=== block 1 ===
==> block_1/clock_nets.png <==
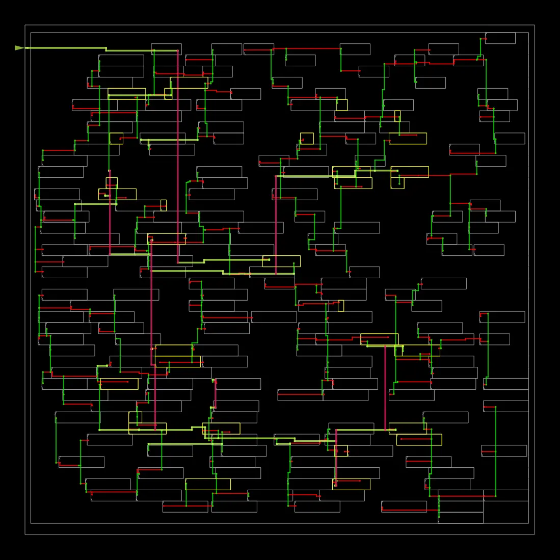
==> block_1/gates.png <==
Scale: 2 px per µm.
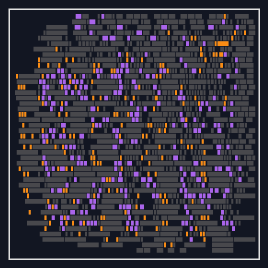
==> block_1/layers.png <==
Scale: 4 px per µm.
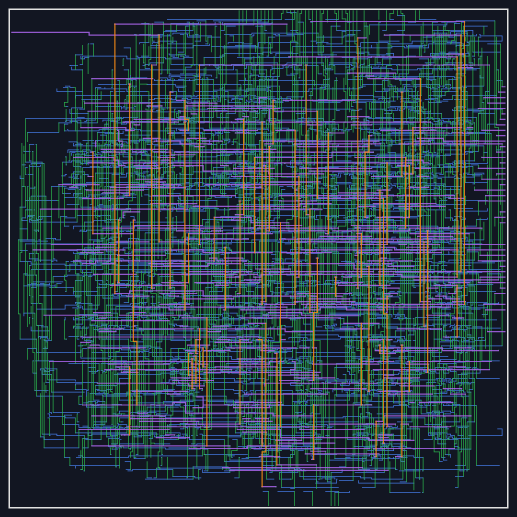
==> src/rtl/mips_pkg.sv <==
// rtl/mips_pkg.sv - opcode constants, instruction field layout and decode helpers
// Shared by the decode stage and the ALU. No ports.
package mips_pkg;

   localparam int DW_DEF   = 16;
   localparam int NREG_DEF = 8;

   // Instruction field positions (LSB of each field)
   localparam int OPC_LSB = 12;
   localparam int RD_LSB  = 9;
   localparam int RS1_LSB = 6;
   localparam int RS2_LSB = 3;
   localparam int IMM_LSB = 0;

   localparam logic [3:0] OP_NOP   = 4'h0;
   localparam logic [3:0] OP_SLLI  = 4'hB;
   localparam logic [3:0] OP_ILL_C = 4'hC;
   localparam logic [3:0] OP_ILL_D = 4'hD;
   localparam logic [3:0] OP_SRLI  = 4'hE;
   localparam logic [3:0] OP_ILL_F = 4'hF;

   typedef struct packed {
      logic [3:0] opcode;
      logic [2:0] rd;
      logic [2:0] rs1;
      logic [2:0] rs2;
      logic [5:0] imm6;
   } decoded_t;

   // imm6 overlaps rs2, so the fields cannot be a plain packed overlay
   function automatic decoded_t decode(input logic [15:0] ins);
      decoded_t d;
      d.opcode = ins[OPC_LSB +: 4];
      d.rd     = ins[RD_LSB  +: 3];
      d.rs1    = ins[RS1_LSB +: 3];
      d.rs2    = ins[RS2_LSB +: 3];
      d.imm6   = ins[IMM_LSB +: 6];
      return d;
   endfunction

   function automatic logic op_is_illegal(input logic [3:0] op);
      return (op == OP_ILL_C) || (op == OP_ILL_D) || (op == OP_ILL_F);
   endfunction

   function automatic logic op_uses_imm(input logic [3:0] op);
      return (op == OP_SLLI) || (op == OP_SRLI);
   endfunction

endpackage

==> src/rtl/regfile.sv <==
// rtl/regfile.sv - register file, two async read ports, one sync write port
// Ports: clk_i, rst_ni (sync, active-low); raddr1_i/rdata1_o, raddr2_i/rdata2_o
// async reads with write-first bypass; we_i/waddr_i/wdata_i sync write.
// r0 always reads zero and ignores writes.
module regfile
   import mips_pkg::*;
#(
   parameter int DW   = DW_DEF,
   parameter int NREG = NREG_DEF
) (
   input  logic          clk_i,
   input  logic          rst_ni,
   input  logic [2:0]    raddr1_i,
   input  logic [2:0]    raddr2_i,
   output logic [DW-1:0] rdata1_o,
   output logic [DW-1:0] rdata2_o,
   input  logic          we_i,
   input  logic [2:0]    waddr_i,
   input  logic [DW-1:0] wdata_i
);

   logic [DW-1:0] mem_q [NREG];

   always_ff @(posedge clk_i) begin
      if (!rst_ni) begin
         for (int i = 0; i < NREG; i++) begin
            mem_q[i] <= '0;
         end
      end else if (we_i && (waddr_i != 3'd0)) begin
         mem_q[waddr_i] <= wdata_i;
      end
   end

   // The r0 test comes first so a write-back aimed at r0 is never bypassed
   assign rdata1_o = (raddr1_i == 3'd0)                 ? '0      :
                     (we_i && (waddr_i == raddr1_i))     ? wdata_i : mem_q[raddr1_i];
   assign rdata2_o = (raddr2_i == 3'd0)                 ? '0      :
                     (we_i && (waddr_i == raddr2_i))     ? wdata_i : mem_q[raddr2_i];

endmodule

==> src/rtl/id_stage.sv <==
// rtl/id_stage.sv - decode stage: operand fetch, busy scoreboard, execute handoff
// Ports: clk, rst_n (sync, active-low); instr_valid/instr_ready/instr in;
// ex_valid/ex_ready with registered ex_aluctrl, ex_din1, ex_din2, ex_rd out;
// wb_en/wb_rd/wb_data write-back in; illegal one-cycle pulse out.
module id_stage
   import mips_pkg::*;
#(
   parameter int DW   = DW_DEF,
   parameter int NREG = NREG_DEF
) (
   input  logic          clk,
   input  logic          rst_n,
   input  logic          instr_valid,
   output logic          instr_ready,
   input  logic [15:0]   instr,
   output logic          ex_valid,
   input  logic          ex_ready,
   output logic [3:0]    ex_aluctrl,
   output logic [DW-1:0] ex_din1,
   output logic [DW-1:0] ex_din2,
   output logic [2:0]    ex_rd,
   input  logic          wb_en,
   input  logic [2:0]    wb_rd,
   input  logic [DW-1:0] wb_data,
   output logic          illegal
);

   decoded_t      dec;
   logic          is_nop, is_ill, is_imm, is_rtype;
   logic          hazard, accept, issue;
   logic [DW-1:0] rdata1, rdata2;

   logic [NREG-1:0] busy_q, busy_d;
   logic            ex_valid_q, ex_valid_d;
   logic [3:0]      ex_aluctrl_q, ex_aluctrl_d;
   logic [DW-1:0]   ex_din1_q, ex_din1_d;
   logic [DW-1:0]   ex_din2_q, ex_din2_d;
   logic [2:0]      ex_rd_q, ex_rd_d;
   logic            illegal_q, illegal_d;

   assign dec      = decode(instr);
   assign is_nop   = (dec.opcode == OP_NOP);
   assign is_ill   = op_is_illegal(dec.opcode);
   assign is_imm   = op_uses_imm(dec.opcode);
   assign is_rtype = !is_nop && !is_ill && !is_imm;

   // busy_q is the pre-write-back view, so a release takes effect a cycle later
   assign hazard = instr_valid &&
                   (busy_q[dec.rs1] ||
                    (is_rtype && busy_q[dec.rs2]) ||
                    ((dec.rd != 3'd0) && busy_q[dec.rd]));

   assign instr_ready = rst_n && (!ex_valid_q || ex_ready) && !hazard;
   assign accept      = instr_valid && instr_ready;
   assign issue       = accept && !is_nop && !is_ill;

   regfile #(.DW(DW), .NREG(NREG)) u_regfile (
      .clk_i    (clk),
      .rst_ni   (rst_n),
      .raddr1_i (dec.rs1),
      .raddr2_i (dec.rs2),
      .rdata1_o (rdata1),
      .rdata2_o (rdata2),
      .we_i     (wb_en),
      .waddr_i  (wb_rd),
      .wdata_i  (wb_data)
   );

   // Set after clear: a same-cycle issue to the retiring rd keeps it busy
   always_comb begin
      busy_d = busy_q;
      if (wb_en) begin
         busy_d[wb_rd] = 1'b0;
      end
      if (issue && (dec.rd != 3'd0)) begin
         busy_d[dec.rd] = 1'b1;
      end
   end

   always_comb begin
      ex_valid_d   = ex_valid_q;
      ex_aluctrl_d = ex_aluctrl_q;
      ex_din1_d    = ex_din1_q;
      ex_din2_d    = ex_din2_q;
      ex_rd_d      = ex_rd_q;
      if (issue) begin
         ex_valid_d   = 1'b1;
         ex_aluctrl_d = dec.opcode;
         ex_din1_d    = rdata1;
         ex_din2_d    = is_imm ? {{(DW-6){1'b0}}, dec.imm6} : rdata2;
         ex_rd_d      = dec.rd;
      end else if (ex_ready) begin
         ex_valid_d = 1'b0;
      end
   end

   assign illegal_d = accept && is_ill;

   always_ff @(posedge clk) begin
      if (!rst_n) begin
         busy_q       <= '0;
         ex_valid_q   <= 1'b0;
         ex_aluctrl_q <= '0;
         ex_din1_q    <= '0;
         ex_din2_q    <= '0;
         ex_rd_q      <= '0;
         illegal_q    <= 1'b0;
      end else begin
         busy_q       <= busy_d;
         ex_valid_q   <= ex_valid_d;
         ex_aluctrl_q <= ex_aluctrl_d;
         ex_din1_q    <= ex_din1_d;
         ex_din2_q    <= ex_din2_d;
         ex_rd_q      <= ex_rd_d;
         illegal_q    <= illegal_d;
      end
   end

   assign ex_valid   = ex_valid_q;
   assign ex_aluctrl = ex_aluctrl_q;
   assign ex_din1    = ex_din1_q;
   assign ex_din2    = ex_din2_q;
   assign ex_rd      = ex_rd_q;
   assign illegal    = illegal_q;

endmodule

==> config.mk <==
export PLATFORM = sky130hd
export DESIGN_NAME = id_stage
export DESIGN_NICKNAME = d
export VERILOG_FILES = /design/src/rtl/mips_pkg.sv /design/src/rtl/regfile.sv /design/src/rtl/id_stage.sv
export SDC_FILE = /design/constraint.sdc
export NUM_CORES = 1
export LEC_CHECK = 0
export ABC_AREA = 1
export CAP_MARGIN = 5
export CORE_UTILIZATION = 63
export CTS_CLUSTER_DIAMETER = 80
export DETAILED_ROUTE_END_ITERATION = 10
export GPL_ROUTABILITY_DRIVEN = 0
export PLACE_DENSITY = 0.89
export SYNTH_ARGS = -nofsm -noshare
export SYNTH_HDL_FRONTEND = slang
export SYNTH_SLANG_ARGS = --single-unit
==> constraint.sdc <==
create_clock -name clk -period 5 [get_ports clk]
set_input_delay 0.5 -clock clk [delete_from_list [all_inputs] [get_ports clk]]
set_output_delay 0.5 -clock clk [all_outputs]
set_load 0.03 [all_outputs]
==> Slide: Implementation Results <==
Key Metrics from the Run

Synth
  • Share of the synthesized area in the top cell type: 40.82%
  • Yosys synthesis chip area: 9415 µm²
  • Synthesized area: 9415 µm²
  • Unique cell types: 27
  • Number of synthesized register bits: 177

Placement
  • IO buf count: 81
  • Dpl ws: 1.534 ns

Finish
  • Clkbuf count: 19
  • Biggest register: u_regfile.mem_q
  • Logic share of the area: 35.94%

Drt
  • Vias after detailed routing: 9,410

Clock tree
  • Resized cells post-CTS: 0
  • CTS max path bufs: 2
  • H-tree depth: 4

STA
  • Pins over their slew limit: 0

Status
  • Status: finished, final reports clean

Power and ir drop
  • Leading power group: registers
  • Clock group: 1.36 mW
  • Sequential Power: 1.71 mW

Setup path
  • R2R cell count: 10
  • CP max FO: 16

Floorplanning
  • Die ar.: 15,440 µm²
  • Die Ht: 124.3 µm
  • Number of placed I/O pins: 82

Hold path
  • WHS Endpoint: ex_din1[10]$_SDFFE_PN0P_
Notes on block_1/clock_nets.png above:
clock sinks: 177
Worst Skew: 0.009040 ns

Notes on block_1/gates.png above:
[purple] aoi and oai cells | cells: 258 | most used: a21oi_1
[orange] nor cells | cells: 182 | most used: nor2_1 | where: widely spread

Notes on block_1/layers.png above:
[blue] M1 | wire length: 10,100 µm
[purple] M3 | wire length: 4,570 µm
[green] M2 | wire length: 13,600 µm
[orange] M4 | wire length: 1,840 µm

==> cells in the mapped netlist, drive strengths merged <==
cell type / instances
o211ai: 18
buf: 33
a21oi: 140
inv: 101
conb: 1
clkbuf: 52
nor4: 1
o22ai: 5
xor2: 1
edfxtp: 128
o21ai: 66
nor3: 4
a22oi: 6
a31oi: 23
nor2: 177
nand4: 9
dfxtp: 49
nand3: 125
nand2: 276
==> worst max-delay path, cell delays in order <==
cell and delay [ns]:
clkdlybuf4s50_1 1.00, inv_1 0.19, nand3_1 0.13, nand3_1 0.07, nand3_1 0.09, nand3_1 0.16
a21oi_1 0.20, clkdlybuf4s50_1 0.70

=== block 2 ===
==> block_2/layers.png <==
Scale: 12 px per µm.
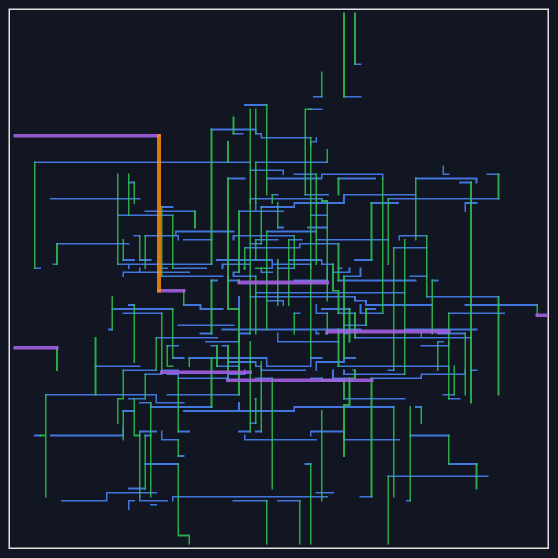
==> block_2/gates.png <==
Scale: 6 px per µm.
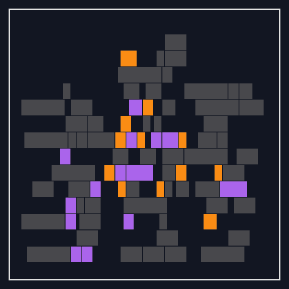
--- src/rtl/nibble_tx_pkg.sv ---
// Shared definitions for the nibble_tx serial frame transmitter:
// FSM state encoding and serial line levels.
package nibble_tx_pkg;

  typedef enum logic [2:0] {
    ST_IDLE   = 3'd0,
    ST_START  = 3'd1,
    ST_DATA   = 3'd2,
    ST_PARITY = 3'd3,
    ST_STOP   = 3'd4
  } state_t;

  localparam logic LINE_IDLE  = 1'b1;
  localparam logic LINE_START = 1'b0;

endpackage

--- src/rtl/nibble_tx_bit_timer.sv ---
// Per-bit cycle counter for nibble_tx; tick marks the last clock of each serial bit.
// Counter is held at zero whenever run is low or enable (active-low reset) is low.
module bit_timer #(
  parameter int CLKS_PER_BIT = 2
) (
  input  logic clock,
  input  logic enable,
  input  logic run,
  output logic tick
);

  localparam int CW = (CLKS_PER_BIT > 1) ? $clog2(CLKS_PER_BIT) : 1;
  localparam logic [CW-1:0] LAST = CW'(CLKS_PER_BIT - 1);

  logic [CW-1:0] count;

  assign tick = run && (count == LAST);

  // Wrapping on tick keeps the count aligned to bit boundaries across state changes.
  always_ff @(posedge clock) begin
    if (!enable || !run || tick) begin
      count <= '0;
    end else begin
      count <= count + 1'b1;
    end
  end

endmodule

--- src/rtl/nibble_tx.sv ---
// Parallel-in, serial-out frame transmitter: start(0), data LSB first, stop(1).
// Define NIBBLE_TX_PARITY_EN to insert an even-parity bit between data and stop.
module nibble_tx
  import nibble_tx_pkg::*;
#(
  parameter int WIDTH        = 4,
  parameter int CLKS_PER_BIT = 2
) (
  input  logic             clock,
  input  logic             enable,
  input  logic [WIDTH-1:0] in_data,
  input  logic             in_valid,
  output logic             in_ready,
  output logic             tx,
  output logic             busy
);

  localparam int BW = (WIDTH > 1) ? $clog2(WIDTH) : 1;
  localparam logic [BW-1:0] LAST_BIT = BW'(WIDTH - 1);

  state_t          state;
  logic [WIDTH-1:0] shift;
  logic [WIDTH-1:0] shift_next;
  logic [BW-1:0]    bit_idx;
  logic             run;
  logic             tick;
`ifdef NIBBLE_TX_PARITY_EN
  logic             parity;
`endif

  assign in_ready   = (state == ST_IDLE);
  assign busy       = ~in_ready;
  assign run        = (state != ST_IDLE);
  assign shift_next = shift >> 1;

  bit_timer #(
    .CLKS_PER_BIT(CLKS_PER_BIT)
  ) u_bit_timer (
    .clock (clock),
    .enable(enable),
    .run   (run),
    .tick  (tick)
  );

  // tx is registered: each transition loads the line level of the state being entered.
  always_ff @(posedge clock) begin
    if (!enable) begin
      state   <= ST_IDLE;
      tx      <= LINE_IDLE;
      shift   <= '0;
      bit_idx <= '0;
`ifdef NIBBLE_TX_PARITY_EN
      parity  <= 1'b0;
`endif
    end else begin
      case (state)
        ST_IDLE: begin
          if (in_valid) begin
            shift <= in_data;
            state <= ST_START;
            tx    <= LINE_START;
`ifdef NIBBLE_TX_PARITY_EN
            parity <= ^in_data;
`endif
          end
        end
        ST_START: begin
          if (tick) begin
            state   <= ST_DATA;
            bit_idx <= '0;
            tx      <= shift[0];
          end
        end
        ST_DATA: begin
          if (tick) begin
            if (bit_idx == LAST_BIT) begin
`ifdef NIBBLE_TX_PARITY_EN
              state <= ST_PARITY;
              tx    <= parity;
`else
              state <= ST_STOP;
              tx    <= LINE_IDLE;
`endif
            end else begin
              shift   <= shift_next;
              bit_idx <= bit_idx + 1'b1;
              tx      <= shift_next[0];
            end
          end
        end
`ifdef NIBBLE_TX_PARITY_EN
        ST_PARITY: begin
          if (tick) begin
            state <= ST_STOP;
            tx    <= LINE_IDLE;
          end
        end
`endif
        ST_STOP: begin
          if (tick) begin
            state <= ST_IDLE;
            tx    <= LINE_IDLE;
          end
        end
        default: begin
          state <= ST_IDLE;
          tx    <= LINE_IDLE;
        end
      endcase
    end
  end

endmodule

--- config.mk ---
export PLATFORM = sky130hd
export DESIGN_NAME = nibble_tx
export DESIGN_NICKNAME = d
export VERILOG_FILES = /design/src/rtl/nibble_tx_pkg.sv /design/src/rtl/nibble_tx_bit_timer.sv /design/src/rtl/nibble_tx.sv
export SDC_FILE = /design/constraint.sdc
export NUM_CORES = 1
export LEC_CHECK = 0
export CORE_MARGIN = 1.5
export CORE_UTILIZATION = 35
export DETAILED_ROUTE_END_ITERATION = 8
export GPL_ROUTABILITY_DRIVEN = 1
export GPL_TIMING_DRIVEN = 0
export HOLD_SLACK_MARGIN = 0.1
export SYNTH_ARGS = -nofsm -noshare
export SYNTH_HDL_FRONTEND = slang
export SYNTH_SLANG_ARGS = --single-unit
--- constraint.sdc ---
create_clock -name clock -period 3.05 [get_ports clock]
set_input_delay 0.305 -clock clock [delete_from_list [all_inputs] [get_ports clock]]
set_output_delay 0.305 -clock clock [all_outputs]
set_load 0.01 [all_outputs]
==> Slide: Implementation Results <==
Key Metrics from the Run

Floorplanning
  • Die ar.: 2008 µm²

Setup path
  • Crit-path leading delay family: buffers and inverters
  • Slowest stage delay, CP: 0.52 ns

Power and ir drop
  • Maximum vdd drop: 0.2833 mV

Finish
  • Signal buf overhead: 17.56%
  • Top flop regs: shift (4), state (3), bit_idx (2)
  • Area Growth Syn to Fin: 22.29%
  • Top cells excl fill/tap: 11 x dfxtp_1, 9 x mux2i_1, 9 x clkdlybuf4s50_1

Status
  • Status: finished, final reports clean

Global routing
  • First-pass GRT wire length: 2014 µm

Synth
  • Post-Synth AOI/OAI Area: 14.52%
  • Yosys xor share: 0%
  • Sequential-to-total area share from yosys stat: 35.99%

Hold path
  • Hold depth: 2

STA
  • # setup viols final: 0
## Picture notes: block_2/layers.png
[blue] M1 | wire length: 578 µm
[purple] M3 | wire length: 55.0 µm
[orange] M4 | wire length: 12.9 µm
[green] M2 | wire length: 524 µm

## Picture notes: block_2/gates.png
[orange] nor cells | cells: 12 | where: center
[purple] aoi and oai cells | cells: 14 | most used: a21oi_1

## synthesized netlist by cell type, types with 2 or more instances
cell | n | area share (%)
a21oi_1 | 6 | 4.9
buf_2 | 3 | 2.5
buf_6 | 2 | 3.7
dfxtp_1 | 11 | 36
inv_1 | 2 | 1.2
mux2i_1 | 9 | 15
nand2_1 | 4 | 2.5
nand2b_1 | 2 | 2.0
nand3b_1 | 2 | 2.5
nor2_1 | 5 | 3.1
nor3_1 | 5 | 4.1
o21ai_0 | 4 | 3.3
## power breakdown
group          switching, mW  internal (mW)
registers            0.00462          0.153
clock network         0.0486         0.0506
logic                 0.0306         0.0347

=== block 3 ===
==> block_3/floorplan.png <==
Scale: 4 px per µm. Pins as bars on the die edge.
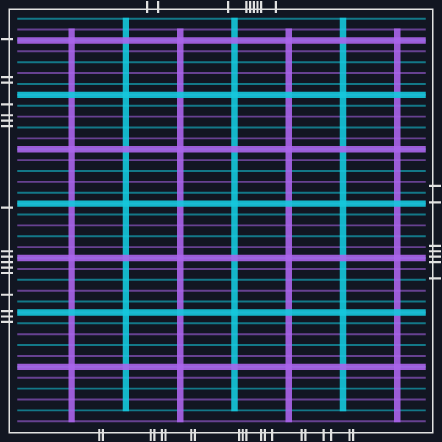
==> block_3/clock_wires.png <==
Scale: 2 px per µm.
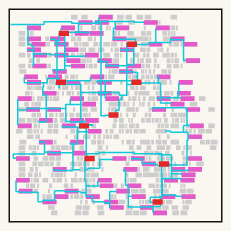
--- src/rtl/psram_qspi_responder.sv ---
// psram_qspi_responder: device-side end of an SPI/QSPI/QPI PSRAM link.
// sck, ce_n and sio_i are oversampled with clk (clk >= 8x sck). Commands,
// addresses and write data are sampled on sck rises. Read data is driven
// on sck falls. A byte-wide synchronous memory port is used as backing store.
//
// Memory port contract: mem_addr is registered. mem_rdata must hold the byte
// at mem_addr one clk after mem_addr changes. mem_we is a single-clk strobe;
// mem_addr and mem_wdata are stable while it is high. mem_addr advances on
// the clk after the strobe.
module psram_qspi_responder #(
  parameter int ADDR_W      = 16,
  parameter int WAIT_CYCLES = 6
) (
  input  logic              clk,
  input  logic              rst,
  input  logic              sck,
  input  logic              ce_n,
  input  logic [3:0]        sio_i,
  output logic [3:0]        sio_o,
  output logic [3:0]        sio_oe,
  output logic [ADDR_W-1:0] mem_addr,
  output logic [7:0]        mem_wdata,
  output logic              mem_we,
  input  logic [7:0]        mem_rdata,
  output logic              qpi_mode,
  output logic [2:0]        state_dbg
);

  typedef enum logic [2:0] {
    ST_IDLE   = 3'd0,
    ST_CMD    = 3'd1,
    ST_ADDR   = 3'd2,
    ST_WAIT   = 3'd3,
    ST_RD     = 3'd4,
    ST_WR     = 3'd5,
    ST_IGNORE = 3'd6
  } state_t;

  localparam int WAIT_W = (WAIT_CYCLES > 1) ? $clog2(WAIT_CYCLES) : 1;
  localparam logic [WAIT_W-1:0] WAIT_LAST = WAIT_W'((WAIT_CYCLES > 0) ? WAIT_CYCLES - 1 : 0);

  state_t state, state_nxt;

  logic              sck_s1, sck_s2;
  logic              ce_s1, ce_s2;
  logic [3:0]        sio_s1, sio_s2;
  logic              rise, fall;

  logic [4:0]        bit_cnt;
  logic [WAIT_W-1:0] wait_cnt;
  logic [7:0]        cmd_sr;
  logic [ADDR_W-1:0] addr_sr;
  logic [7:0]        wr_sr;
  logic [7:0]        hold;
  logic              xfer_quad;
  logic              is_read;
  logic              fetch_s1, fetch_s2;

  logic [7:0]        cmd_next;
  logic [ADDR_W-1:0] addr_next;
  logic [7:0]        wr_next;
  logic              cmd_last, addr_last, byte_last, wait_last;
  logic              dec_valid, dec_read, dec_quad, dec_set, dec_clr;

  assign rise      = sck_s1 & ~sck_s2;
  assign fall      = ~sck_s1 & sck_s2;
  assign state_dbg = state;

  // Two-flop synchronizers; ce_n resets to its inactive level.
  always_ff @(posedge clk) begin
    if (rst) begin
      sck_s1 <= 1'b0;
      sck_s2 <= 1'b0;
      ce_s1  <= 1'b1;
      ce_s2  <= 1'b1;
      sio_s1 <= 4'h0;
      sio_s2 <= 4'h0;
    end else begin
      sck_s1 <= sck;
      sck_s2 <= sck_s1;
      ce_s1  <= ce_n;
      ce_s2  <= ce_s1;
      sio_s1 <= sio_i;
      sio_s2 <= sio_s1;
    end
  end

  // Shift-register next values, phase-end flags and command decode.
  always_comb begin
    cmd_next  = qpi_mode  ? ((cmd_sr << 4) | 8'(sio_s2))
                          : ((cmd_sr << 1) | 8'(sio_s2[0]));
    addr_next = xfer_quad ? ((addr_sr << 4) | ADDR_W'(sio_s2))
                          : ((addr_sr << 1) | ADDR_W'(sio_s2[0]));
    wr_next   = xfer_quad ? ((wr_sr << 4) | 8'(sio_s2))
                          : ((wr_sr << 1) | 8'(sio_s2[0]));
    cmd_last  = qpi_mode  ? (bit_cnt == 5'd1) : (bit_cnt == 5'd7);
    addr_last = xfer_quad ? (bit_cnt == 5'd5) : (bit_cnt == 5'd23);
    byte_last = xfer_quad ? (bit_cnt == 5'd1) : (bit_cnt == 5'd7);
    wait_last = (wait_cnt == WAIT_LAST);
    dec_valid = 1'b0;
    dec_read  = 1'b0;
    dec_quad  = 1'b0;
    dec_set   = 1'b0;
    dec_clr   = 1'b0;
    if (!qpi_mode) begin
      case (cmd_next)
        8'h03: begin dec_valid = 1'b1; dec_read = 1'b1; end
        8'h02: dec_valid = 1'b1;
        8'hEB: begin dec_valid = 1'b1; dec_read = 1'b1; dec_quad = 1'b1; end
        8'h38: begin dec_valid = 1'b1; dec_quad = 1'b1; end
        8'h35: dec_set = 1'b1;
        default: ;
      endcase
    end else begin
      case (cmd_next)
        8'hEB:        begin dec_valid = 1'b1; dec_read = 1'b1; dec_quad = 1'b1; end
        8'h02, 8'h38: begin dec_valid = 1'b1; dec_quad = 1'b1; end
        8'hF5:        dec_clr = 1'b1;
        default: ;
      endcase
    end
  end

  // Next-state logic; chip-enable high returns to IDLE from anywhere.
  always_comb begin
    state_nxt = state;
    case (state)
      ST_IDLE: if (!ce_s2) state_nxt = ST_CMD;
      ST_CMD:  if (rise && cmd_last) state_nxt = dec_valid ? ST_ADDR : ST_IGNORE;
      ST_ADDR: if (rise && addr_last) begin
        if (!is_read)                            state_nxt = ST_WR;
        else if (xfer_quad && (WAIT_CYCLES != 0)) state_nxt = ST_WAIT;
        else                                     state_nxt = ST_RD;
      end
      ST_WAIT: if (rise && wait_last) state_nxt = ST_RD;
      default: ;
    endcase
    if (ce_s2) state_nxt = ST_IDLE;
  end

  // State register.
  always_ff @(posedge clk) begin
    if (rst) state <= ST_IDLE;
    else     state <= state_nxt;
  end

  // Datapath: shift registers, memory port, read prefetch and pin drivers.
  always_ff @(posedge clk) begin
    if (rst) begin
      bit_cnt   <= 5'd0;
      wait_cnt  <= '0;
      cmd_sr    <= 8'h00;
      addr_sr   <= '0;
      wr_sr     <= 8'h00;
      hold      <= 8'h00;
      xfer_quad <= 1'b0;
      is_read   <= 1'b0;
      fetch_s1  <= 1'b0;
      fetch_s2  <= 1'b0;
      qpi_mode  <= 1'b0;
      sio_o     <= 4'h0;
      sio_oe    <= 4'h0;
      mem_addr  <= '0;
      mem_wdata <= 8'h00;
      mem_we    <= 1'b0;
    end else begin
      mem_we   <= 1'b0;
      fetch_s1 <= 1'b0;
      fetch_s2 <= fetch_s1;
      if (fetch_s2) hold <= mem_rdata;
      if (mem_we) mem_addr <= mem_addr + ADDR_W'(1);
      case (state)
        ST_IDLE: begin
          bit_cnt  <= 5'd0;
          wait_cnt <= '0;
          sio_oe   <= 4'h0;
        end
        ST_CMD: if (rise) begin
          cmd_sr <= cmd_next;
          if (cmd_last) begin
            bit_cnt   <= 5'd0;
            is_read   <= dec_read;
            xfer_quad <= dec_quad;
            if (dec_set) qpi_mode <= 1'b1;
            if (dec_clr) qpi_mode <= 1'b0;
          end else begin
            bit_cnt <= bit_cnt + 5'd1;
          end
        end
        ST_ADDR: if (rise) begin
          addr_sr <= addr_next;
          if (addr_last) begin
            bit_cnt  <= 5'd0;
            mem_addr <= addr_next;
            fetch_s1 <= is_read;
          end else begin
            bit_cnt <= bit_cnt + 5'd1;
          end
        end
        ST_WAIT: if (rise) wait_cnt <= wait_cnt + WAIT_W'(1);
        ST_RD: if (fall) begin
          if (xfer_quad) begin
            sio_o  <= bit_cnt[0] ? hold[3:0] : hold[7:4];
            sio_oe <= 4'b1111;
          end else begin
            sio_o  <= {2'b00, hold[3'd7 - bit_cnt[2:0]], 1'b0};
            sio_oe <= 4'b0010;
          end
          if (byte_last) begin
            bit_cnt  <= 5'd0;
            mem_addr <= mem_addr + ADDR_W'(1);
            fetch_s1 <= 1'b1;
          end else begin
            bit_cnt <= bit_cnt + 5'd1;
          end
        end
        // A byte completing in the same clk as ce_n going high is still written.
        ST_WR: if (rise) begin
          wr_sr <= wr_next;
          if (byte_last) begin
            bit_cnt   <= 5'd0;
            mem_wdata <= wr_next;
            mem_we    <= 1'b1;
          end else begin
            bit_cnt <= bit_cnt + 5'd1;
          end
        end
        default: ;
      endcase
      if (ce_s2) sio_oe <= 4'h0;
    end
  end

endmodule

--- config.mk ---
export PLATFORM = sky130hd
export DESIGN_NAME = psram_qspi_responder
export DESIGN_NICKNAME = d
export VERILOG_FILES = /design/src/rtl/psram_qspi_responder.sv
export SDC_FILE = /design/constraint.sdc
export NUM_CORES = 1
export LEC_CHECK = 0
export CAP_MARGIN = 25
export CORE_MARGIN = 1.5
export CORE_UTILIZATION = 45
export CTS_BUF_LIST = sky130_fd_sc_hd__clkbuf_8
export DETAILED_ROUTE_END_ITERATION = 8
export GPL_TIMING_DRIVEN = 0
export PLACE_DENSITY = 0.66
export RECOVER_POWER = 25
export SKIP_LAST_GASP = 1
export SYNTH_ARGS = -nofsm -noshare
export SYNTH_HDL_FRONTEND = slang
export SYNTH_SLANG_ARGS = --single-unit
--- constraint.sdc ---
create_clock -name clk -period 4.9 [get_ports clk]
set_input_delay 1.225 -clock clk [delete_from_list [all_inputs] [get_ports clk]]
set_output_delay 1.225 -clock clk [all_outputs]
set_load 0.1 [all_outputs]
==> Slide: Implementation Results <==
Key Metrics from the Run

STA
  • Least-Margin Pin Slew: 0.9743 ns
  • Pins over their slew limit: 0

Drt
  • WL/cell: 16.61 µm
  • Vias after detailed routing: 4,137
  • Final ANT Viol Nets: 0

Setup path
  • R2R Path Start: bit_cnt[1]$_SDFFE_PP0P_
  • Crit path from: mem_addr[2]$_SDFF_PP0_
  • WP buf/inv: 1
  • Levels on crit path: 1
  • Slowest stage cell, crit path: clkdlybuf4s50_1

Global routing
  • Initial antenna violation count: 0
  • Grt met1 use: 30.52%
  • Vias in the first global route: 3,840

Power and ir drop
  • Maximum vdd drop: 0.1815 mV
  • Leading power group: registers
  • Sequential Power: 0.790 mW
  • Sw frac: 25.28%
  • Clock group: 0.569 mW
  • Clk network pwr share: 40.3%

Synth
  • Unique cell types: 66
  • Top cells by area: dfxtp_1 41%, mux2i_1 8.3%, a211oi_1 6.0%
  • Main logic family: simple AND/OR/NAND/NOR gates
  • Synth Net Count: 549
  • Post-Synth AOI/OAI Area: 18.06%
  • Fraction of registers with async set/reset: 0%

Flow run
  • Max-cap violations: 0

Hold path
  • Hold Startpoint: ce_s1$_SDFF_PP1_
  • Hold Crit Class: reg2reg

Status
  • Status: finished, final reports clean

Clock tree
  • Hold buffers post-CTS: 0
  • CTS tree: yes

Finish
  • Filler cells: 975
  • Seq_cells: 96
  • Area Growth Syn to Fin: 18.62%
  • ClkCell Share: 3.790%
About block_3/floorplan.png:
[cyan] VDD
[purple] VSS
met5 straps: 7
met4 straps: 7
rows: 37

About block_3/clock_wires.png:
[cyan] clock wires | length: 1,270 µm
[red] clock-net drivers | count: 9
[magenta] flip-flops | count: 96
routed clock nets: 10

==> through the flow <==
step                      total power [mW]  util (%)  worst slack [ns]  instances
after detailed placement            0.8611     52.75             1.542        716
final                                1.412     54.60             1.569        732
after CTS                            1.420     54.82             1.589        732
after floorplan                     0.8351         -             2.284        528
after global routing                 1.451     54.60             1.551        732
after global placement              0.8605     52.75             1.556        716
==> per-layer routing <==
layer | up-vias | part of all wire [%]
met1 | 1966 | 47
li1 | 2029 | -
met2 | 122 | 46
met5 | - | 0
met4 | 0 | 1.6
met3 | 20 | 5.0

=== block 4 ===
[src/rtl/axi_rd_arbiter.sv]
// Round-robin arbiter sharing one AXI read-burst path between NREQ requesters.
// Define AXI_RD_DPRIO_EN to give requester 0 (dcache) fixed priority over the round-robin group.
module axi_rd_arbiter #(
  parameter int NREQ = 3,
  parameter int AW   = 32,
  parameter int LW   = 8
) (
  input  logic              clk,
  input  logic              rset,
  input  logic [NREQ-1:0]   s_req,
  input  logic [NREQ*AW-1:0] s_addr,
  input  logic [NREQ*LW-1:0] s_lens,
  input  logic [NREQ-1:0]   s_rready,
  output logic [NREQ-1:0]   s_rvalid,
  output logic [NREQ-1:0]   s_rlast,
  output logic [31:0]       s_rdata,
  output logic [NREQ-1:0]   s_done,
  output logic [NREQ-1:0]   s_grant,
  output logic [AW-1:0]     m_araddr,
  output logic [LW-1:0]     m_arlen,
  output logic              m_arvalid,
  input  logic              m_arready,
  input  logic              m_rvalid,
  input  logic [31:0]       m_rdata,
  input  logic              m_rlast,
  output logic              m_rready
);

  localparam int IW = (NREQ > 1) ? $clog2(NREQ) : 1;

  typedef enum logic [1:0] {ST_IDLE, ST_ADDR, ST_DATA} state_e;

  state_e          state_q;
  logic [NREQ-1:0] grant_q;
  logic [NREQ-1:0] done_q;
  logic [IW-1:0]   owner_q;
  logic [IW-1:0]   rr_ptr_q;
  logic [AW-1:0]   araddr_q;
  logic [LW-1:0]   arlen_q;
  logic            arvalid_q;

  logic [NREQ-1:0] rr_req;
  logic            win_vld;
  logic [IW-1:0]   win_idx;
  logic [IW-1:0]   rr_ptr_d;
  logic            in_data;
  int              idx;

  always_comb begin
    win_vld = 1'b0;
    win_idx = '0;
    idx     = 0;
`ifdef AXI_RD_DPRIO_EN
    rr_req  = s_req & {{(NREQ-1){1'b1}}, 1'b0};
`else
    rr_req  = s_req;
`endif
    // first requester at or after rr_ptr, wrapping modulo NREQ
    for (int k = 0; k < NREQ; k++) begin
      idx = (int'(rr_ptr_q) + k) % NREQ;
      if (!win_vld && rr_req[idx]) begin
        win_vld = 1'b1;
        win_idx = IW'(idx);
      end
    end
`ifdef AXI_RD_DPRIO_EN
    if (s_req[0]) begin
      win_vld = 1'b1;
      win_idx = '0;
    end
`endif
  end

  assign rr_ptr_d = (owner_q == IW'(NREQ-1)) ? '0 : owner_q + IW'(1);

  assign in_data   = (state_q == ST_DATA);
  assign m_rready  = in_data & |(grant_q & s_rready);
  assign s_rvalid  = in_data ? (grant_q & {NREQ{m_rvalid}}) : '0;
  assign s_rlast   = in_data ? (grant_q & {NREQ{m_rlast}})  : '0;
  assign s_rdata   = m_rdata;
  assign s_done    = done_q;
  assign s_grant   = grant_q;
  assign m_araddr  = araddr_q;
  assign m_arlen   = arlen_q;
  assign m_arvalid = arvalid_q;

  always_ff @(posedge clk) begin
    if (!rset) begin
      state_q   <= ST_IDLE;
      grant_q   <= '0;
      done_q    <= '0;
      owner_q   <= '0;
      rr_ptr_q  <= '0;
      araddr_q  <= '0;
      arlen_q   <= '0;
      arvalid_q <= 1'b0;
    end else begin
      done_q <= '0;
      case (state_q)
        ST_IDLE: begin
          // skip the s_done cycle so the finishing requester can drop s_req first
          if (win_vld && (done_q == '0)) begin
            grant_q   <= {{(NREQ-1){1'b0}}, 1'b1} << win_idx;
            owner_q   <= win_idx;
            araddr_q  <= s_addr[win_idx*AW +: AW];
            arlen_q   <= s_lens[win_idx*LW +: LW];
            arvalid_q <= 1'b1;
            state_q   <= ST_ADDR;
          end
        end
        ST_ADDR: begin
          if (m_arready) begin
            arvalid_q <= 1'b0;
            state_q   <= ST_DATA;
          end
        end
        ST_DATA: begin
          if (m_rvalid && m_rready && m_rlast) begin
            done_q  <= grant_q;
            grant_q <= '0;
            state_q <= ST_IDLE;
`ifdef AXI_RD_DPRIO_EN
            if (owner_q != '0) rr_ptr_q <= rr_ptr_d;
`else
            rr_ptr_q <= rr_ptr_d;
`endif
          end
        end
        default: state_q <= ST_IDLE;
      endcase
    end
  end

endmodule
[config.mk]
export PLATFORM = sky130hd
export DESIGN_NAME = axi_rd_arbiter
export DESIGN_NICKNAME = d
export VERILOG_FILES = /design/src/rtl/axi_rd_arbiter.sv
export SDC_FILE = /design/constraint.sdc
export NUM_CORES = 1
export LEC_CHECK = 0
export CAP_MARGIN = 20
export CORE_MARGIN = 1
export CORE_UTILIZATION = 40
export CTS_BUF_LIST = sky130_fd_sc_hd__clkbuf_8
export DETAILED_ROUTE_END_ITERATION = 16
export PLACE_DENSITY = 0.95
export RECOVER_POWER = 100
export SLEW_MARGIN = 30
export SYNTH_ARGS = -nofsm -noshare
export SYNTH_HDL_FRONTEND = slang
export SYNTH_SLANG_ARGS = --single-unit
export TNS_END_PERCENT = 1
[constraint.sdc]
create_clock -name clk -period 4.8 [get_ports clk]
set_input_delay 0.96 -clock clk [delete_from_list [all_inputs] [get_ports clk]]
set_output_delay 0.96 -clock clk [all_outputs]
set_load 0.005 [all_outputs]
==> Slide: Implementation Results <==
Key Metrics from the Run

Setup path
  • Flop2flop setup slack: 1.24 ns
  • R2R Path Start: rr_ptr_q[1]$_SDFFE_PN0P_

Synth
  • Yosys cell count: 401
  • Unique cell types: 39
  • Post-Synth Simple-Gate Area: 21.31%
  • Yosys xor share: 0%
  • EDFF count, synth: 0

Clock tree
  • CTS tree: yes

Floorplanning
  • Die Ht: 98.78 µm
  • Number of placed I/O pins: 249

Power and ir drop
  • Clk network pwr share: 24.4%
  • Sw Pwr: 0.3355 mW
  • Reg power frac: 42.2%

Global routing
  • Grt met1 use: 26.01%

Placement
  • Dpl cells: 634

Status
  • Status: finished, final reports clean

Drt
  • Final ANT Viol Nets: 0

Hold path
  • Hold Crit Class: reg2reg
  • Hold depth: 2

Finish
  • Max-area cell class: logic gates
  • Logic share of the area: 38.42%

STA
  • Setup slack after layout: 1.021 ns
  • Maximum clock frequency: 264.6 MHz
  • Endpoints failing hold: 0
  • Final min period: 3.779 ns
cell usage in the layout, fill, tap and decap left out, types with 2 or more instances in the layout:
master and count:
clkdlybuf4s50_1 129, dlygate4sd3_1 55, dfxtp_1 53, nand2_1 47, nor2b_1 46, nor2_1 42
a221oi_2 38, o31ai_1 35, and3_1 10, o31ai_2 6, nand2b_1 5, nand3_1 5
clkbuf_8 5, mux2i_1 4, a21oi_1 4, o21ai_0 4, ha_1 4, buf_4 4
inv_1 3, nand3b_1 3, buf_16 3, nor3_1 2, a32o_1 2, a21boi_0 2
o21ai_1 2, a221oi_1 2, buf_12 2
==> block_4/clock_wires.png <==
Scale: 3 px per µm.
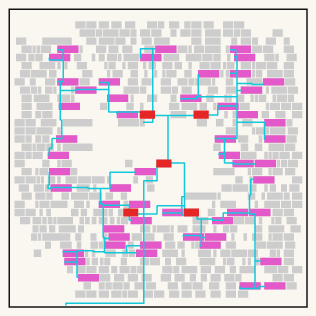
[magenta] flip-flops | count: 53
[cyan] clock wires | length: 656 µm
[red] clock-net drivers | count: 5
routed clock nets: 6

==> block_4/clock_nets.png <==
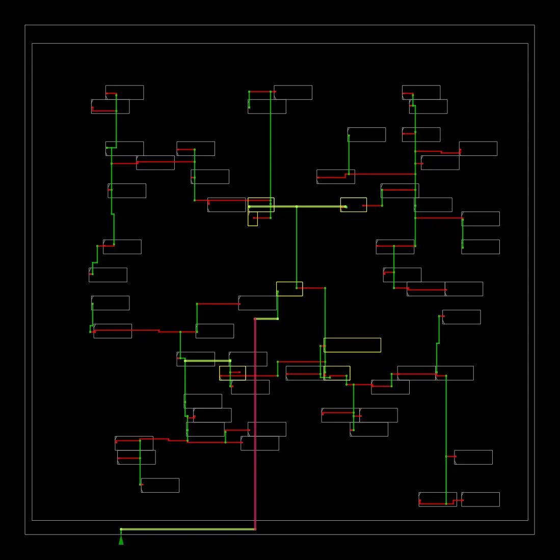
clock sinks: 53
Worst Skew: 0.008879 ns
Clock group: 0.295 mW
Num CTS Buffers: 5

==> block_4/floorplan.png <==
Scale: 4 px per µm. Pins as bars on the die edge.
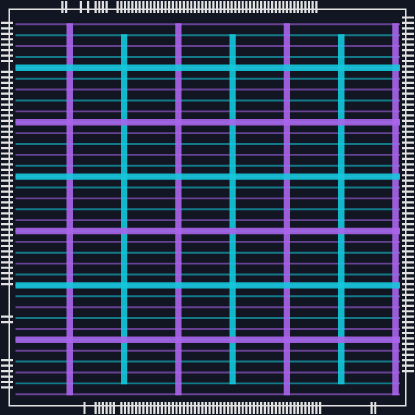
[purple] VSS
[cyan] VDD
rows: 34
met4 straps: 7
met1 rails: 35
signal pins: 249
met5 straps: 6


=== block 5 ===
==> block_5/clock_nets.png <==
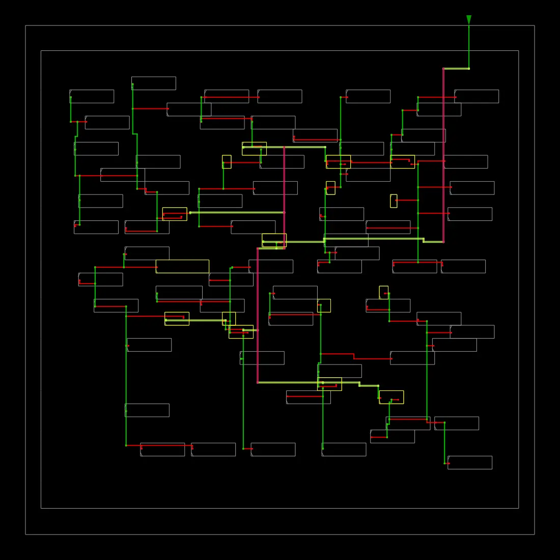
[src/rtl/itcm_auto_loader_pkg.sv]
// itcm_auto_loader_pkg: platform widths, default image/ITCM bases and the word-address helper.
`ifndef TOP_DEFINES_VH
`define TOP_DEFINES_VH
`define AXI_ADDR_WIDTH 32
`define AXI_DATA_WIDTH 32
`define DATA_WIDTH 32
`define ITCM_START_ADDR 32'h0000_0000
`define FLASH_START_ADDR 32'h0000_0000
`endif

package itcm_auto_loader_pkg;
    localparam int AXI_ADDR_WIDTH = `AXI_ADDR_WIDTH;
    localparam int AXI_DATA_WIDTH = `AXI_DATA_WIDTH;
    localparam int DATA_WIDTH = `DATA_WIDTH;
    localparam logic [AXI_ADDR_WIDTH-1:0] ITCM_START_ADDR = `ITCM_START_ADDR;
    localparam logic [AXI_ADDR_WIDTH-1:0] FLASH_START_ADDR = `FLASH_START_ADDR;

    // Byte address of 32-bit word idx; wraps modulo 2^AXI_ADDR_WIDTH.
    function automatic logic [AXI_ADDR_WIDTH-1:0] word_addr(
        input logic [AXI_ADDR_WIDTH-1:0] base,
        input logic [AXI_ADDR_WIDTH-1:0] idx
    );
        return base + {idx[AXI_ADDR_WIDTH-3:0], 2'b00};
    endfunction
endpackage

[src/rtl/itcm_auto_loader.sv]
// itcm_auto_loader: copies LOAD_WORDS words from flash into the ITCM after reset,
// holding itcm_auto_load high so the decoder and core stay off the ITCM meanwhile.
module itcm_auto_loader
    import itcm_auto_loader_pkg::*;
#(
    parameter logic [AXI_ADDR_WIDTH-1:0] FLASH_BASE = FLASH_START_ADDR,
    parameter logic [AXI_ADDR_WIDTH-1:0] ITCM_BASE = ITCM_START_ADDR,
    parameter int LOAD_WORDS = 1024
) (
    input  logic                      ACLK,
    input  logic                      ARESETn,
    input  logic                      auto_load_en,
    output logic                      ARVALID,
    input  logic                      ARREADY,
    output logic [AXI_ADDR_WIDTH-1:0] ARADDR,
    output logic [2:0]                ARPROT,
    input  logic                      RVALID,
    output logic                      RREADY,
    input  logic [AXI_DATA_WIDTH-1:0] RDATA,
    input  logic [1:0]                RRESP,
    output logic                      itcm_load_wr,
    output logic [AXI_ADDR_WIDTH-1:0] itcm_load_addr,
    output logic [DATA_WIDTH-1:0]     itcm_load_data,
    output logic                      itcm_auto_load,
    output logic                      load_done,
    output logic                      load_error
);
    localparam int IW = $clog2(LOAD_WORDS + 1);

    typedef enum logic [2:0] {IDLE, ADDR, DATA, WRITE, DONE, ERR} state_t;

    state_t                    state_q;
    logic [IW-1:0]             idx_q;
    logic [AXI_ADDR_WIDTH-1:0] araddr_q, waddr_q;
    logic [DATA_WIDTH-1:0]     wdata_q;
    logic                      arvalid_q, rready_q, wr_q, auto_q, done_q, err_q;
    logic                      last_word;

    assign last_word = idx_q == IW'(LOAD_WORDS - 1);

    always_ff @(posedge ACLK or negedge ARESETn) begin
        if (!ARESETn) begin
            state_q   <= IDLE;
            idx_q     <= '0;
            araddr_q  <= FLASH_BASE;
            waddr_q   <= ITCM_BASE;
            wdata_q   <= '0;
            arvalid_q <= 1'b0;
            rready_q  <= 1'b0;
            wr_q      <= 1'b0;
            auto_q    <= 1'b1;
            done_q    <= 1'b0;
            err_q     <= 1'b0;
        end else begin
            case (state_q)
                IDLE: begin
                    if (auto_load_en) begin
                        state_q   <= ADDR;
                        arvalid_q <= 1'b1;
                    end else begin
                        state_q <= DONE;
                        auto_q  <= 1'b0;
                        done_q  <= 1'b1;
                    end
                end
                ADDR: begin
                    if (ARREADY) begin
                        state_q   <= DATA;
                        arvalid_q <= 1'b0;
                        rready_q  <= 1'b1;
                    end
                end
                DATA: begin
                    if (RVALID) begin
                        rready_q <= 1'b0;
                        if (RRESP == 2'b00) begin
                            state_q <= WRITE;
                            wr_q    <= 1'b1;
                            waddr_q <= word_addr(ITCM_BASE, AXI_ADDR_WIDTH'(idx_q));
                            wdata_q <= DATA_WIDTH'(RDATA);
                        end else begin
                            state_q <= ERR;
                            auto_q  <= 1'b0;
                            err_q   <= 1'b1;
                        end
                    end
                end
                WRITE: begin
                    wr_q <= 1'b0;
                    if (last_word) begin
                        state_q <= DONE;
                        auto_q  <= 1'b0;
                        done_q  <= 1'b1;
                    end else begin
                        // Next read address is prepared here so ARADDR is stable from the first ADDR cycle.
                        state_q   <= ADDR;
                        idx_q     <= idx_q + 1'b1;
                        araddr_q  <= word_addr(FLASH_BASE, AXI_ADDR_WIDTH'(idx_q) + 1);
                        arvalid_q <= 1'b1;
                    end
                end
                default: ;
            endcase
        end
    end

    assign ARVALID        = arvalid_q;
    assign ARADDR         = araddr_q;
    assign ARPROT         = 3'b000;
    assign RREADY         = rready_q;
    assign itcm_load_wr   = wr_q;
    assign itcm_load_addr = waddr_q;
    assign itcm_load_data = wdata_q;
    assign itcm_auto_load = auto_q;
    assign load_done      = done_q;
    assign load_error     = err_q;
endmodule

[config.mk]
export PLATFORM = sky130hd
export DESIGN_NAME = itcm_auto_loader
export DESIGN_NICKNAME = d
export VERILOG_FILES = /design/src/rtl/itcm_auto_loader_pkg.sv /design/src/rtl/itcm_auto_loader.sv
export SDC_FILE = /design/constraint.sdc
export NUM_CORES = 1
export LEC_CHECK = 0
export CELL_PAD_IN_SITES_DETAIL_PLACEMENT = 1
export CELL_PAD_IN_SITES_GLOBAL_PLACEMENT = 1
export CORE_MARGIN = 3
export CORE_UTILIZATION = 30
export DETAILED_ROUTE_END_ITERATION = 12
export PLACE_DENSITY_LB_ADDON = 0.1
export SYNTH_ARGS = -nofsm -noshare
export SYNTH_HDL_FRONTEND = slang
export SYNTH_SLANG_ARGS = --single-unit
export TNS_END_PERCENT = 10
[constraint.sdc]
create_clock -name ACLK -period 3.3 [get_ports ACLK]
set_clock_uncertainty 0.2 [all_clocks]
set_input_delay 0.495 -clock ACLK [delete_from_list [all_inputs] [get_ports ACLK]]
set_output_delay 0.495 -clock ACLK [all_outputs]
set_load 0.05 [all_outputs]
==> Slide: Implementation Results <==
Key Metrics from the Run

Status
  • Status: finished, final reports clean

STA
  • # setup viols final: 0
  • Final min period: 2.418 ns
  • Min Hold Slack: 0.2659 ns

Setup path
  • R2R Path Start: state_q[2]$_DFFE_PN0P_
  • Crit path DAT: 1.72 ns
  • Worst setup endpoint: ARADDR[6]
  • CP max FO: 7
  • Flop2flop setup slack: 1.08 ns

Clock tree
  • H-tree depth: 3
  • CTS tree: yes
  • Hold buffers post-CTS: 1
  • Num CTS Buffers: 9
  • Clock root buffer: clkbuf_8

Finish
  • Filler cells: 1,064
  • Proportion of layout cells with a drive suffix above 1: 21.10%
  • Area Growth Syn to Fin: 38.42%
  • Layout Nets: 381
  • Inverter count: 3
  • Footprint of the multi-input gates: 1154 µm²
  • Signal buf overhead: 24.77%
  • Non-clock buffers: 104
  • N_diodes: 0

Global routing
  • First-pass GRT wire length: 10,950 µm
  • Initial antenna violation count: 0

Power and ir drop
  • Power density over the cells: 638.9 nW/µm²
  • Comb. pwr: 0.969 mW
  • Sw frac: 40.07%
  • P_int: 1.586 mW
  • Lkg Pwr: 1.959 nW

Drt
  • Vias per cell: 4.286
  • DR pass1 iterations: 4
  • Vias after detailed routing: 2,036
  • Initial DRC Count: 34

Placement
  • Final HPWL DP: 5243 µm
  • GP Congestion: 0.6860
  • Cell area after placement: 3945 µm²
  • IO buf count: 99

Floorplanning
  • Number of placed I/O pins: 144
  • FP Core Util: 31.64%
  • Chip width: 105.9 µm

Synth
  • Ys Warns: 0
  • Synthesized area: 2993 µm²
  • Adder share: 0.4181%
Notes on block_5/clock_nets.png above:
clock sinks: 64
Clock group: 0.649 mW
seq_cells: 64
clkbuf count: 10

==> sequential cells by signal (all words and copies together), names as in the netlist <==
signal,cells
itcm_load_addr,11
ARADDR,2
ARVALID,1
RREADY,1
idx_q,10
load_error,1
itcm_load_wr,1
itcm_load_data,32
load_done,1
state_q,3
itcm_auto_load,1
==> per-layer routing <==
| metal | GRT usage [%] | part of all wire, % |
|---|---|---|
| met2 | 21.36 | 51 |
| met3 | 4.899 | 8.4 |
| met4 | 3.608 | 1.2 |
| met1 | 14.68 | 40 |
| met5 | 0 | 0 |

=== block 6 ===
==> block_6/layers.png <==
Scale: 4 px per µm.
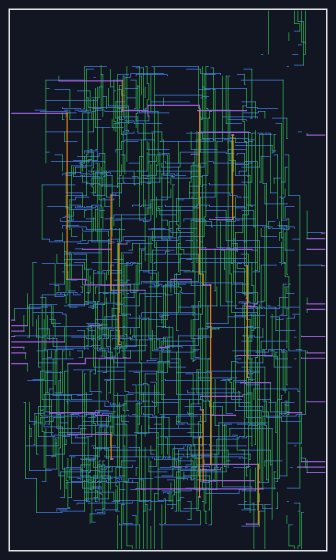
===== src/rtl/ps2_kbd_dev_io_if.sv =====
// ----------------------------------------------------------------------------
// ps2_kbd_dev_io_if
// Bus-side connection between the CPU bus decoder and the PS/2 keyboard
// peripheral.
//   kbd_rd          pop strobe (one cycle)
//   kbd_we          control write strobe (one cycle)
//   kbd_wdata       control word: [31] flush, [30] clr overflow,
//                   [29] clr parity_err, [28] clr frame_err
//   kbd_status_out  {valid, overflow, parity_err, frame_err, 4'b0,
//                    count (zero-extended to 8 bits), 8'b0, head_byte}
//   kbd_ready       FIFO non-empty (interrupt)
// master = bus decoder / CPU side, slave = keyboard peripheral.
// ----------------------------------------------------------------------------
interface ps2_kbd_dev_io_if;
    logic        kbd_rd;
    logic        kbd_we;
    logic [31:0] kbd_wdata;
    logic [31:0] kbd_status_out;
    logic        kbd_ready;

    modport master (
        output kbd_rd,
        output kbd_we,
        output kbd_wdata,
        input  kbd_status_out,
        input  kbd_ready
    );

    modport slave (
        input  kbd_rd,
        input  kbd_we,
        input  kbd_wdata,
        output kbd_status_out,
        output kbd_ready
    );
endinterface


===== src/rtl/ps2_kbd_dev_io.sv =====
// ----------------------------------------------------------------------------
// ps2_kbd_dev_io
// PS/2 keyboard receiver exposed as a polled / interrupting bus peripheral.
// Deserialises 11-bit device-to-host frames, checks start/parity/stop and
// queues good bytes in a small FIFO.
// Ports:
//   clk       system clock (all logic on this clock)
//   rst       synchronous active-high reset
//   ps2_clk   asynchronous PS/2 clock from the keyboard
//   ps2_data  asynchronous PS/2 data from the keyboard
//   bus       slave side of ps2_kbd_dev_io_if (rd/we/wdata in, status/ready out)
// ----------------------------------------------------------------------------
module ps2_kbd_dev_io #(
    parameter int unsigned FIFO_AW        = 3,
    parameter int unsigned FILTER_LEN     = 8,
    parameter int unsigned TIMEOUT_CYCLES = 50000
) (
    input  logic                 clk,
    input  logic                 rst,
    input  logic                 ps2_clk,
    input  logic                 ps2_data,
    ps2_kbd_dev_io_if.slave      bus
);

    localparam int unsigned DEPTH = 1 << FIFO_AW;
    localparam int unsigned FCW   = $clog2(FILTER_LEN + 1);
    localparam int unsigned TCW   = $clog2(TIMEOUT_CYCLES + 1);
    localparam int unsigned CW    = FIFO_AW + 1;

    typedef enum logic [1:0] {StIdle, StData, StParity, StStop} state_t;

    // ------------------------------------------------------------------
    // Input synchronisers and ps2_clk glitch filter
    // ------------------------------------------------------------------
    logic           r_clk_s1, r_clk_s2;
    logic           r_dat_s1, r_dat_s2;
    logic           r_filt;
    logic [FCW-1:0] r_fcnt;
    logic           w_filt_flip;
    logic           w_fall;

    always_ff @(posedge clk) begin
        if (rst) begin
            r_clk_s1 <= 1'b1;
            r_clk_s2 <= 1'b1;
            r_dat_s1 <= 1'b1;
            r_dat_s2 <= 1'b1;
        end else begin
            r_clk_s1 <= ps2_clk;
            r_clk_s2 <= r_clk_s1;
            r_dat_s1 <= ps2_data;
            r_dat_s2 <= r_dat_s1;
        end
    end

    // The filtered clock follows the synchronised one only after FILTER_LEN
    // consecutive samples disagree with it; any agreeing sample restarts the run.
    assign w_filt_flip = (r_clk_s2 != r_filt) && (r_fcnt == FCW'(FILTER_LEN - 1));
    assign w_fall      = w_filt_flip && r_filt;

    always_ff @(posedge clk) begin
        if (rst) begin
            r_filt <= 1'b1;
            r_fcnt <= '0;
        end else if (r_clk_s2 == r_filt) begin
            r_fcnt <= '0;
        end else if (w_filt_flip) begin
            r_filt <= r_clk_s2;
            r_fcnt <= '0;
        end else begin
            r_fcnt <= r_fcnt + 1'b1;
        end
    end

    // ------------------------------------------------------------------
    // Receiver FSM
    // ------------------------------------------------------------------
    state_t         r_state, w_state_nxt;
    logic [7:0]     r_shift, w_shift_nxt;
    logic [2:0]     r_bitcnt, w_bitcnt_nxt;
    logic           r_par_ok, w_par_ok_nxt;
    logic [TCW-1:0] r_tmo;
    logic           w_timeout;
    logic           w_push;
    logic           w_set_ferr;
    logic           w_set_perr;

    assign w_timeout = (r_state != StIdle) && (r_tmo == TCW'(TIMEOUT_CYCLES));

    always_comb begin
        w_state_nxt  = r_state;
        w_shift_nxt  = r_shift;
        w_bitcnt_nxt = r_bitcnt;
        w_par_ok_nxt = r_par_ok;
        w_push       = 1'b0;
        w_set_ferr   = 1'b0;
        w_set_perr   = 1'b0;
        if (w_timeout) begin
            // Keyboard stalled mid-frame: drop the partial byte.
            w_state_nxt = StIdle;
            w_shift_nxt = '0;
            w_set_ferr  = 1'b1;
        end else if (w_fall) begin
            unique case (r_state)
                StIdle: begin
                    if (!r_dat_s2) begin
                        w_state_nxt  = StData;
                        w_bitcnt_nxt = '0;
                    end else begin
                        w_set_ferr = 1'b1;
                    end
                end
                StData: begin
                    // LSB first on the wire: shift right, new bit at the top.
                    w_shift_nxt  = {r_dat_s2, r_shift[7:1]};
                    w_bitcnt_nxt = r_bitcnt + 1'b1;
                    if (r_bitcnt == 3'd7) begin
                        w_state_nxt = StParity;
                    end
                end
                StParity: begin
                    w_par_ok_nxt = ^{r_shift, r_dat_s2};
                    w_state_nxt  = StStop;
                end
                StStop: begin
                    w_push      = r_dat_s2 && r_par_ok;
                    w_set_ferr  = !r_dat_s2;
                    w_set_perr  = !r_par_ok;
                    w_state_nxt = StIdle;
                end
                default: w_state_nxt = StIdle;
            endcase
        end
    end

    always_ff @(posedge clk) begin
        if (rst) begin
            r_state  <= StIdle;
            r_shift  <= '0;
            r_bitcnt <= '0;
            r_par_ok <= 1'b0;
        end else begin
            r_state  <= w_state_nxt;
            r_shift  <= w_shift_nxt;
            r_bitcnt <= w_bitcnt_nxt;
            r_par_ok <= w_par_ok_nxt;
        end
    end

    always_ff @(posedge clk) begin
        if (rst || r_state == StIdle || w_fall || w_timeout) begin
            r_tmo <= '0;
        end else begin
            r_tmo <= r_tmo + 1'b1;
        end
    end

    // ------------------------------------------------------------------
    // FIFO
    // ------------------------------------------------------------------
    logic [7:0]         r_mem [DEPTH];
    logic [FIFO_AW-1:0] r_wptr, r_rptr;
    logic [CW-1:0]      r_count;
    logic               w_empty, w_full;
    logic               w_pop_ok, w_push_ok;
    logic               w_flush;
    logic               w_set_ovf;
    logic [7:0]         w_head;

    assign w_empty   = (r_count == '0);
    assign w_full    = (r_count == CW'(DEPTH));
    assign w_flush   = bus.kbd_we && bus.kbd_wdata[31];
    assign w_pop_ok  = bus.kbd_rd && !w_empty;
    // A pop in the same cycle frees the slot, so a full FIFO can still accept.
    assign w_push_ok = w_push && (!w_full || w_pop_ok) && !w_flush;
    assign w_set_ovf = w_push && w_full && !w_pop_ok;

    always_ff @(posedge clk) begin
        if (w_push_ok) begin
            r_mem[r_wptr] <= r_shift;
        end
    end

    always_ff @(posedge clk) begin
        if (rst || w_flush) begin
            r_wptr  <= '0;
            r_rptr  <= '0;
            r_count <= '0;
        end else begin
            if (w_push_ok) begin
                r_wptr <= r_wptr + 1'b1;
            end
            if (w_pop_ok) begin
                r_rptr <= r_rptr + 1'b1;
            end
            unique case ({w_push_ok, w_pop_ok})
                2'b10:   r_count <= r_count + 1'b1;
                2'b01:   r_count <= r_count - 1'b1;
                default: r_count <= r_count;
            endcase
        end
    end

    // ------------------------------------------------------------------
    // Sticky flags: a set in the same cycle as a clear wins
    // ------------------------------------------------------------------
    logic r_ovf, r_perr, r_ferr;
    logic w_clr_ovf, w_clr_perr, w_clr_ferr;

    assign w_clr_ovf  = bus.kbd_we && bus.kbd_wdata[30];
    assign w_clr_perr = bus.kbd_we && bus.kbd_wdata[29];
    assign w_clr_ferr = bus.kbd_we && bus.kbd_wdata[28];

    always_ff @(posedge clk) begin
        if (rst) begin
            r_ovf  <= 1'b0;
            r_perr <= 1'b0;
            r_ferr <= 1'b0;
        end else begin
            r_ovf  <= w_set_ovf  || (r_ovf  && !w_clr_ovf);
            r_perr <= w_set_perr || (r_perr && !w_clr_perr);
            r_ferr <= w_set_ferr || (r_ferr && !w_clr_ferr);
        end
    end

    // ------------------------------------------------------------------
    // Bus outputs
    // ------------------------------------------------------------------
    logic w_unused_wdata;

    assign w_unused_wdata = ^bus.kbd_wdata[27:0];
    assign w_head         = w_empty ? 8'h00 : r_mem[r_rptr];

    assign bus.kbd_status_out = {!w_empty, r_ovf, r_perr, r_ferr, 4'b0000,
                                 8'(r_count), 8'h00, w_head};
    assign bus.kbd_ready      = !w_empty;

endmodule


===== src/flat_wrapper.sv =====
// flat-port wrapper written by rule: the top's interface ports become plain ports
module ps2_kbd_dev_io_flat 
#(
    parameter int unsigned FIFO_AW        = 3,
    parameter int unsigned FILTER_LEN     = 8,
    parameter int unsigned TIMEOUT_CYCLES = 50000
)
  (clk, rst, ps2_clk, ps2_data, bus_kbd_rd, bus_kbd_we, bus_kbd_wdata, bus_kbd_status_out, bus_kbd_ready);
  ps2_kbd_dev_io_if bus_i ();
  input  logic clk;
  input  logic rst;
  input  logic ps2_clk;
  input  logic ps2_data;
  input wire logic [$bits(bus_i.kbd_rd)-1:0] bus_kbd_rd;
  input wire logic [$bits(bus_i.kbd_we)-1:0] bus_kbd_we;
  input wire logic [$bits(bus_i.kbd_wdata)-1:0] bus_kbd_wdata;
  output wire logic [$bits(bus_i.kbd_status_out)-1:0] bus_kbd_status_out;
  output wire logic [$bits(bus_i.kbd_ready)-1:0] bus_kbd_ready;
  assign bus_i.kbd_rd = bus_kbd_rd;
  assign bus_i.kbd_we = bus_kbd_we;
  assign bus_i.kbd_wdata = bus_kbd_wdata;
  assign bus_kbd_status_out = bus_i.kbd_status_out;
  assign bus_kbd_ready = bus_i.kbd_ready;
  ps2_kbd_dev_io #(.FIFO_AW(FIFO_AW), .FILTER_LEN(FILTER_LEN), .TIMEOUT_CYCLES(TIMEOUT_CYCLES)) u_core (.clk(clk), .rst(rst), .ps2_clk(ps2_clk), .ps2_data(ps2_data), .bus(bus_i));
endmodule

===== config.mk =====
export PLATFORM = sky130hd
export DESIGN_NAME = ps2_kbd_dev_io_flat
export DESIGN_NICKNAME = d
export VERILOG_FILES = /design/src/rtl/ps2_kbd_dev_io_if.sv /design/src/rtl/ps2_kbd_dev_io.sv /design/src/flat_wrapper.sv
export SDC_FILE = /design/constraint.sdc
export NUM_CORES = 1
export LEC_CHECK = 0
export ABC_AREA = 0
export CORE_AREA = 3 3 76 132
export DETAILED_ROUTE_END_ITERATION = 7
export DIE_AREA = 0 0 79 135
export GPL_TIMING_DRIVEN = 0
export PLACE_DENSITY = 0.9
export RECOVER_POWER = 25
export SYNTH_ARGS = -nofsm -noshare
export SYNTH_HDL_FRONTEND = slang
export SYNTH_SLANG_ARGS = --single-unit

===== constraint.sdc =====
create_clock -name clk -period 5.2 [get_ports clk]
set_input_delay 1.04 -clock clk [delete_from_list [all_inputs] [get_ports clk]]
set_output_delay 1.04 -clock clk [all_outputs]
set_load 0.01 [all_outputs]

==> Slide: Implementation Results <==
Key Metrics from the Run

Synth
  • Number of synthesized register bits: 119
  • Fraction of registers with async set/reset: 0%
  • Cell count after synthesis: 396
  • Unique cell types: 55
  • Main flop type: edfxtp_1

STA
  • # setup viols final: 0
  • Worst Skew: 0.01326 ns
  • Maximum clock frequency: 258.9 MHz
  • Endpoints failing hold: 0
  • RSZ-0062 raised after global routing: no

Setup path
  • Most used cell, CP: clkbuf_1
  • R2R Path Start: u_core.r_tmo[0]$_SDFF_PP0_
  • CP max FO: 10
  • Crit-path leading delay family: buffers and inverters
  • Crit path DAT: 2.82 ns

Drt
  • Vias per cell: 5.350
  • M1 WL: 3481 µm
  • Final WL: 9932 µm
  • Final ANT Viol Nets: 0
  • WL/cell: 16.78 µm
  • Met2 routed WL: 5766 µm
  • Vias after detailed routing: 3,167
  • DRC Markers: 0

Hold path
  • WHS Endpoint: u_core.r_dat_s2$_SDFF_PP1_

Clock tree
  • Clock root buffer: clkbuf_16
  • Hold buffers post-CTS: 0

Placement
  • Final HPWL DP: 6760 µm
  • GP Congestion: 0.7746

Global routing
  • M2 GR Usage: 38.60%

Floorplanning
  • Chip width: 79 µm

Flow run
  • OpenROAD warning count: 60

Finish
  • Finished Core Util: 70.82%
  • Biggest register: u_core.r_mem
  • Number of flip-flops in the largest register: 64
  • Top cells excl fill/tap: 64 x edfxtp_1, 55 x dfxtp_1, 46 x nor2_1

Power and ir drop
  • Sw Pwr: 0.4297 mW
  • Clock group: 1.27 mW
  • Sw frac: 18.75%
  • Sequential Power: 0.984 mW
  • P_int: 1.862 mW

Status
  • Status: finished, final reports clean
About block_6/layers.png:
[orange] M4 | wire length: 290 µm
[purple] M3 | wire length: 395 µm
[blue] M1 | wire length: 3,480 µm
[green] M2 | wire length: 5,770 µm

cell families after synthesis:
kind of cell / share of synthesized area, %
xor gates and xnor gates: 5.396
DFF: 57.18
other: 0.07094
adders and majority gates: 3.550
muxes: 10.98
and+or+nand+nor: 15.24
AOI/OAI and AO/OA: 2.107
buffers and inverters: 5.467
cell type report:
class                      instances  area, µm²
sequential                       119       3023
fill                             628       2654
multi-input combinational        247       2049
clock buffer                      20      446.7
timing repair buffer              29      282.8
buffer                            34      247.7
clock inverter                    12      198.9
tap                              120      150.1
inverter                          11      41.29

=== block 7 ===
==> block_7/layers.png <==
Scale: 4 px per µm.
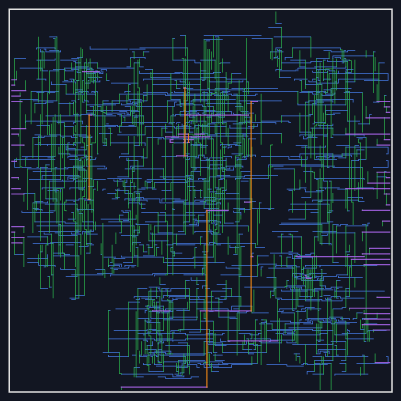
==> block_7/clock_wires.png <==
Scale: 3 px per µm.
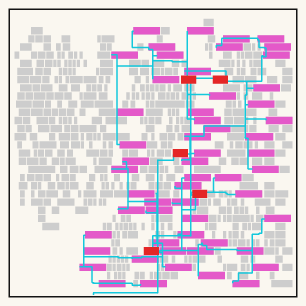
===== src/rtl/cfg_sched_pkg.sv =====
// cfg_sched_pkg: shared FSM encoding, register-count default and minimum line length.
package cfg_sched_pkg;
  typedef enum logic [1:0] {ST_IDLE, ST_ARMED, ST_LAUNCH, ST_HOLDOFF} state_e;
  localparam int CFG_REGS_DEF = 2;
  localparam logic [15:0] MIN_LP = 16'd2;
endpackage


===== src/rtl/cfg_line_timer.sv =====
// cfg_line_timer: free-running line counter with a registered one-cycle LINE_SYNC at count zero.
module cfg_line_timer
  import cfg_sched_pkg::*;
(
  input  logic        clk,
  input  logic        rst_n,
  input  logic [15:0] line_period,
  output logic        line_sync
);
  logic [15:0] cnt_q, cnt_d, lp;
  logic        sync_q, sync_d;
  always_comb begin
    lp = (line_period < MIN_LP) ? MIN_LP : line_period;
    cnt_d = (cnt_q >= lp - 16'd1) ? '0 : cnt_q + 16'd1;
    sync_d = (cnt_q == '0);
  end
  always_ff @(posedge clk or negedge rst_n) begin
    if (!rst_n) begin
      cnt_q <= '0;
      sync_q <= 1'b0;
    end else begin
      cnt_q <= cnt_d;
      sync_q <= sync_d;
    end
  end
  assign line_sync = sync_q;
endmodule


===== src/rtl/cfg_update_sched.sv =====
// cfg_update_sched: tracks dirty config registers and launches one transmitter update per line,
// with completion on a fresh TX_END rise, a launch timeout and a sticky error flag.
module cfg_update_sched
  import cfg_sched_pkg::*;
#(
  parameter int CFG_REGS    = CFG_REGS_DEF,
  parameter int TIMEOUT_CYC = 4096
) (
  input  logic                CLOCK,
  input  logic                RESET_N,
  input  logic [15:0]         LINE_PERIOD,
  input  logic                ENABLE,
  input  logic                FORCE,
  input  logic                WE_A,
  input  logic [2:0]          ADD_A,
  input  logic                TX_END,
  input  logic                ERR_CLR,
  output logic                START,
  output logic                LINE_SYNC,
  output logic                BUSY,
  output logic [CFG_REGS-1:0] DIRTY,
  output logic                ERR_TIMEOUT,
  output logic [15:0]         UPD_CNT
);
  localparam int TW = $clog2(TIMEOUT_CYC + 1);
  state_e              state_q, state_d;
  logic [CFG_REGS-1:0] dirty_q, dirty_d, inflight_q, inflight_d, wr_mask, set_mask;
  logic [TW-1:0]       tmo_cnt_q, tmo_cnt_d;
  logic [15:0]         upd_q, upd_d;
  logic                start_q, start_d, busy_q, busy_d, err_q, err_d;
  logic                seen_q, seen_d, tx_prev_q;
  logic                line_sync, tx_rise, launch, done, tmo;

  cfg_line_timer u_timer (
    .clk        (CLOCK),
    .rst_n      (RESET_N),
    .line_period(LINE_PERIOD),
    .line_sync  (line_sync)
  );

  always_comb begin
    wr_mask = '0;
    for (int i = 0; i < CFG_REGS; i++) wr_mask[i] = WE_A && (ADD_A[2:1] == 2'(i));
    set_mask = FORCE ? '1 : wr_mask;
    tx_rise = TX_END && !tx_prev_q;
    launch = (state_q == ST_ARMED) && ENABLE && line_sync;
    done = (state_q == ST_LAUNCH) && tx_rise;
    tmo = (state_q == ST_LAUNCH) && !tx_rise && (tmo_cnt_q == TW'(TIMEOUT_CYC - 1));
    state_d = state_q;
    case (state_q)
      ST_IDLE:    state_d = (|dirty_q && ENABLE) ? ST_ARMED : ST_IDLE;
      ST_ARMED:   state_d = !ENABLE ? ST_IDLE : line_sync ? ST_LAUNCH : ST_ARMED;
      ST_LAUNCH:  state_d = done ? ST_HOLDOFF : tmo ? ST_IDLE : ST_LAUNCH;
      ST_HOLDOFF: state_d = ((seen_q || line_sync) && !TX_END) ? ST_IDLE : ST_HOLDOFF;
      default:    state_d = ST_IDLE;
    endcase
    tmo_cnt_d = (state_q == ST_LAUNCH) ? tmo_cnt_q + TW'(1) : '0;
    seen_d = (state_q == ST_HOLDOFF) && (seen_q || line_sync);
    // New writes are ORed in last so they survive both the launch clear and a timeout restore.
    dirty_d = (launch ? '0 : dirty_q) | (tmo ? inflight_q : '0) | set_mask;
    inflight_d = launch ? dirty_q : inflight_q;
    start_d = (state_d == ST_LAUNCH);
    busy_d = (state_d == ST_LAUNCH) || (state_d == ST_HOLDOFF);
    err_d = tmo || (err_q && !ERR_CLR);
    upd_d = upd_q + 16'(done);
  end

  always_ff @(posedge CLOCK or negedge RESET_N) begin
    if (!RESET_N) begin
      state_q <= ST_IDLE;
      dirty_q <= '0;
      inflight_q <= '0;
      tmo_cnt_q <= '0;
      upd_q <= '0;
      start_q <= 1'b0;
      busy_q <= 1'b0;
      err_q <= 1'b0;
      seen_q <= 1'b0;
      tx_prev_q <= 1'b0;
    end else begin
      state_q <= state_d;
      dirty_q <= dirty_d;
      inflight_q <= inflight_d;
      tmo_cnt_q <= tmo_cnt_d;
      upd_q <= upd_d;
      start_q <= start_d;
      busy_q <= busy_d;
      err_q <= err_d;
      seen_q <= seen_d;
      tx_prev_q <= TX_END;
    end
  end

  assign START = start_q;
  assign LINE_SYNC = line_sync;
  assign BUSY = busy_q;
  assign DIRTY = dirty_q;
  assign ERR_TIMEOUT = err_q;
  assign UPD_CNT = upd_q;
endmodule


===== config.mk =====
export PLATFORM = sky130hd
export DESIGN_NAME = cfg_update_sched
export DESIGN_NICKNAME = d
export VERILOG_FILES = /design/src/rtl/cfg_sched_pkg.sv /design/src/rtl/cfg_line_timer.sv /design/src/rtl/cfg_update_sched.sv
export SDC_FILE = /design/constraint.sdc
export NUM_CORES = 1
export LEC_CHECK = 0
export ABC_AREA = 1
export CAP_MARGIN = 40
export CORE_MARGIN = 1
export CORE_UTILIZATION = 40
export DETAILED_ROUTE_END_ITERATION = 10
export GPL_ROUTABILITY_DRIVEN = 0
export PLACE_DENSITY = 0.64
export SYNTH_ARGS = -nofsm -noshare
export SYNTH_HDL_FRONTEND = slang
export SYNTH_HIERARCHICAL = 1
export SYNTH_SLANG_ARGS = --single-unit

===== constraint.sdc =====
create_clock -name CLOCK -period 2 [get_ports CLOCK]
set_clock_uncertainty 0.2 [all_clocks]
set_input_delay 0.4 -clock CLOCK [delete_from_list [all_inputs] [get_ports CLOCK]]
set_output_delay 0.4 -clock CLOCK [all_outputs]
set_load 0.005 [all_outputs]

==> Slide: Implementation Results <==
Key Metrics from the Run

Power and ir drop
  • Sw Pwr: 1.246 mW
  • Power density over the cells: 699.6 nW/µm²
  • Lkg Pwr: 2.349 nW
  • Sw frac: 35.31%

Setup path
  • Crit path from: LINE_PERIOD[7]
  • Worst path cell trace: buf_4 -> nor2_4 -> nand2_2 -> nor2_4 -> buf_4 -> a21oi_4 -> ha_4 -> buf_4 -> buf_4 -> xnor2_2 -> ha_1 -> nand2_1 -> inv_1 -> nand2_1 -> nand2_1 -> nand2_1 -> nand2_1 -> nand2_2 -> nand3_4 -> buf_12 -> nor2_2
  • Crit path DAT: 2.64 ns
  • Setup crit end kind: flop

Status
  • Failing checks: setup timing
  • Status: finished, violations left

Synth
  • Number of synthesized register bits: 56
  • Ys Warns: 6
  • Adder share: 7.905%
  • Yosys synthesis chip area: 3482 µm²
  • Main logic family: simple AND/OR/NAND/NOR gates
  • Syn avg cell area: 8.117 µm²

STA
  • Maximum clock frequency: 386.3 MHz
  • Min Hold Slack: 0.1511 ns
  • # setup viols final: 19
  • Setup slack after layout: -0.5890 ns

Drt
  • DR pass1 iterations: 4
  • WL/cell: 11.79 µm

Finish
  • Inverter count: 53
  • Max-area cell class: logic gates

Clock tree
  • H-tree depth: 2
  • CTS max path bufs: 2
  • Hold buffers post-CTS: 1

Floorplanning
  • Site Rows: 33

Hold path
  • Hold Startpoint: TX_END
About block_7/layers.png:
[green] M2 | wire length: 3,720 µm
[purple] M3 | wire length: 290 µm
[orange] M4 | wire length: 137 µm
[blue] M1 | wire length: 3,610 µm

About block_7/clock_wires.png:
[magenta] flip-flops | count: 56
[red] clock-net drivers | count: 5
[cyan] clock wires | length: 703 µm
routed clock nets: 6

layer usage:
layer | global-route usage, % | wire (µm)
met4 | 6.439 | 136
met5 | 0 | 0
met3 | 1.435 | 289
met1 | 23.34 | 3612
met2 | 32.86 | 3717
state kept, by name, summed over array words and instances (netlist names):
register and cells:
UPD_CNT 16, u_timer/cnt_q 16, tmo_cnt_q 13, DIRTY 2
inflight_q 2, BUSY 1, ERR_TIMEOUT 1, START 1
seen_q 1, state_q 1, tx_prev_q 1, u_timer/line_sync 1

=== block 8 ===
`config.mk`:
```
export PLATFORM = sky130hd
export DESIGN_NAME = pipeline_hazard_ctrl
export DESIGN_NICKNAME = d
export VERILOG_FILES = /design/src/rtl/pipeline_hazard_ctrl.sv
export SDC_FILE = /design/constraint.sdc
export NUM_CORES = 1
export LEC_CHECK = 0
export ABC_AREA = 1
export CORE_MARGIN = 2
export CORE_UTILIZATION = 40
export DETAILED_ROUTE_END_ITERATION = 7
export GPL_TIMING_DRIVEN = 0
export PLACE_DENSITY = 0.66
export SLEW_MARGIN = 20
export SYNTH_ARGS = -nofsm -noshare
export SYNTH_HDL_FRONTEND = slang
export SYNTH_SLANG_ARGS = --single-unit
```
`constraint.sdc`:
```
create_clock -name clk -period 2.8 [get_ports clk]
set_input_delay 0.42 -clock clk [delete_from_list [all_inputs] [get_ports clk]]
set_output_delay 0.42 -clock clk [all_outputs]
set_load 0.005 [all_outputs]
```
`src/rtl/pipeline_hazard_ctrl.sv`:
```
// Issue and hazard controller for the 8-register pipelined core: tracks EX/MEM/WB,
// stalls on load-use, and registers operand-forwarding selects for the EX stage.
module pipeline_hazard_ctrl (
   input  logic        clk,
   input  logic        rst,
   input  logic        in_valid,
   output logic        in_ready,
   input  logic [1:0]  in_opcode,
   input  logic [2:0]  in_rd,
   input  logic [2:0]  in_rs,
   input  logic [2:0]  in_rt,
   input  logic        flush,
   output logic        ex_valid,
   output logic [1:0]  ex_opcode,
   output logic [2:0]  ex_rd,
   output logic [1:0]  fwd_a_sel,
   output logic [1:0]  fwd_b_sel,
   output logic        mem_valid,
   output logic [2:0]  mem_rd,
   output logic        wb_en,
   output logic [2:0]  wb_rd,
   output logic [15:0] stall_cnt
);

   localparam logic [1:0] OP_LOAD_IMM = 2'b00;
   localparam logic [1:0] OP_ALU      = 2'b01;
   localparam logic [1:0] OP_LOAD_MEM = 2'b10;
   localparam logic [1:0] OP_STORE    = 2'b11;

   localparam logic [1:0] SEL_RF  = 2'b00;
   localparam logic [1:0] SEL_MEM = 2'b01;
   localparam logic [1:0] SEL_WB  = 2'b10;

   logic [1:0] mem_op_r;
   logic       use_rs_s;
   logic       use_rt_s;
   logic       hazard_s;
   logic       accept_s;
   logic [1:0] fwd_a_s;
   logic [1:0] fwd_b_s;

   function automatic logic writes_rd(input logic [1:0] op);
      return (op != OP_STORE);
   endfunction

   function automatic logic uses_rs(input logic [1:0] op);
      logic r;
      case (op)
         OP_LOAD_IMM: r = 1'b0;
         OP_ALU:      r = 1'b1;
         OP_LOAD_MEM: r = 1'b1;
         OP_STORE:    r = 1'b1;
         default:     r = 1'b0;
      endcase
      return r;
   endfunction

   function automatic logic uses_rt(input logic [1:0] op);
      logic r;
      case (op)
         OP_ALU:   r = 1'b1;
         OP_STORE: r = 1'b1;
         default:  r = 1'b0;
      endcase
      return r;
   endfunction

   // The younger producer (currently in EX, next in MEM) wins over the older one.
   function automatic logic [1:0] fwd_sel(
      input logic       used,
      input logic [2:0] src,
      input logic       p_ex_v,
      input logic [1:0] p_ex_op,
      input logic [2:0] p_ex_rd,
      input logic       p_mem_v,
      input logic [1:0] p_mem_op,
      input logic [2:0] p_mem_rd
   );
      logic [1:0] sel;
      sel = SEL_RF;
      if (!used) begin
         sel = SEL_RF;
      end else if (p_ex_v && writes_rd(p_ex_op) && (p_ex_rd == src)) begin
         sel = SEL_MEM;
      end else if (p_mem_v && writes_rd(p_mem_op) && (p_mem_rd == src)) begin
         sel = SEL_WB;
      end else begin
         sel = SEL_RF;
      end
      return sel;
   endfunction

   // Hazard detection, issue handshake and forwarding decision for the decode slot
   always_comb begin
      use_rs_s = uses_rs(in_opcode);
      use_rt_s = uses_rt(in_opcode);
      hazard_s = in_valid && ex_valid && (ex_opcode == OP_LOAD_MEM) &&
                 ((use_rs_s && (in_rs == ex_rd)) || (use_rt_s && (in_rt == ex_rd)));
      in_ready = !hazard_s && !flush;
      accept_s = in_valid && in_ready;
      fwd_a_s  = fwd_sel(use_rs_s, in_rs, ex_valid, ex_opcode, ex_rd,
                         mem_valid, mem_op_r, mem_rd);
      fwd_b_s  = fwd_sel(use_rt_s, in_rt, ex_valid, ex_opcode, ex_rd,
                         mem_valid, mem_op_r, mem_rd);
   end

   // Stage registers; the pipeline never freezes, a stall or flush only inserts bubbles
   always_ff @(posedge clk) begin
      if (rst) begin
         ex_valid  <= 1'b0;
         ex_opcode <= 2'b00;
         ex_rd     <= 3'd0;
         fwd_a_sel <= SEL_RF;
         fwd_b_sel <= SEL_RF;
         mem_valid <= 1'b0;
         mem_op_r  <= 2'b00;
         mem_rd    <= 3'd0;
         wb_en     <= 1'b0;
         wb_rd     <= 3'd0;
         stall_cnt <= 16'd0;
      end else begin
         wb_en <= mem_valid && writes_rd(mem_op_r);
         wb_rd <= mem_rd;
         if (flush) begin
            mem_valid <= 1'b0;
            mem_op_r  <= 2'b00;
            mem_rd    <= 3'd0;
         end else begin
            mem_valid <= ex_valid;
            mem_op_r  <= ex_opcode;
            mem_rd    <= ex_rd;
         end
         if (accept_s) begin
            ex_valid  <= 1'b1;
            ex_opcode <= in_opcode;
            ex_rd     <= in_rd;
            fwd_a_sel <= fwd_a_s;
            fwd_b_sel <= fwd_b_s;
         end else begin
            ex_valid  <= 1'b0;
            ex_opcode <= 2'b00;
            ex_rd     <= 3'd0;
            fwd_a_sel <= SEL_RF;
            fwd_b_sel <= SEL_RF;
         end
         if (hazard_s && !flush && (stall_cnt != 16'hFFFF)) begin
            stall_cnt <= stall_cnt + 16'd1;
         end else begin
            stall_cnt <= stall_cnt;
         end
      end
   end

endmodule

```
==> block_8/clock_wires.png <==
Scale: 4 px per µm.
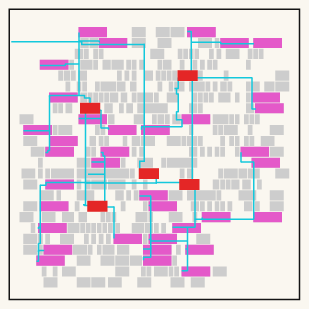
[cyan] clock wires | length: 485 µm
[magenta] flip-flops | count: 36
[red] clock-net drivers | count: 5
routed clock nets: 6
flops lie: widely spread

==> block_8/gates.png <==
Scale: 4 px per µm.
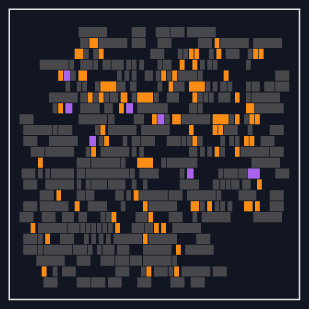
[purple] aoi and oai cells | cells: 7
[orange] nor cells | cells: 68 | most used: nor2_1 | where: widely spread

==> block_8/clock_nets.png <==
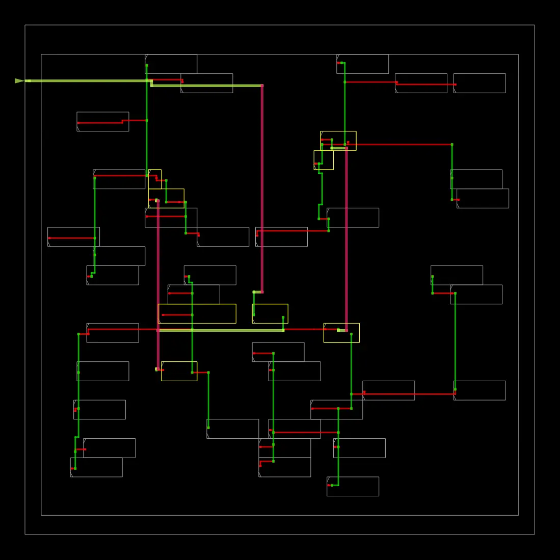
Skew-Pair Late Insertion Delay: 0.29 ns
seq_cells: 36
Clock group: 0.457 mW

==> final cells by class <==
class / count / area [µm²] / area share [%]
repair buffers: 49 / 490.5 / 19.42
well taps: 52 / 65.06 / 2.576
flip-flops and latches: 36 / 720.7 / 28.53
clock inverters: 3 / 42.54 / 1.684
inverters: 43 / 161.4 / 6.389
plain buffers: 3 / 35.03 / 1.387
multi-input cells: 179 / 942.2 / 37.30
clock buffers: 5 / 68.82 / 2.724
==> through the flow <==
step	total power, mW	std cells
2_1_floorplan	0.5670	261
3_3_place_gp	0.6084	362
3_5_place_dp	0.6093	362
4_1_cts	1.067	370
5_1_grt	1.096	370
6_report	1.054	370
==> Slide: Implementation Results <==
Key Metrics from the Run

Power and ir drop
  • Logic pwr share: 7.4%
  • P_int: 0.8178 mW
  • Sw Pwr: 0.2359 mW

Clock tree
  • Num CTS Buffers: 5
  • Clk pin slew, worst setup/hold paths: 0.07 ns

Setup path
  • Crit-path leading delay family: buffers and inverters
  • Crit path from: in_rs[1]
  • CP startpoint kind: input pin
  • Slowest stage delay, CP: 0.53 ns
  • CP max FO: 9
  • Worst path cell trace: clkdlybuf4s50_1 -> inv_1 -> nand2_1 -> nand2_1 -> nand4_2 -> nand2_4 -> a21oi_1 -> clkdlybuf4s50_1
  • Slowest stage cell, crit path: clkdlybuf4s50_1

Global routing
  • Global-route usage over all layers: 17.69%
  • Grt met1 use: 22.93%

Hold path
  • Hold Startpoint: ex_opcode[0]$_SDFF_PP0_
  • Hold Crit Class: reg2reg
  • WHS Endpoint: mem_op_r[0]$_SDFF_PP0_
  • Hold depth: 2

Finish
  • Finished Core Util: 57.23%
  • Top cells excl fill/tap: 60 x nand2_1, 55 x nor2_1, 49 x clkdlybuf4s50_1
  • Filler cells: 431

Floorplanning
  • FP Core Util: 42.12%
  • Die Ht: 72.18 µm
  • Chip width: 72.18 µm

Synth
  • Post-Synth Simple-Gate Area: 41.86%
  • Cell type with the largest total area: dfxtp_1
  • Synth Net Count: 277
  • Synthesized area: 1859 µm²
  • Synth cell count leaders: 60 x nand2_1, 55 x nor2_1, 40 x inv_1
  • Yosys cell count: 261
  • Fraction of registers with async set/reset: 0%

Flow run
  • OpenROAD warning count: 26

Placement
  • IO buf count: 49
  • Final HPWL DP: 3193 µm

STA
  • Pins over their slew limit: 0
  • Setup TNS: 0 ns
  • Final period util: 88.20%

Drt
  • Met2 routed WL: 1854 µm
  • Highest metal used: met4

Status
  • Status: finished, final reports clean

=== block 9 ===
==> block_9/floorplan.png <==
Scale: 1 px per µm. Pins as bars on the die edge.
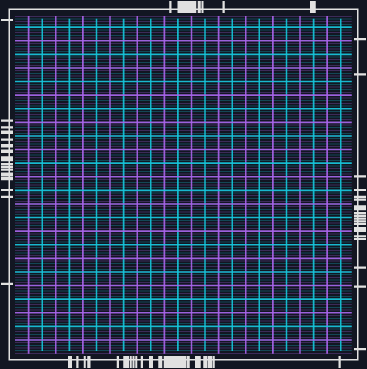
==> block_9/clock_wires.png <==
Scale: 1 px per µm.
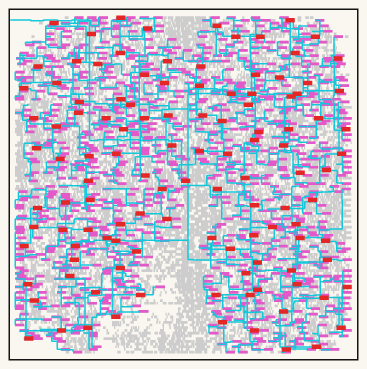
==> block_9/clock_nets.png <==
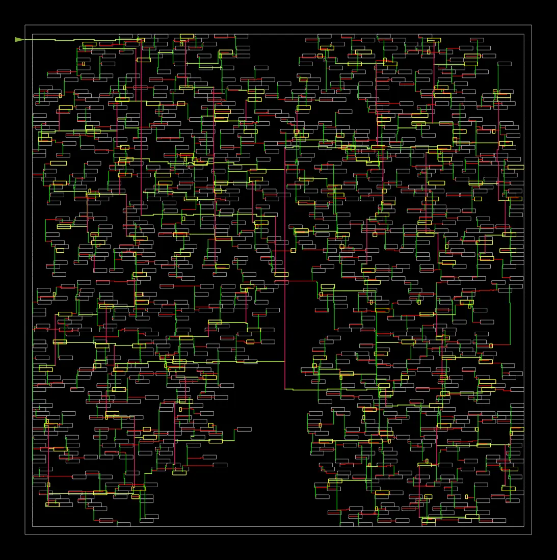
===== config.mk =====
export PLATFORM = sky130hd
export DESIGN_NAME = regfile_scoreboard_flat
export DESIGN_NICKNAME = d
export VERILOG_FILES = /design/src/rtl/regfile_scoreboard_if.sv /design/src/rtl/regfile_scoreboard.sv /design/src/flat_wrapper.sv
export SDC_FILE = /design/constraint.sdc
export NUM_CORES = 2
export LEC_CHECK = 0
export ABC_AREA = 1
export CORE_AREA = 5 5 342 344
export DETAILED_ROUTE_END_ITERATION = 12
export DIE_AREA = 0 0 347 349
export PLACE_DENSITY_LB_ADDON = 0.1
export SETUP_SLACK_MARGIN = 0.2
export SLEW_MARGIN = 30
export SYNTH_ARGS = -nofsm -noshare
export SYNTH_HDL_FRONTEND = slang
export SYNTH_SLANG_ARGS = --single-unit

===== constraint.sdc =====
create_clock -name clk -period 2.8 [get_ports clk]
set_input_delay 0.56 -clock clk [delete_from_list [all_inputs] [get_ports clk]]
set_output_delay 0.56 -clock clk [all_outputs]
set_load 0.05 [all_outputs]

===== src/rtl/regfile_scoreboard_if.sv =====
// Bundle of read, issue and write-back signals between decode/issue,
// the write-back stage and the register file with busy scoreboard.
interface regfile_scoreboard_if #(
    parameter int XLEN   = 32,
    parameter int ADDR_W = 5
);
    // Read ports
    logic [ADDR_W-1:0] rs1_addr;
    logic [ADDR_W-1:0] rs2_addr;
    logic [XLEN-1:0]   rs1_data;
    logic [XLEN-1:0]   rs2_data;
    logic              rs1_rdy;
    logic              rs2_rdy;

    // Issue side of the scoreboard
    logic              issue_valid;
    logic [ADDR_W-1:0] issue_rd;
    logic              waw_hazard;

    // Write-back port
    logic              wb_en;
    logic [ADDR_W-1:0] wb_rd;
    logic [XLEN-1:0]   wb_data;

    // Scoreboard occupancy
    logic [ADDR_W:0]   busy_cnt;

    // Pipeline side: decode/issue plus write-back
    modport master (
        output rs1_addr, rs2_addr, issue_valid, issue_rd, wb_en, wb_rd, wb_data,
        input  rs1_data, rs2_data, rs1_rdy, rs2_rdy, waw_hazard, busy_cnt
    );

    // Register file side
    modport slave (
        input  rs1_addr, rs2_addr, issue_valid, issue_rd, wb_en, wb_rd, wb_data,
        output rs1_data, rs2_data, rs1_rdy, rs2_rdy, waw_hazard, busy_cnt
    );
endinterface


===== src/rtl/regfile_scoreboard.sv =====
// Integer register file with two combinational read ports, one clocked
// write-back port, optional write-to-read bypass and a per-register busy
// scoreboard used by decode to detect RAW/WAW hazards on in-flight results.
module regfile_scoreboard #(
    parameter int XLEN   = 32,
    parameter int NREGS  = 32,
    parameter int ADDR_W = 5,
    parameter bit BYPASS = 1'b1
) (
    input  logic                 clk,
    input  logic                 rst_n,
    regfile_scoreboard_if.slave  bus
);

    localparam logic [ADDR_W:0] CNT_ONE = {{ADDR_W{1'b0}}, 1'b1};

    logic [XLEN-1:0]  regs [NREGS];
    logic [NREGS-1:0] busy;
    logic [NREGS-1:0] busy_next;
    logic [ADDR_W:0]  busy_cnt_q;

    logic wb_fire;
    logic issue_fire;
    logic set_new;
    logic clr_old;
    logic byp_ok;
    logic byp1_hit;
    logic byp2_hit;

    // Qualify strobes: register 0 is never written and never becomes busy.
    // Forwarding is suppressed while in reset so reads report zero there.
    always_comb begin
        wb_fire    = bus.wb_en && (bus.wb_rd != '0);
        issue_fire = bus.issue_valid && (bus.issue_rd != '0);
        byp_ok     = BYPASS && rst_n && wb_fire;
        byp1_hit   = byp_ok && (bus.wb_rd == bus.rs1_addr);
        byp2_hit   = byp_ok && (bus.wb_rd == bus.rs2_addr);
        // Count moves only on a real 0->1 or 1->0 transition of a busy bit;
        // a same-register issue plus write-back keeps the bit set.
        set_new    = issue_fire && !busy[bus.issue_rd];
        clr_old    = wb_fire && busy[bus.wb_rd] &&
                     !(issue_fire && (bus.issue_rd == bus.wb_rd));
    end

    // Next busy vector: clear on write-back first, then set on issue so a
    // new producer to the same register wins.
    always_comb begin
        // NOTE: every variable written here gets a default first; a path that
        // leaves one unassigned would infer a latch.
        busy_next = busy;
        if (wb_fire) begin
            busy_next[bus.wb_rd] = 1'b0;
        end
        if (issue_fire) begin
            busy_next[bus.issue_rd] = 1'b1;
        end
    end

    // Register array write-back; everything clears asynchronously on reset.
    always_ff @(posedge clk or negedge rst_n) begin
        if (!rst_n) begin
            // NOTE: the array is reset deliberately: architectural state must
            // read as zero after reset, which rules out a plain RAM macro.
            for (int i = 0; i < NREGS; i++) begin
                regs[i] <= '0;
            end
        end else if (wb_fire) begin
            // NOTE: sequential state uses non-blocking assignments so every
            // flop samples pre-edge values regardless of block ordering.
            regs[bus.wb_rd] <= bus.wb_data;
        end
    end

    // Busy scoreboard and its incrementally maintained population count.
    always_ff @(posedge clk or negedge rst_n) begin
        if (!rst_n) begin
            busy       <= '0;
            busy_cnt_q <= '0;
        end else begin
            busy <= busy_next;
            case ({set_new, clr_old})
                2'b10:   busy_cnt_q <= busy_cnt_q + CNT_ONE;
                2'b01:   busy_cnt_q <= busy_cnt_q - CNT_ONE;
                default: busy_cnt_q <= busy_cnt_q;
            endcase
        end
    end

    // Read port 1: zero for x0, forwarded write-back data on a hit, else array.
    always_comb begin
        if (bus.rs1_addr == '0) begin
            bus.rs1_data = '0;
        end else if (byp1_hit) begin
            bus.rs1_data = bus.wb_data;
        end else begin
            bus.rs1_data = regs[bus.rs1_addr];
        end
        bus.rs1_rdy = (bus.rs1_addr == '0) || !busy[bus.rs1_addr] || byp1_hit;
    end

    // Read port 2: same selection as port 1.
    always_comb begin
        if (bus.rs2_addr == '0) begin
            bus.rs2_data = '0;
        end else if (byp2_hit) begin
            bus.rs2_data = bus.wb_data;
        end else begin
            bus.rs2_data = regs[bus.rs2_addr];
        end
        bus.rs2_rdy = (bus.rs2_addr == '0) || !busy[bus.rs2_addr] || byp2_hit;
    end

    // Hazard flag and occupancy output.
    always_comb begin
        bus.waw_hazard = issue_fire && busy[bus.issue_rd];
        bus.busy_cnt   = busy_cnt_q;
    end

endmodule


===== src/flat_wrapper.sv =====
// flat-port wrapper written by rule: the top's interface ports become plain ports
module regfile_scoreboard_flat 
#(
    parameter int XLEN   = 32,
    parameter int NREGS  = 32,
    parameter int ADDR_W = 5,
    parameter bit BYPASS = 1'b1
)
  (clk, rst_n, bus_rs1_addr, bus_rs2_addr, bus_issue_valid, bus_issue_rd, bus_wb_en, bus_wb_rd, bus_wb_data, bus_rs1_data, bus_rs2_data, bus_rs1_rdy, bus_rs2_rdy, bus_waw_hazard, bus_busy_cnt);
  regfile_scoreboard_if #(.XLEN(XLEN), .ADDR_W(ADDR_W)) bus_i ();
  input  logic clk;
  input  logic rst_n;
  input wire logic [$bits(bus_i.rs1_addr)-1:0] bus_rs1_addr;
  input wire logic [$bits(bus_i.rs2_addr)-1:0] bus_rs2_addr;
  input wire logic [$bits(bus_i.issue_valid)-1:0] bus_issue_valid;
  input wire logic [$bits(bus_i.issue_rd)-1:0] bus_issue_rd;
  input wire logic [$bits(bus_i.wb_en)-1:0] bus_wb_en;
  input wire logic [$bits(bus_i.wb_rd)-1:0] bus_wb_rd;
  input wire logic [$bits(bus_i.wb_data)-1:0] bus_wb_data;
  output wire logic [$bits(bus_i.rs1_data)-1:0] bus_rs1_data;
  output wire logic [$bits(bus_i.rs2_data)-1:0] bus_rs2_data;
  output wire logic [$bits(bus_i.rs1_rdy)-1:0] bus_rs1_rdy;
  output wire logic [$bits(bus_i.rs2_rdy)-1:0] bus_rs2_rdy;
  output wire logic [$bits(bus_i.waw_hazard)-1:0] bus_waw_hazard;
  output wire logic [$bits(bus_i.busy_cnt)-1:0] bus_busy_cnt;
  assign bus_i.rs1_addr = bus_rs1_addr;
  assign bus_i.rs2_addr = bus_rs2_addr;
  assign bus_i.issue_valid = bus_issue_valid;
  assign bus_i.issue_rd = bus_issue_rd;
  assign bus_i.wb_en = bus_wb_en;
  assign bus_i.wb_rd = bus_wb_rd;
  assign bus_i.wb_data = bus_wb_data;
  assign bus_rs1_data = bus_i.rs1_data;
  assign bus_rs2_data = bus_i.rs2_data;
  assign bus_rs1_rdy = bus_i.rs1_rdy;
  assign bus_rs2_rdy = bus_i.rs2_rdy;
  assign bus_waw_hazard = bus_i.waw_hazard;
  assign bus_busy_cnt = bus_i.busy_cnt;
  regfile_scoreboard #(.XLEN(XLEN), .NREGS(NREGS), .ADDR_W(ADDR_W), .BYPASS(BYPASS)) u_core (.clk(clk), .rst_n(rst_n), .bus(bus_i));
endmodule

==> Slide: Implementation Results <==
Key Metrics from the Run

Clock tree
  • H-tree depth: 3
  • Resized cells post-CTS: 498
  • CTS tree: yes

Status
  • Status: finished, violations left
  • Failing checks: hold timing, setup timing

Global routing
  • GRT overflow: 0
  • Largest net degree at the start of global routing: 176
  • First-pass GRT wire length: 395,500 µm

Synth
  • EDFF count, synth: 0
  • Yosys cell count: 8,854
  • Number of synthesized register bits: 1,062

STA
  • Endpoints failing hold: 25
  • Setup slack after layout: -0.1289 ns
  • Min Hold Slack: -0.05303 ns
  • # setup viols final: 54

Power and ir drop
  • Power density over the cells: 658.9 nW/µm²
  • Lkg Pwr: 36.55 nW

Finish
  • Top cells excl fill/tap: 1,817 x nand2_1, 1,054 x dfrtp_1, 1,008 x o21ai_0
Notes on block_9/floorplan.png above:
[cyan] VDD
[purple] VSS
met5 straps: 24
met1 rails: 125
signal pins: 129
rows: 124

Notes on block_9/clock_wires.png above:
[red] clock-net drivers | count: 116
[magenta] flip-flops | count: 1,062
[cyan] clock wires | length: 14,100 µm
flops lie: widely spread

Notes on block_9/clock_nets.png above:
Skew-Pair Late Insertion Delay: 0.74 ns
Clock group: 17.0 mW
Num CTS Buffers: 116
Worst Skew: 0.05457 ns

==> layer usage <==
metal  global-route usage [%]  part of all wire, %  vias to the layer above
met4                    25.71                  7.9                        6
met3                    12.12                   14                     1290
li1                         -                    -                    29414
met2                    62.92                   42                     5168
met5                        0                0.015                        -
met1                    56.24                   36                    31431
==> registers in the layout (all words and copies together), names as in the netlist <==
register and cells:
u_core.bus.busy_cnt 6, u_core.regs 1024, u_core.busy 32

=== block 10 ===
[src/rtl/eeprom_word_loader.sv]
// eeprom_word_loader
//   Boot-time sequencer that sits in front of the `eeprom` byte reader. On
//   start it reads 2*word_count consecutive EEPROM bytes through the
//   reader's strobe/ready handshake. It packs each byte pair (high byte
//   first) into a 16-bit AGC word. Each word is written through a
//   single-cycle memory write port.
//
//   Handshake: eeprom_strobe is a one-cycle request issued only while the
//   reader reports ready. A read completes when ready is seen low and then
//   high again. Ready is still high on the first edge after the strobe, so
//   that stale level is never taken as completion.
//
//   Optional feature (macro PARITY_CHECK_EN): an odd-parity check on each
//   written word. When it is enabled, parity_error is sticky until the next
//   accepted start. When it is disabled, parity_error is tied low.
//
// Ports
//   raw_clk, reset_n    clock, asynchronous active-low reset
//   start               load request (sampled only in IDLE)
//   eeprom_base         first EEPROM byte address
//   mem_base            first destination word address
//   word_count          number of words to load (0 = nothing to do)
//   eeprom_address/_strobe/_ready/_data   byte reader interface
//   mem_address/_data/_write_enable       destination write port
//   busy, done, parity_error              status
//   dbg_state_o         current FSM state (debug observation)
module eeprom_word_loader #(
    parameter int EEPROM_ADDR_WIDTH = 11,
    parameter int MEM_ADDR_WIDTH    = 12,
    parameter int COUNT_WIDTH       = 10
) (
    input  logic                         raw_clk,
    input  logic                         reset_n,
    input  logic                         start,
    input  logic [EEPROM_ADDR_WIDTH-1:0] eeprom_base,
    input  logic [MEM_ADDR_WIDTH-1:0]    mem_base,
    input  logic [COUNT_WIDTH-1:0]       word_count,
    output logic [EEPROM_ADDR_WIDTH-1:0] eeprom_address,
    output logic                         eeprom_strobe,
    input  logic                         eeprom_ready,
    input  logic [7:0]                   eeprom_data,
    output logic [MEM_ADDR_WIDTH-1:0]    mem_address,
    output logic [15:0]                  mem_data,
    output logic                         mem_write_enable,
    output logic                         busy,
    output logic                         done,
    output logic                         parity_error,
    output logic [2:0]                   dbg_state_o
);

    typedef enum logic [2:0] {
        S_SYNC      = 3'd0,
        S_IDLE      = 3'd1,
        S_ISSUE     = 3'd2,
        S_WAIT_BUSY = 3'd3,
        S_WAIT_DATA = 3'd4,
        S_WRITE     = 3'd5,
        S_FINISH    = 3'd6
    } state_t;

    state_t                       state_q, state_d;
    logic [EEPROM_ADDR_WIDTH-1:0] byte_addr_q, byte_addr_d;
    logic [MEM_ADDR_WIDTH-1:0]    word_addr_q, word_addr_d;
    logic [COUNT_WIDTH-1:0]       cnt_q, cnt_d;
    logic [7:0]                   hi_q, hi_d;
    logic [7:0]                   lo_q, lo_d;
    logic                         byte_sel_q, byte_sel_d;   // 0 = high byte next, 1 = low byte next
    logic                         busy_q, busy_d;
    logic                         done_q, done_d;
    logic                         start_accept;

    assign start_accept = (state_q == S_IDLE) && start;

    always_ff @(posedge raw_clk or negedge reset_n) begin
        if (!reset_n) begin
            state_q     <= S_SYNC;
            byte_addr_q <= '0;
            word_addr_q <= '0;
            cnt_q       <= '0;
            hi_q        <= '0;
            lo_q        <= '0;
            byte_sel_q  <= 1'b0;
            busy_q      <= 1'b0;
            done_q      <= 1'b0;
        end else begin
            state_q     <= state_d;
            byte_addr_q <= byte_addr_d;
            word_addr_q <= word_addr_d;
            cnt_q       <= cnt_d;
            hi_q        <= hi_d;
            lo_q        <= lo_d;
            byte_sel_q  <= byte_sel_d;
            busy_q      <= busy_d;
            done_q      <= done_d;
        end
    end

    always_comb begin
        state_d     = state_q;
        byte_addr_d = byte_addr_q;
        word_addr_d = word_addr_q;
        cnt_d       = cnt_q;
        hi_d        = hi_q;
        lo_d        = lo_q;
        byte_sel_d  = byte_sel_q;
        busy_d      = busy_q;
        done_d      = done_q;

        case (state_q)
            // The reader has no reset and may be mid-transfer. Wait until it
            // is idle before any request.
            S_SYNC: begin
                if (eeprom_ready) begin
                    state_d = S_IDLE;
                end
            end
            S_IDLE: begin
                if (start_accept) begin
                    byte_addr_d = eeprom_base;
                    word_addr_d = mem_base;
                    cnt_d       = word_count;
                    byte_sel_d  = 1'b0;
                    busy_d      = 1'b1;
                    done_d      = 1'b0;
                    state_d     = (word_count == '0) ? S_FINISH : S_ISSUE;
                end
            end
            S_ISSUE: begin
                state_d = S_WAIT_BUSY;
            end
            // Ready is still high right after the strobe. Only a low level
            // proves the reader took the request.
            S_WAIT_BUSY: begin
                if (!eeprom_ready) begin
                    state_d = S_WAIT_DATA;
                end
            end
            S_WAIT_DATA: begin
                if (eeprom_ready) begin
                    byte_addr_d = byte_addr_q + EEPROM_ADDR_WIDTH'(1);
                    if (!byte_sel_q) begin
                        hi_d       = eeprom_data;
                        byte_sel_d = 1'b1;
                        state_d    = S_ISSUE;
                    end else begin
                        lo_d    = eeprom_data;
                        state_d = S_WRITE;
                    end
                end
            end
            S_WRITE: begin
                word_addr_d = word_addr_q + MEM_ADDR_WIDTH'(1);
                cnt_d       = cnt_q - COUNT_WIDTH'(1);
                if (cnt_q == COUNT_WIDTH'(1)) begin
                    state_d = S_FINISH;
                end else begin
                    byte_sel_d = 1'b0;
                    state_d    = S_ISSUE;
                end
            end
            S_FINISH: begin
                busy_d  = 1'b0;
                done_d  = 1'b1;
                state_d = S_IDLE;
            end
            default: begin
                state_d = S_SYNC;
            end
        endcase
    end

    assign eeprom_address   = byte_addr_q;
    assign eeprom_strobe    = (state_q == S_ISSUE);
    assign mem_address      = word_addr_q;
    assign mem_data         = {hi_q, lo_q};
    assign mem_write_enable = (state_q == S_WRITE);
    assign busy             = busy_q;
    assign done             = done_q;
    assign dbg_state_o      = state_q;

`ifdef PARITY_CHECK_EN
    // AGC words carry odd parity across all 16 bits. An even XOR flags a
    // corrupt word. The word is still written unchanged.
    logic parity_q, parity_d;

    always_comb begin
        parity_d = parity_q;
        if (start_accept) begin
            parity_d = 1'b0;
        end else if ((state_q == S_WRITE) && !(^{hi_q, lo_q})) begin
            parity_d = 1'b1;
        end
    end

    always_ff @(posedge raw_clk or negedge reset_n) begin
        if (!reset_n) begin
            parity_q <= 1'b0;
        end else begin
            parity_q <= parity_d;
        end
    end

    assign parity_error = parity_q;
`else
    assign parity_error = 1'b0;
`endif

endmodule

[config.mk]
export PLATFORM = sky130hd
export DESIGN_NAME = eeprom_word_loader
export DESIGN_NICKNAME = d
export VERILOG_FILES = /design/src/rtl/eeprom_word_loader.sv
export SDC_FILE = /design/constraint.sdc
export NUM_CORES = 1
export LEC_CHECK = 0
export ABC_AREA = 1
export CAP_MARGIN = 30
export CORE_ASPECT_RATIO = 2
export CORE_UTILIZATION = 50
export CTS_BUF_LIST = sky130_fd_sc_hd__clkbuf_4
export DETAILED_ROUTE_END_ITERATION = 6
export PLACE_DENSITY = 0.8
export SYNTH_ARGS = -nofsm -noshare
export SYNTH_HDL_FRONTEND = slang
export SYNTH_SLANG_ARGS = --single-unit
[constraint.sdc]
create_clock -name raw_clk -period 1.8 [get_ports raw_clk]
set_input_delay 0.54 -clock raw_clk [delete_from_list [all_inputs] [get_ports raw_clk]]
set_output_delay 0.54 -clock raw_clk [all_outputs]
set_load 0.005 [all_outputs]
==> Slide: Implementation Results <==
Key Metrics from the Run

Synth
  • Adder share: 1.530%
  • Yosys xor share: 1.339%
  • Ys Warns: 0
  • Mux frac, synth: 0%
  • Share of the synthesized area in the top cell type: 42.08%
  • Number of synthesized register bits: 55

Global routing
  • Global routing usage on met3: 4.208%
  • Largest net degree at the start of global routing: 56
  • Global-route usage over all layers: 29.43%

Status
  • Status: finished, violations left
  • Failing checks: setup timing

Power and ir drop
  • Power, Total: 6.476 mW
  • Lkg Pwr: 2.415 nW

Drt
  • Vias per cell: 5.223

Placement
  • IO buf count: 90
  • GP Congestion: 0.8834
  • Final HPWL DP: 6722 µm

Finish
  • Most frequent logic cell in the layout: nand2_1
  • Finished Core Util: 73.86%
  • Filler cells: 527
  • Top cells excl fill/tap: 157 x nand2_1, 54 x dfrtp_1, 48 x buf_4

Setup path
  • CP startpoint kind: flop
  • Crit path DAT: 1.29 ns
  • R2R cell count: 8
  • Critical path required time: 1.26 ns
  • Worst path cell trace: buf_4 -> nor3_4 -> buf_2
  • CP max FO: 2

Floorplanning
  • Die Ht: 116.4 µm
  • Chip width: 59.19 µm

Clock tree
  • CTS max path bufs: 2
  • CTS tree: yes
  • Clock root buffer: clkbuf_4

STA
  • RSZ-0062 raised after global routing: yes
  • Final period util: 101.6%
  • # setup viols final: 1
  • Setup slack after layout: -0.02940 ns
[timing repair]
item | 4_1_cts | 5_1_grt
setup buffers | 31 | 1
gates resized | 63 | 9
pin swaps | 1 | 0
hold buffers | 0 | 0
setup endpoints to repair | 46 | 13
[report_power, final]
group / switching, mW / internal, mW
combinational: 1.98 / 1.72
clock: 0.431 / 0.300
sequential: 0.306 / 1.73
total: 2.72 / 3.76
[per-layer routing]
metal  up-vias  part of all wire [%]
li1       1727                     -
met1      1676                    35
met2       121                    57
met3        33                   4.1
met4         0                   4.0
met5         -                     0
==> block_10/layers.png <==
Scale: 6 px per µm.
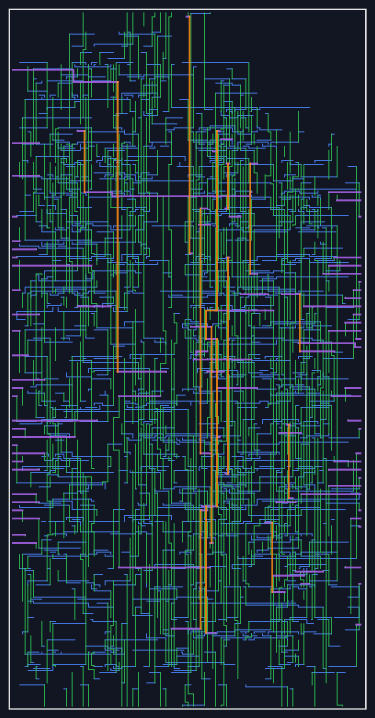
[blue] M1 | wire length: 3,320 µm
[orange] M4 | wire length: 375 µm
[green] M2 | wire length: 5,310 µm
[purple] M3 | wire length: 385 µm


=== block 11 ===
==> block_11/layers.png <==
Scale: 3 px per µm.
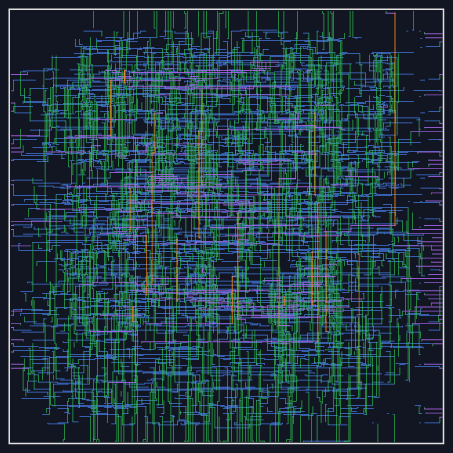
$ cat src/rtl/cpu_pkg.sv
// Shared definitions for the boot path: state encoding, halt opcode and
// default instruction-memory geometry.
package cpu_pkg;

    localparam int CPU_PC_W     = 26;
    localparam int CPU_IM_DEPTH = 1024;

    localparam logic [5:0] OPC_HALT = 6'b111111;

    typedef enum logic [2:0] {
        ST_BIOS_RUN,
        ST_REQ_LEN,
        ST_CHECK,
        ST_REQ_WORD,
        ST_WRITE,
        ST_RELEASE,
        ST_USER_RUN,
        ST_ERROR
    } boot_state_e;

endpackage

$ cat src/rtl/boot_sequencer_hd_read_port.sv
// Single-outstanding disk read: holds hd_req/hd_addr until ack, and flags a
// timeout when the request sits unacknowledged for TIMEOUT cycles.
module hd_read_port #(
    parameter int HD_ADDR_W = 20,
    parameter int TIMEOUT   = 255
) (
    input  logic                 clock,
    input  logic                 reset,
    input  logic                 start,
    input  logic [HD_ADDR_W-1:0] addr,
    output logic                 done,
    output logic [31:0]          data,
    output logic                 timeout,
    output logic                 hd_req,
    output logic [HD_ADDR_W-1:0] hd_addr,
    input  logic                 hd_ack,
    input  logic [31:0]          hd_data
);

    localparam int CNT_W = $clog2(TIMEOUT + 1);

    logic                 req_q, req_d;
    logic [HD_ADDR_W-1:0] addr_q, addr_d;
    logic [CNT_W-1:0]     cnt_q, cnt_d;

    always_ff @(posedge clock or negedge reset) begin
        if (!reset) begin
            req_q  <= 1'b0;
            addr_q <= '0;
            cnt_q  <= '0;
        end else begin
            req_q  <= req_d;
            addr_q <= addr_d;
            cnt_q  <= cnt_d;
        end
    end

    // Ack in the final counted cycle still completes the read.
    always_comb begin
        done    = req_q & hd_ack;
        timeout = req_q & ~hd_ack & (cnt_q == CNT_W'(TIMEOUT - 1));
        req_d   = req_q;
        addr_d  = addr_q;
        cnt_d   = cnt_q;
        if (start) begin
            req_d  = 1'b1;
            addr_d = addr;
            cnt_d  = '0;
        end else if (done || timeout) begin
            req_d = 1'b0;
        end else if (req_q) begin
            cnt_d = cnt_q + CNT_W'(1);
        end
    end

    assign data    = hd_data;
    assign hd_req  = req_q;
    assign hd_addr = addr_q;

endmodule

$ cat src/rtl/boot_sequencer.sv
// Boot flow: run BIOS until halt, copy a length-prefixed program from disk
// into instruction memory, then restart the CPU at PC 0 in user mode.
module boot_sequencer
    import cpu_pkg::*;
#(
    parameter int PC_W      = CPU_PC_W,
    parameter int IM_DEPTH  = CPU_IM_DEPTH,
    parameter int HD_ADDR_W = 20,
    parameter int TIMEOUT   = 255
) (
    input  logic                 clock,
    input  logic                 reset,
    input  logic                 cpu_halt,
    input  logic [HD_ADDR_W-1:0] hd_base,
    output logic                 bios_mode,
    output logic                 cpu_stall,
    output logic                 pc_load,
    output logic [PC_W-1:0]      pc_load_value,
    output logic                 hd_req,
    output logic [HD_ADDR_W-1:0] hd_addr,
    input  logic                 hd_ack,
    input  logic [31:0]          hd_data,
    output logic                 im_we,
    output logic [PC_W-1:0]      im_addr,
    output logic [31:0]          im_wdata,
    output logic                 boot_done,
    output logic                 boot_error
);

    boot_state_e          state_q, state_d;
    logic [HD_ADDR_W-1:0] base_q, base_d;
    logic [31:0]          len_q, len_d;
    logic [31:0]          idx_q, idx_d;
    logic [31:0]          idx_inc;
    logic [PC_W-1:0]      im_addr_q, im_addr_d;
    logic [31:0]          im_wdata_q, im_wdata_d;

    logic                 rd_start;
    logic [HD_ADDR_W-1:0] rd_addr;
    logic                 rd_done;
    logic                 rd_timeout;
    logic [31:0]          rd_data;

    hd_read_port #(
        .HD_ADDR_W (HD_ADDR_W),
        .TIMEOUT   (TIMEOUT)
    ) u_rd (
        .clock   (clock),
        .reset   (reset),
        .start   (rd_start),
        .addr    (rd_addr),
        .done    (rd_done),
        .data    (rd_data),
        .timeout (rd_timeout),
        .hd_req  (hd_req),
        .hd_addr (hd_addr),
        .hd_ack  (hd_ack),
        .hd_data (hd_data)
    );

    always_ff @(posedge clock or negedge reset) begin
        if (!reset) begin
            state_q    <= ST_BIOS_RUN;
            base_q     <= '0;
            len_q      <= '0;
            idx_q      <= '0;
            im_addr_q  <= '0;
            im_wdata_q <= '0;
        end else begin
            state_q    <= state_d;
            base_q     <= base_d;
            len_q      <= len_d;
            idx_q      <= idx_d;
            im_addr_q  <= im_addr_d;
            im_wdata_q <= im_wdata_d;
        end
    end

    assign idx_inc = idx_q + 32'd1;

    // The read for the next state is launched on the transition edge so that
    // hd_req is already high in the first cycle of a REQ state.
    always_comb begin
        state_d    = state_q;
        base_d     = base_q;
        len_d      = len_q;
        idx_d      = idx_q;
        im_addr_d  = im_addr_q;
        im_wdata_d = im_wdata_q;
        rd_start   = 1'b0;
        rd_addr    = base_q;
        case (state_q)
            ST_BIOS_RUN: if (cpu_halt) begin
                base_d   = hd_base;
                rd_start = 1'b1;
                rd_addr  = hd_base;
                state_d  = ST_REQ_LEN;
            end
            ST_REQ_LEN: begin
                if (rd_done) begin
                    len_d   = rd_data;
                    state_d = ST_CHECK;
                end else if (rd_timeout) begin
                    state_d = ST_ERROR;
                end
            end
            ST_CHECK: begin
                if (len_q == 32'd0 || len_q > 32'(IM_DEPTH)) begin
                    state_d = ST_ERROR;
                end else begin
                    idx_d    = '0;
                    rd_start = 1'b1;
                    rd_addr  = base_q + HD_ADDR_W'(1);
                    state_d  = ST_REQ_WORD;
                end
            end
            ST_REQ_WORD: begin
                if (rd_done) begin
                    im_wdata_d = rd_data;
                    im_addr_d  = PC_W'(idx_q);
                    state_d    = ST_WRITE;
                end else if (rd_timeout) begin
                    state_d = ST_ERROR;
                end
            end
            ST_WRITE: begin
                if (idx_q == len_q - 32'd1) begin
                    state_d = ST_RELEASE;
                end else begin
                    idx_d    = idx_inc;
                    rd_start = 1'b1;
                    rd_addr  = base_q + HD_ADDR_W'(1) + idx_inc[HD_ADDR_W-1:0];
                    state_d  = ST_REQ_WORD;
                end
            end
            ST_RELEASE: state_d = ST_USER_RUN;
            default: ;
        endcase
    end

    always_comb begin
        bios_mode  = !(state_q == ST_RELEASE || state_q == ST_USER_RUN);
        cpu_stall  = !(state_q == ST_BIOS_RUN || state_q == ST_USER_RUN);
        pc_load    = (state_q == ST_RELEASE);
        im_we      = (state_q == ST_WRITE);
        boot_done  = (state_q == ST_USER_RUN);
        boot_error = (state_q == ST_ERROR);
    end

    assign pc_load_value = '0;
    assign im_addr       = im_addr_q;
    assign im_wdata      = im_wdata_q;

endmodule
$ cat config.mk
export PLATFORM = sky130hd
export DESIGN_NAME = boot_sequencer
export DESIGN_NICKNAME = d
export VERILOG_FILES = /design/src/rtl/cpu_pkg.sv /design/src/rtl/boot_sequencer_hd_read_port.sv /design/src/rtl/boot_sequencer.sv
export SDC_FILE = /design/constraint.sdc
export NUM_CORES = 1
export LEC_CHECK = 0
export CORE_MARGIN = 3
export CORE_UTILIZATION = 55
export DETAILED_ROUTE_END_ITERATION = 6
export GPL_TIMING_DRIVEN = 0
export PLACE_DENSITY = 0.81
export SYNTH_ARGS = -nofsm -noshare
export SYNTH_HDL_FRONTEND = slang
export SYNTH_SLANG_ARGS = --single-unit
$ cat constraint.sdc
create_clock -name clock -period 4.23 [get_ports clock]
set_clock_uncertainty 0.2 [all_clocks]
set_input_delay 0.846 -clock clock [delete_from_list [all_inputs] [get_ports clock]]
set_output_delay 0.846 -clock clock [all_outputs]
set_load 0.005 [all_outputs]
==> Slide: Implementation Results <==
Key Metrics from the Run

Floorplanning
  • Site Rows: 49

Finish
  • Signal buf overhead: 14.94%
  • Proportion of layout cells with a drive suffix above 1: 17.98%
  • Most frequent logic cell in the layout: dfrtp_1

Placement
  • Dpl cells: 1,463
  • Dpl ws: -0.4258 ns

Global routing
  • Global-route usage over all layers: 27.90%
  • Vias in the first global route: 8,730

Status
  • Status: finished, final reports clean

Synth
  • Synthesized area: 10,510 µm²
  • EDFF count, synth: 0
  • Post-Synth AOI/OAI Area: 12.33%
  • Ys Warns: 0
  • Share of the synthesized area in the top cell type: 41.42%
  • Unique cell types: 82
  • Yosys synthesis chip area: 10,510 µm²
  • Synth cell count leaders: 174 x dfrtp_1, 117 x nand2_1, 87 x mux2_2

Power and ir drop
  • Sequential Power: 1.94 mW

Drt
  • DRC Markers: 0
  • WL/cell: 19.33 µm

STA
  • Final min period: 4.108 ns

Setup path
  • Slowest stage delay, CP: 0.66 ns
  • R2R cell count: 12
Notes on block_11/layers.png above:
[green] M2 | wire length: 13,500 µm
[purple] M3 | wire length: 2,070 µm
[blue] M1 | wire length: 12,700 µm
[orange] M4 | wire length: 674 µm

## state kept, by name, summed over array words and instances, names as in the netlist
register / cells
u_rd.hd_addr: 20
base_q: 20
state_q: 3
u_rd.hd_req: 1
idx_q: 32
im_wdata: 32
u_rd.cnt_q: 8
len_q: 32
im_addr: 26
## per-layer routing
layer | GRT usage (%) | share of wire [%] | up-vias
met1 | 38.21 | 44 | 4408
li1 | - | - | 4152
met4 | 8.787 | 2.3 | 0
met2 | 44.56 | 47 | 393
met3 | 6.283 | 7.2 | 55
met5 | 0 | 0 | -

=== block 12 ===
==> block_12/gates.png <==
Scale: 1.5 px per µm.
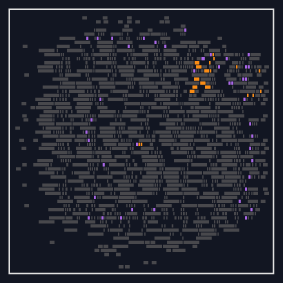
==> block_12/floorplan.png <==
Scale: 2 px per µm. Pins as bars on the die edge.
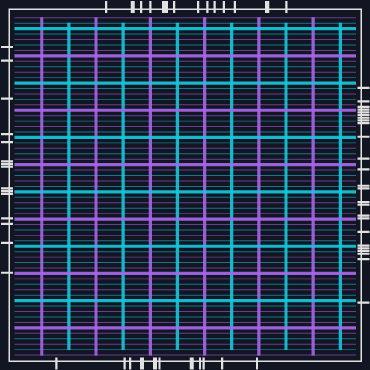
==> block_12/clock_wires.png <==
Scale: 1.5 px per µm.
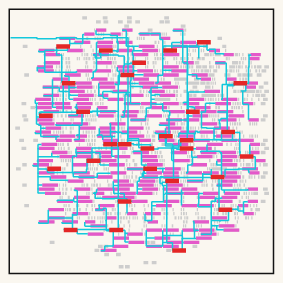
$ cat config.mk
export PLATFORM = sky130hd
export DESIGN_NAME = host_vram_write_queue
export DESIGN_NICKNAME = d
export VERILOG_FILES = /design/src/rtl/host_vram_write_queue.sv
export SDC_FILE = /design/constraint.sdc
export NUM_CORES = 1
export LEC_CHECK = 0
export ABC_AREA = 1
export CORE_MARGIN = 2
export CORE_UTILIZATION = 40
export CTS_CLUSTER_DIAMETER = 60
export DETAILED_ROUTE_END_ITERATION = 10
export PLACE_DENSITY = 0.64
export SLEW_MARGIN = 30
export SYNTH_ARGS = -nofsm -noshare
export SYNTH_HDL_FRONTEND = slang
export SYNTH_SLANG_ARGS = --single-unit
$ cat constraint.sdc
create_clock -name pixel_clk -period 4.45 [get_ports pixel_clk]
set_clock_uncertainty 0.2 [all_clocks]
set_input_delay 0.445 -clock pixel_clk [delete_from_list [all_inputs] [get_ports pixel_clk]]
set_output_delay 0.445 -clock pixel_clk [all_outputs]
set_load 0.02 [all_outputs]
$ cat src/rtl/host_vram_write_queue.sv
// rtl/host_vram_write_queue.sv - posted host write FIFO that drains to VRAM only during vblank
//
// Ports:
//   pixel_clk, reset        sole clock; synchronous active-high reset
//   host_cs/addr/wdata      host write request, held until host_done
//   host_done               write accepted; high until host_cs is sampled low
//   host_write_avail        queue not full (registers only, no host_cs path)
//   vblank                  drain enable from video timing
//   vram_cs/we/addr/wdata   VRAM write access, held until vram_done
//   vram_done               VRAM completion strobe
//   queue_level             occupied entry count
module host_vram_write_queue #(
    parameter int DEPTH  = 8,
    parameter int ADDR_W = 13,
    parameter int DATA_W = 16
) (
    input  logic                       pixel_clk,
    input  logic                       reset,
    input  logic                       host_cs,
    input  logic [ADDR_W-1:0]          host_addr,
    input  logic [DATA_W-1:0]          host_wdata,
    output logic                       host_done,
    output logic                       host_write_avail,
    input  logic                       vblank,
    output logic                       vram_cs,
    output logic                       vram_we,
    output logic [ADDR_W-1:0]          vram_addr,
    output logic [DATA_W-1:0]          vram_wdata,
    input  logic                       vram_done,
    output logic [$clog2(DEPTH+1)-1:0] queue_level
);

    localparam int PTR_W   = $clog2(DEPTH);
    localparam int LVL_W   = $clog2(DEPTH + 1);
    localparam int ENTRY_W = ADDR_W + DATA_W;

    typedef enum logic {H_IDLE, H_ACK}    h_state_t;
    typedef enum logic {D_IDLE, D_ACCESS} d_state_t;

    h_state_t           h_state, h_next;
    d_state_t           d_state, d_next;
    logic [ENTRY_W-1:0] mem [DEPTH];
    logic [PTR_W-1:0]   wr_ptr, rd_ptr;
    logic [ENTRY_W-1:0] rd_entry;
    logic               push, pop, full, empty;

    // Both decodes use the pre-edge level, so a same-cycle pop never frees
    // room for a push, and a freshly pushed entry is invisible to the drain
    // side until the following edge.
    assign full             = (queue_level == LVL_W'(DEPTH));
    assign empty            = (queue_level == '0);
    assign host_write_avail = !full;
    assign host_done        = (h_state == H_ACK);
    assign vram_cs          = (d_state == D_ACCESS);
    assign vram_we          = vram_cs;
    assign rd_entry         = mem[rd_ptr];

    always_comb begin
        h_next = h_state;
        push   = 1'b0;
        case (h_state)
            H_IDLE: begin
                if (host_cs && !full) begin
                    push   = 1'b1;
                    h_next = H_ACK;
                end
            end
            H_ACK: begin
                // Host must drop cs for one sampled edge before the next write.
                if (!host_cs) begin
                    h_next = H_IDLE;
                end
            end
            default: h_next = H_IDLE;
        endcase
    end

    always_comb begin
        d_next = d_state;
        pop    = 1'b0;
        case (d_state)
            D_IDLE: begin
                if (vblank && !empty) begin
                    pop    = 1'b1;
                    d_next = D_ACCESS;
                end
            end
            D_ACCESS: begin
                // An access in flight finishes even if vblank has dropped.
                if (vram_done) begin
                    d_next = D_IDLE;
                end
            end
            default: d_next = D_IDLE;
        endcase
    end

    always_ff @(posedge pixel_clk) begin
        if (reset) begin
            h_state     <= H_IDLE;
            d_state     <= D_IDLE;
            wr_ptr      <= '0;
            rd_ptr      <= '0;
            queue_level <= '0;
            vram_addr   <= '0;
            vram_wdata  <= '0;
        end else begin
            h_state <= h_next;
            d_state <= d_next;
            if (push) begin
                wr_ptr <= wr_ptr + PTR_W'(1);
            end
            if (pop) begin
                rd_ptr     <= rd_ptr + PTR_W'(1);
                vram_addr  <= rd_entry[ENTRY_W-1:DATA_W];
                vram_wdata <= rd_entry[DATA_W-1:0];
            end
            case ({push, pop})
                2'b10:   queue_level <= queue_level + LVL_W'(1);
                2'b01:   queue_level <= queue_level - LVL_W'(1);
                default: queue_level <= queue_level;
            endcase
        end
    end

    // Storage needs no reset: discarded entries are unreachable once the
    // pointers and level are cleared.
    always_ff @(posedge pixel_clk) begin
        if (push) begin
            mem[wr_ptr] <= {host_addr, host_wdata};
        end
    end

endmodule
==> Slide: Implementation Results <==
Key Metrics from the Run

Clock tree
  • CTS tree: yes
  • Postcts setup bufs: 0
  • CTS max path bufs: 3

Setup path
  • Critical path required time: 4.47 ns
  • Slowest stage cell, crit path: nor2_4
  • Worst setup endpoint: mem[3][12]$_DFFE_PP_
  • Setup crit end kind: flop
  • Levels on crit path: 5
  • Slowest stage delay, CP: 0.57 ns

Finish
  • Finished Core Util: 47.94%
  • Final Instance Area: 13,800 µm²
  • Most frequent logic cell in the layout: nand2_1
  • Multi-input combinational cell count: 591
  • Max-area cell class: flip-flops and latches
  • ClkCell Share: 6.601%
  • Footprint of the multi-input gates: 2645 µm²
  • Area Growth Syn to Fin: 17.63%

STA
  • Final period util: 58.79%
  • Endpoints failing hold: 0
  • # setup viols final: 0
  • Pins over their slew limit: 0

Floorplanning
  • Die ar.: 30,710 µm²
  • # Taps: 384
  • Number of placed I/O pins: 71

Hold path
  • Hold depth: 4

Power and ir drop
  • Power, Total: 7.688 mW
  • Lkg Pwr: 6.029 nW

Synth
  • Sequential-to-total area share from yosys stat: 66.39%
  • Number of synthesized register bits: 273

Status
  • Status: finished, final reports clean

Drt
  • Highest metal used: met4

Global routing
  • Global-route usage over all layers: 17.14%
## Picture notes: block_12/gates.png
[purple] aoi and oai cells | cells: 42 | most used: a21oi_1 | where: widely spread
[orange] nor cells | cells: 19 | most used: nor2_1 | where: upper right

## Picture notes: block_12/floorplan.png
[cyan] VDD
[purple] VSS
signal pins: 71
met1 rails: 63

## Picture notes: block_12/clock_wires.png
[red] clock-net drivers | count: 29
[magenta] flip-flops | count: 273
[cyan] clock wires | length: 3,220 µm
routed clock nets: 30
flops lie: widely spread

==> cells by family after synthesis <==
kind of cell    synth area share, %
flops                         66.39
xor+xnor                     0.2240
buf+inv                       11.49
simple gates                  19.38
fa+ha+maj                    0.7040
compound gates                1.813
==> registers in the layout, indices dropped and copies added, names as in the netlist <==
register	flops
host_done	1
vram_wdata	16
mem	232
rd_ptr	3
vram_addr	13
queue_level	4
vram_cs	1
wr_ptr	3
==> power by group <==
| group | switching, mW | internal [mW] |
|---|---|---|
| registers | 0.202 | 3.01 |
| clock network | 0.945 | 1.38 |
| logic | 1.38 | 0.779 |
| total | 2.52 | 5.16 |


==> gallery <==
Selected gate families.
(a)
Scale: 2 px per µm.
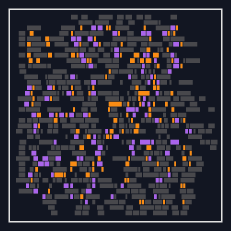
(b)
Scale: 3 px per µm.
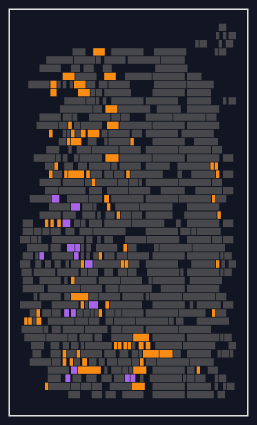
(c)
Scale: 2 px per µm.
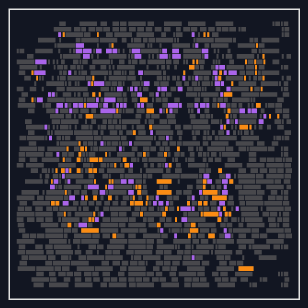
(d)
Scale: 2 px per µm.
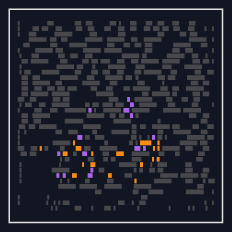
(e)
Scale: 3 px per µm.
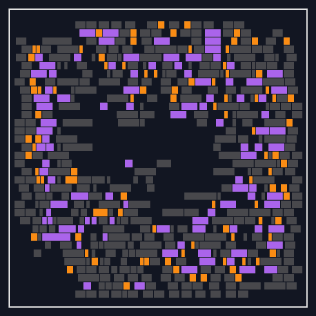
(f)
Scale: 3 px per µm.
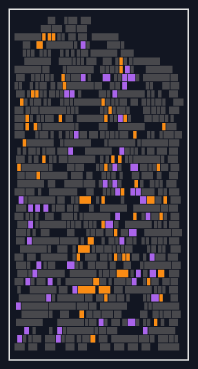
- most cells: (c)
- smallest die: (f)
(a) -> block 3
(b) -> block 6
(e) -> block 4
(c) -> block 11
(f) -> block 10
(d) -> block 5

Key to (c):
[orange] nor cells | cells: 125 | most used: nor2_1
[purple] aoi and oai cells | cells: 133 | most used: a21oi_1


## Gallery

The clock network.
image #1
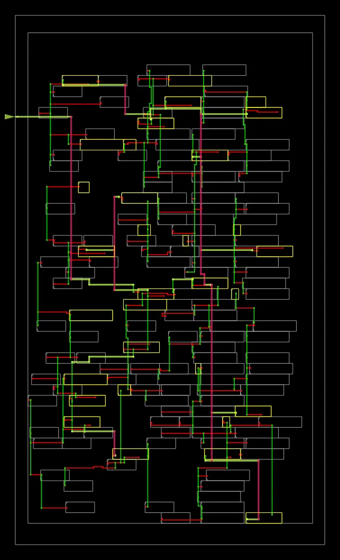
image #2
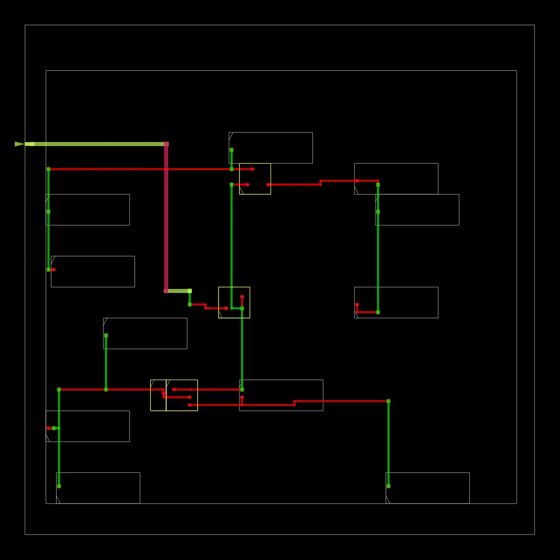
image #3
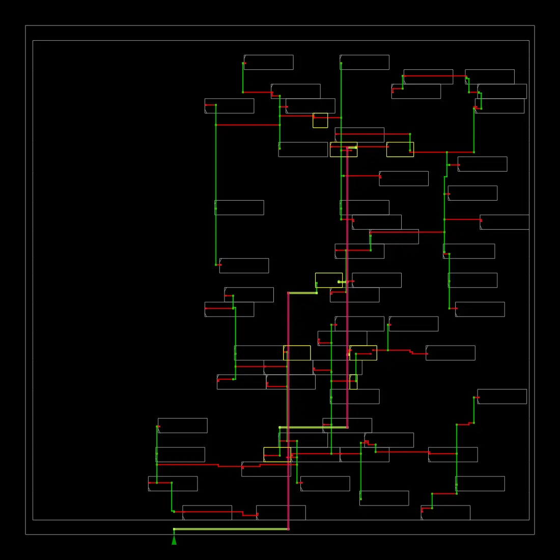
image #4
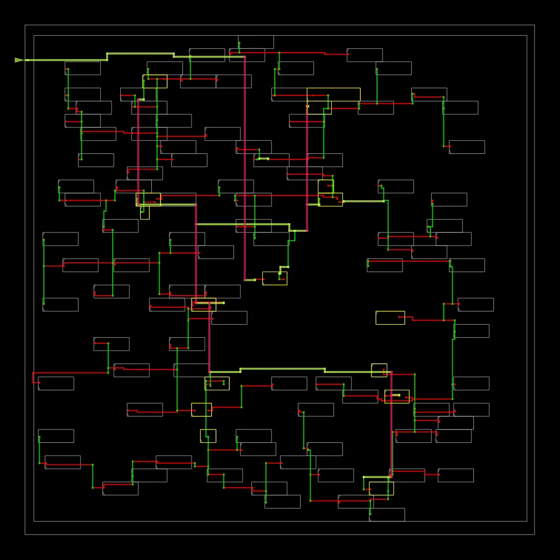
image #5
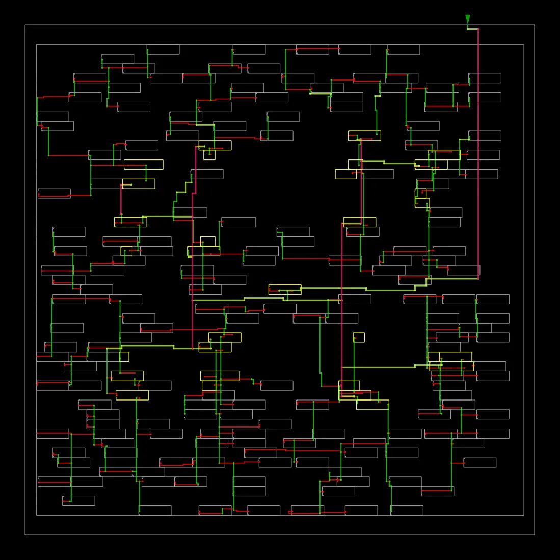
image #6
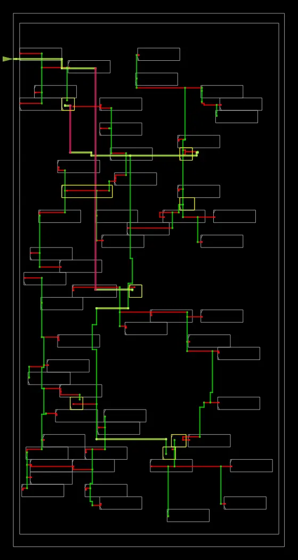
| picture | from |
|---|---|
| image #1 | block 6 |
| image #5 | block 11 |
| image #3 | block 7 |
| image #6 | block 10 |
| image #4 | block 3 |
| image #2 | block 2 |
Of these, fewest sequential cells: image #2
Of these, most sequential cells: image #5

Power is estimated from default activity; no workload was simulated.
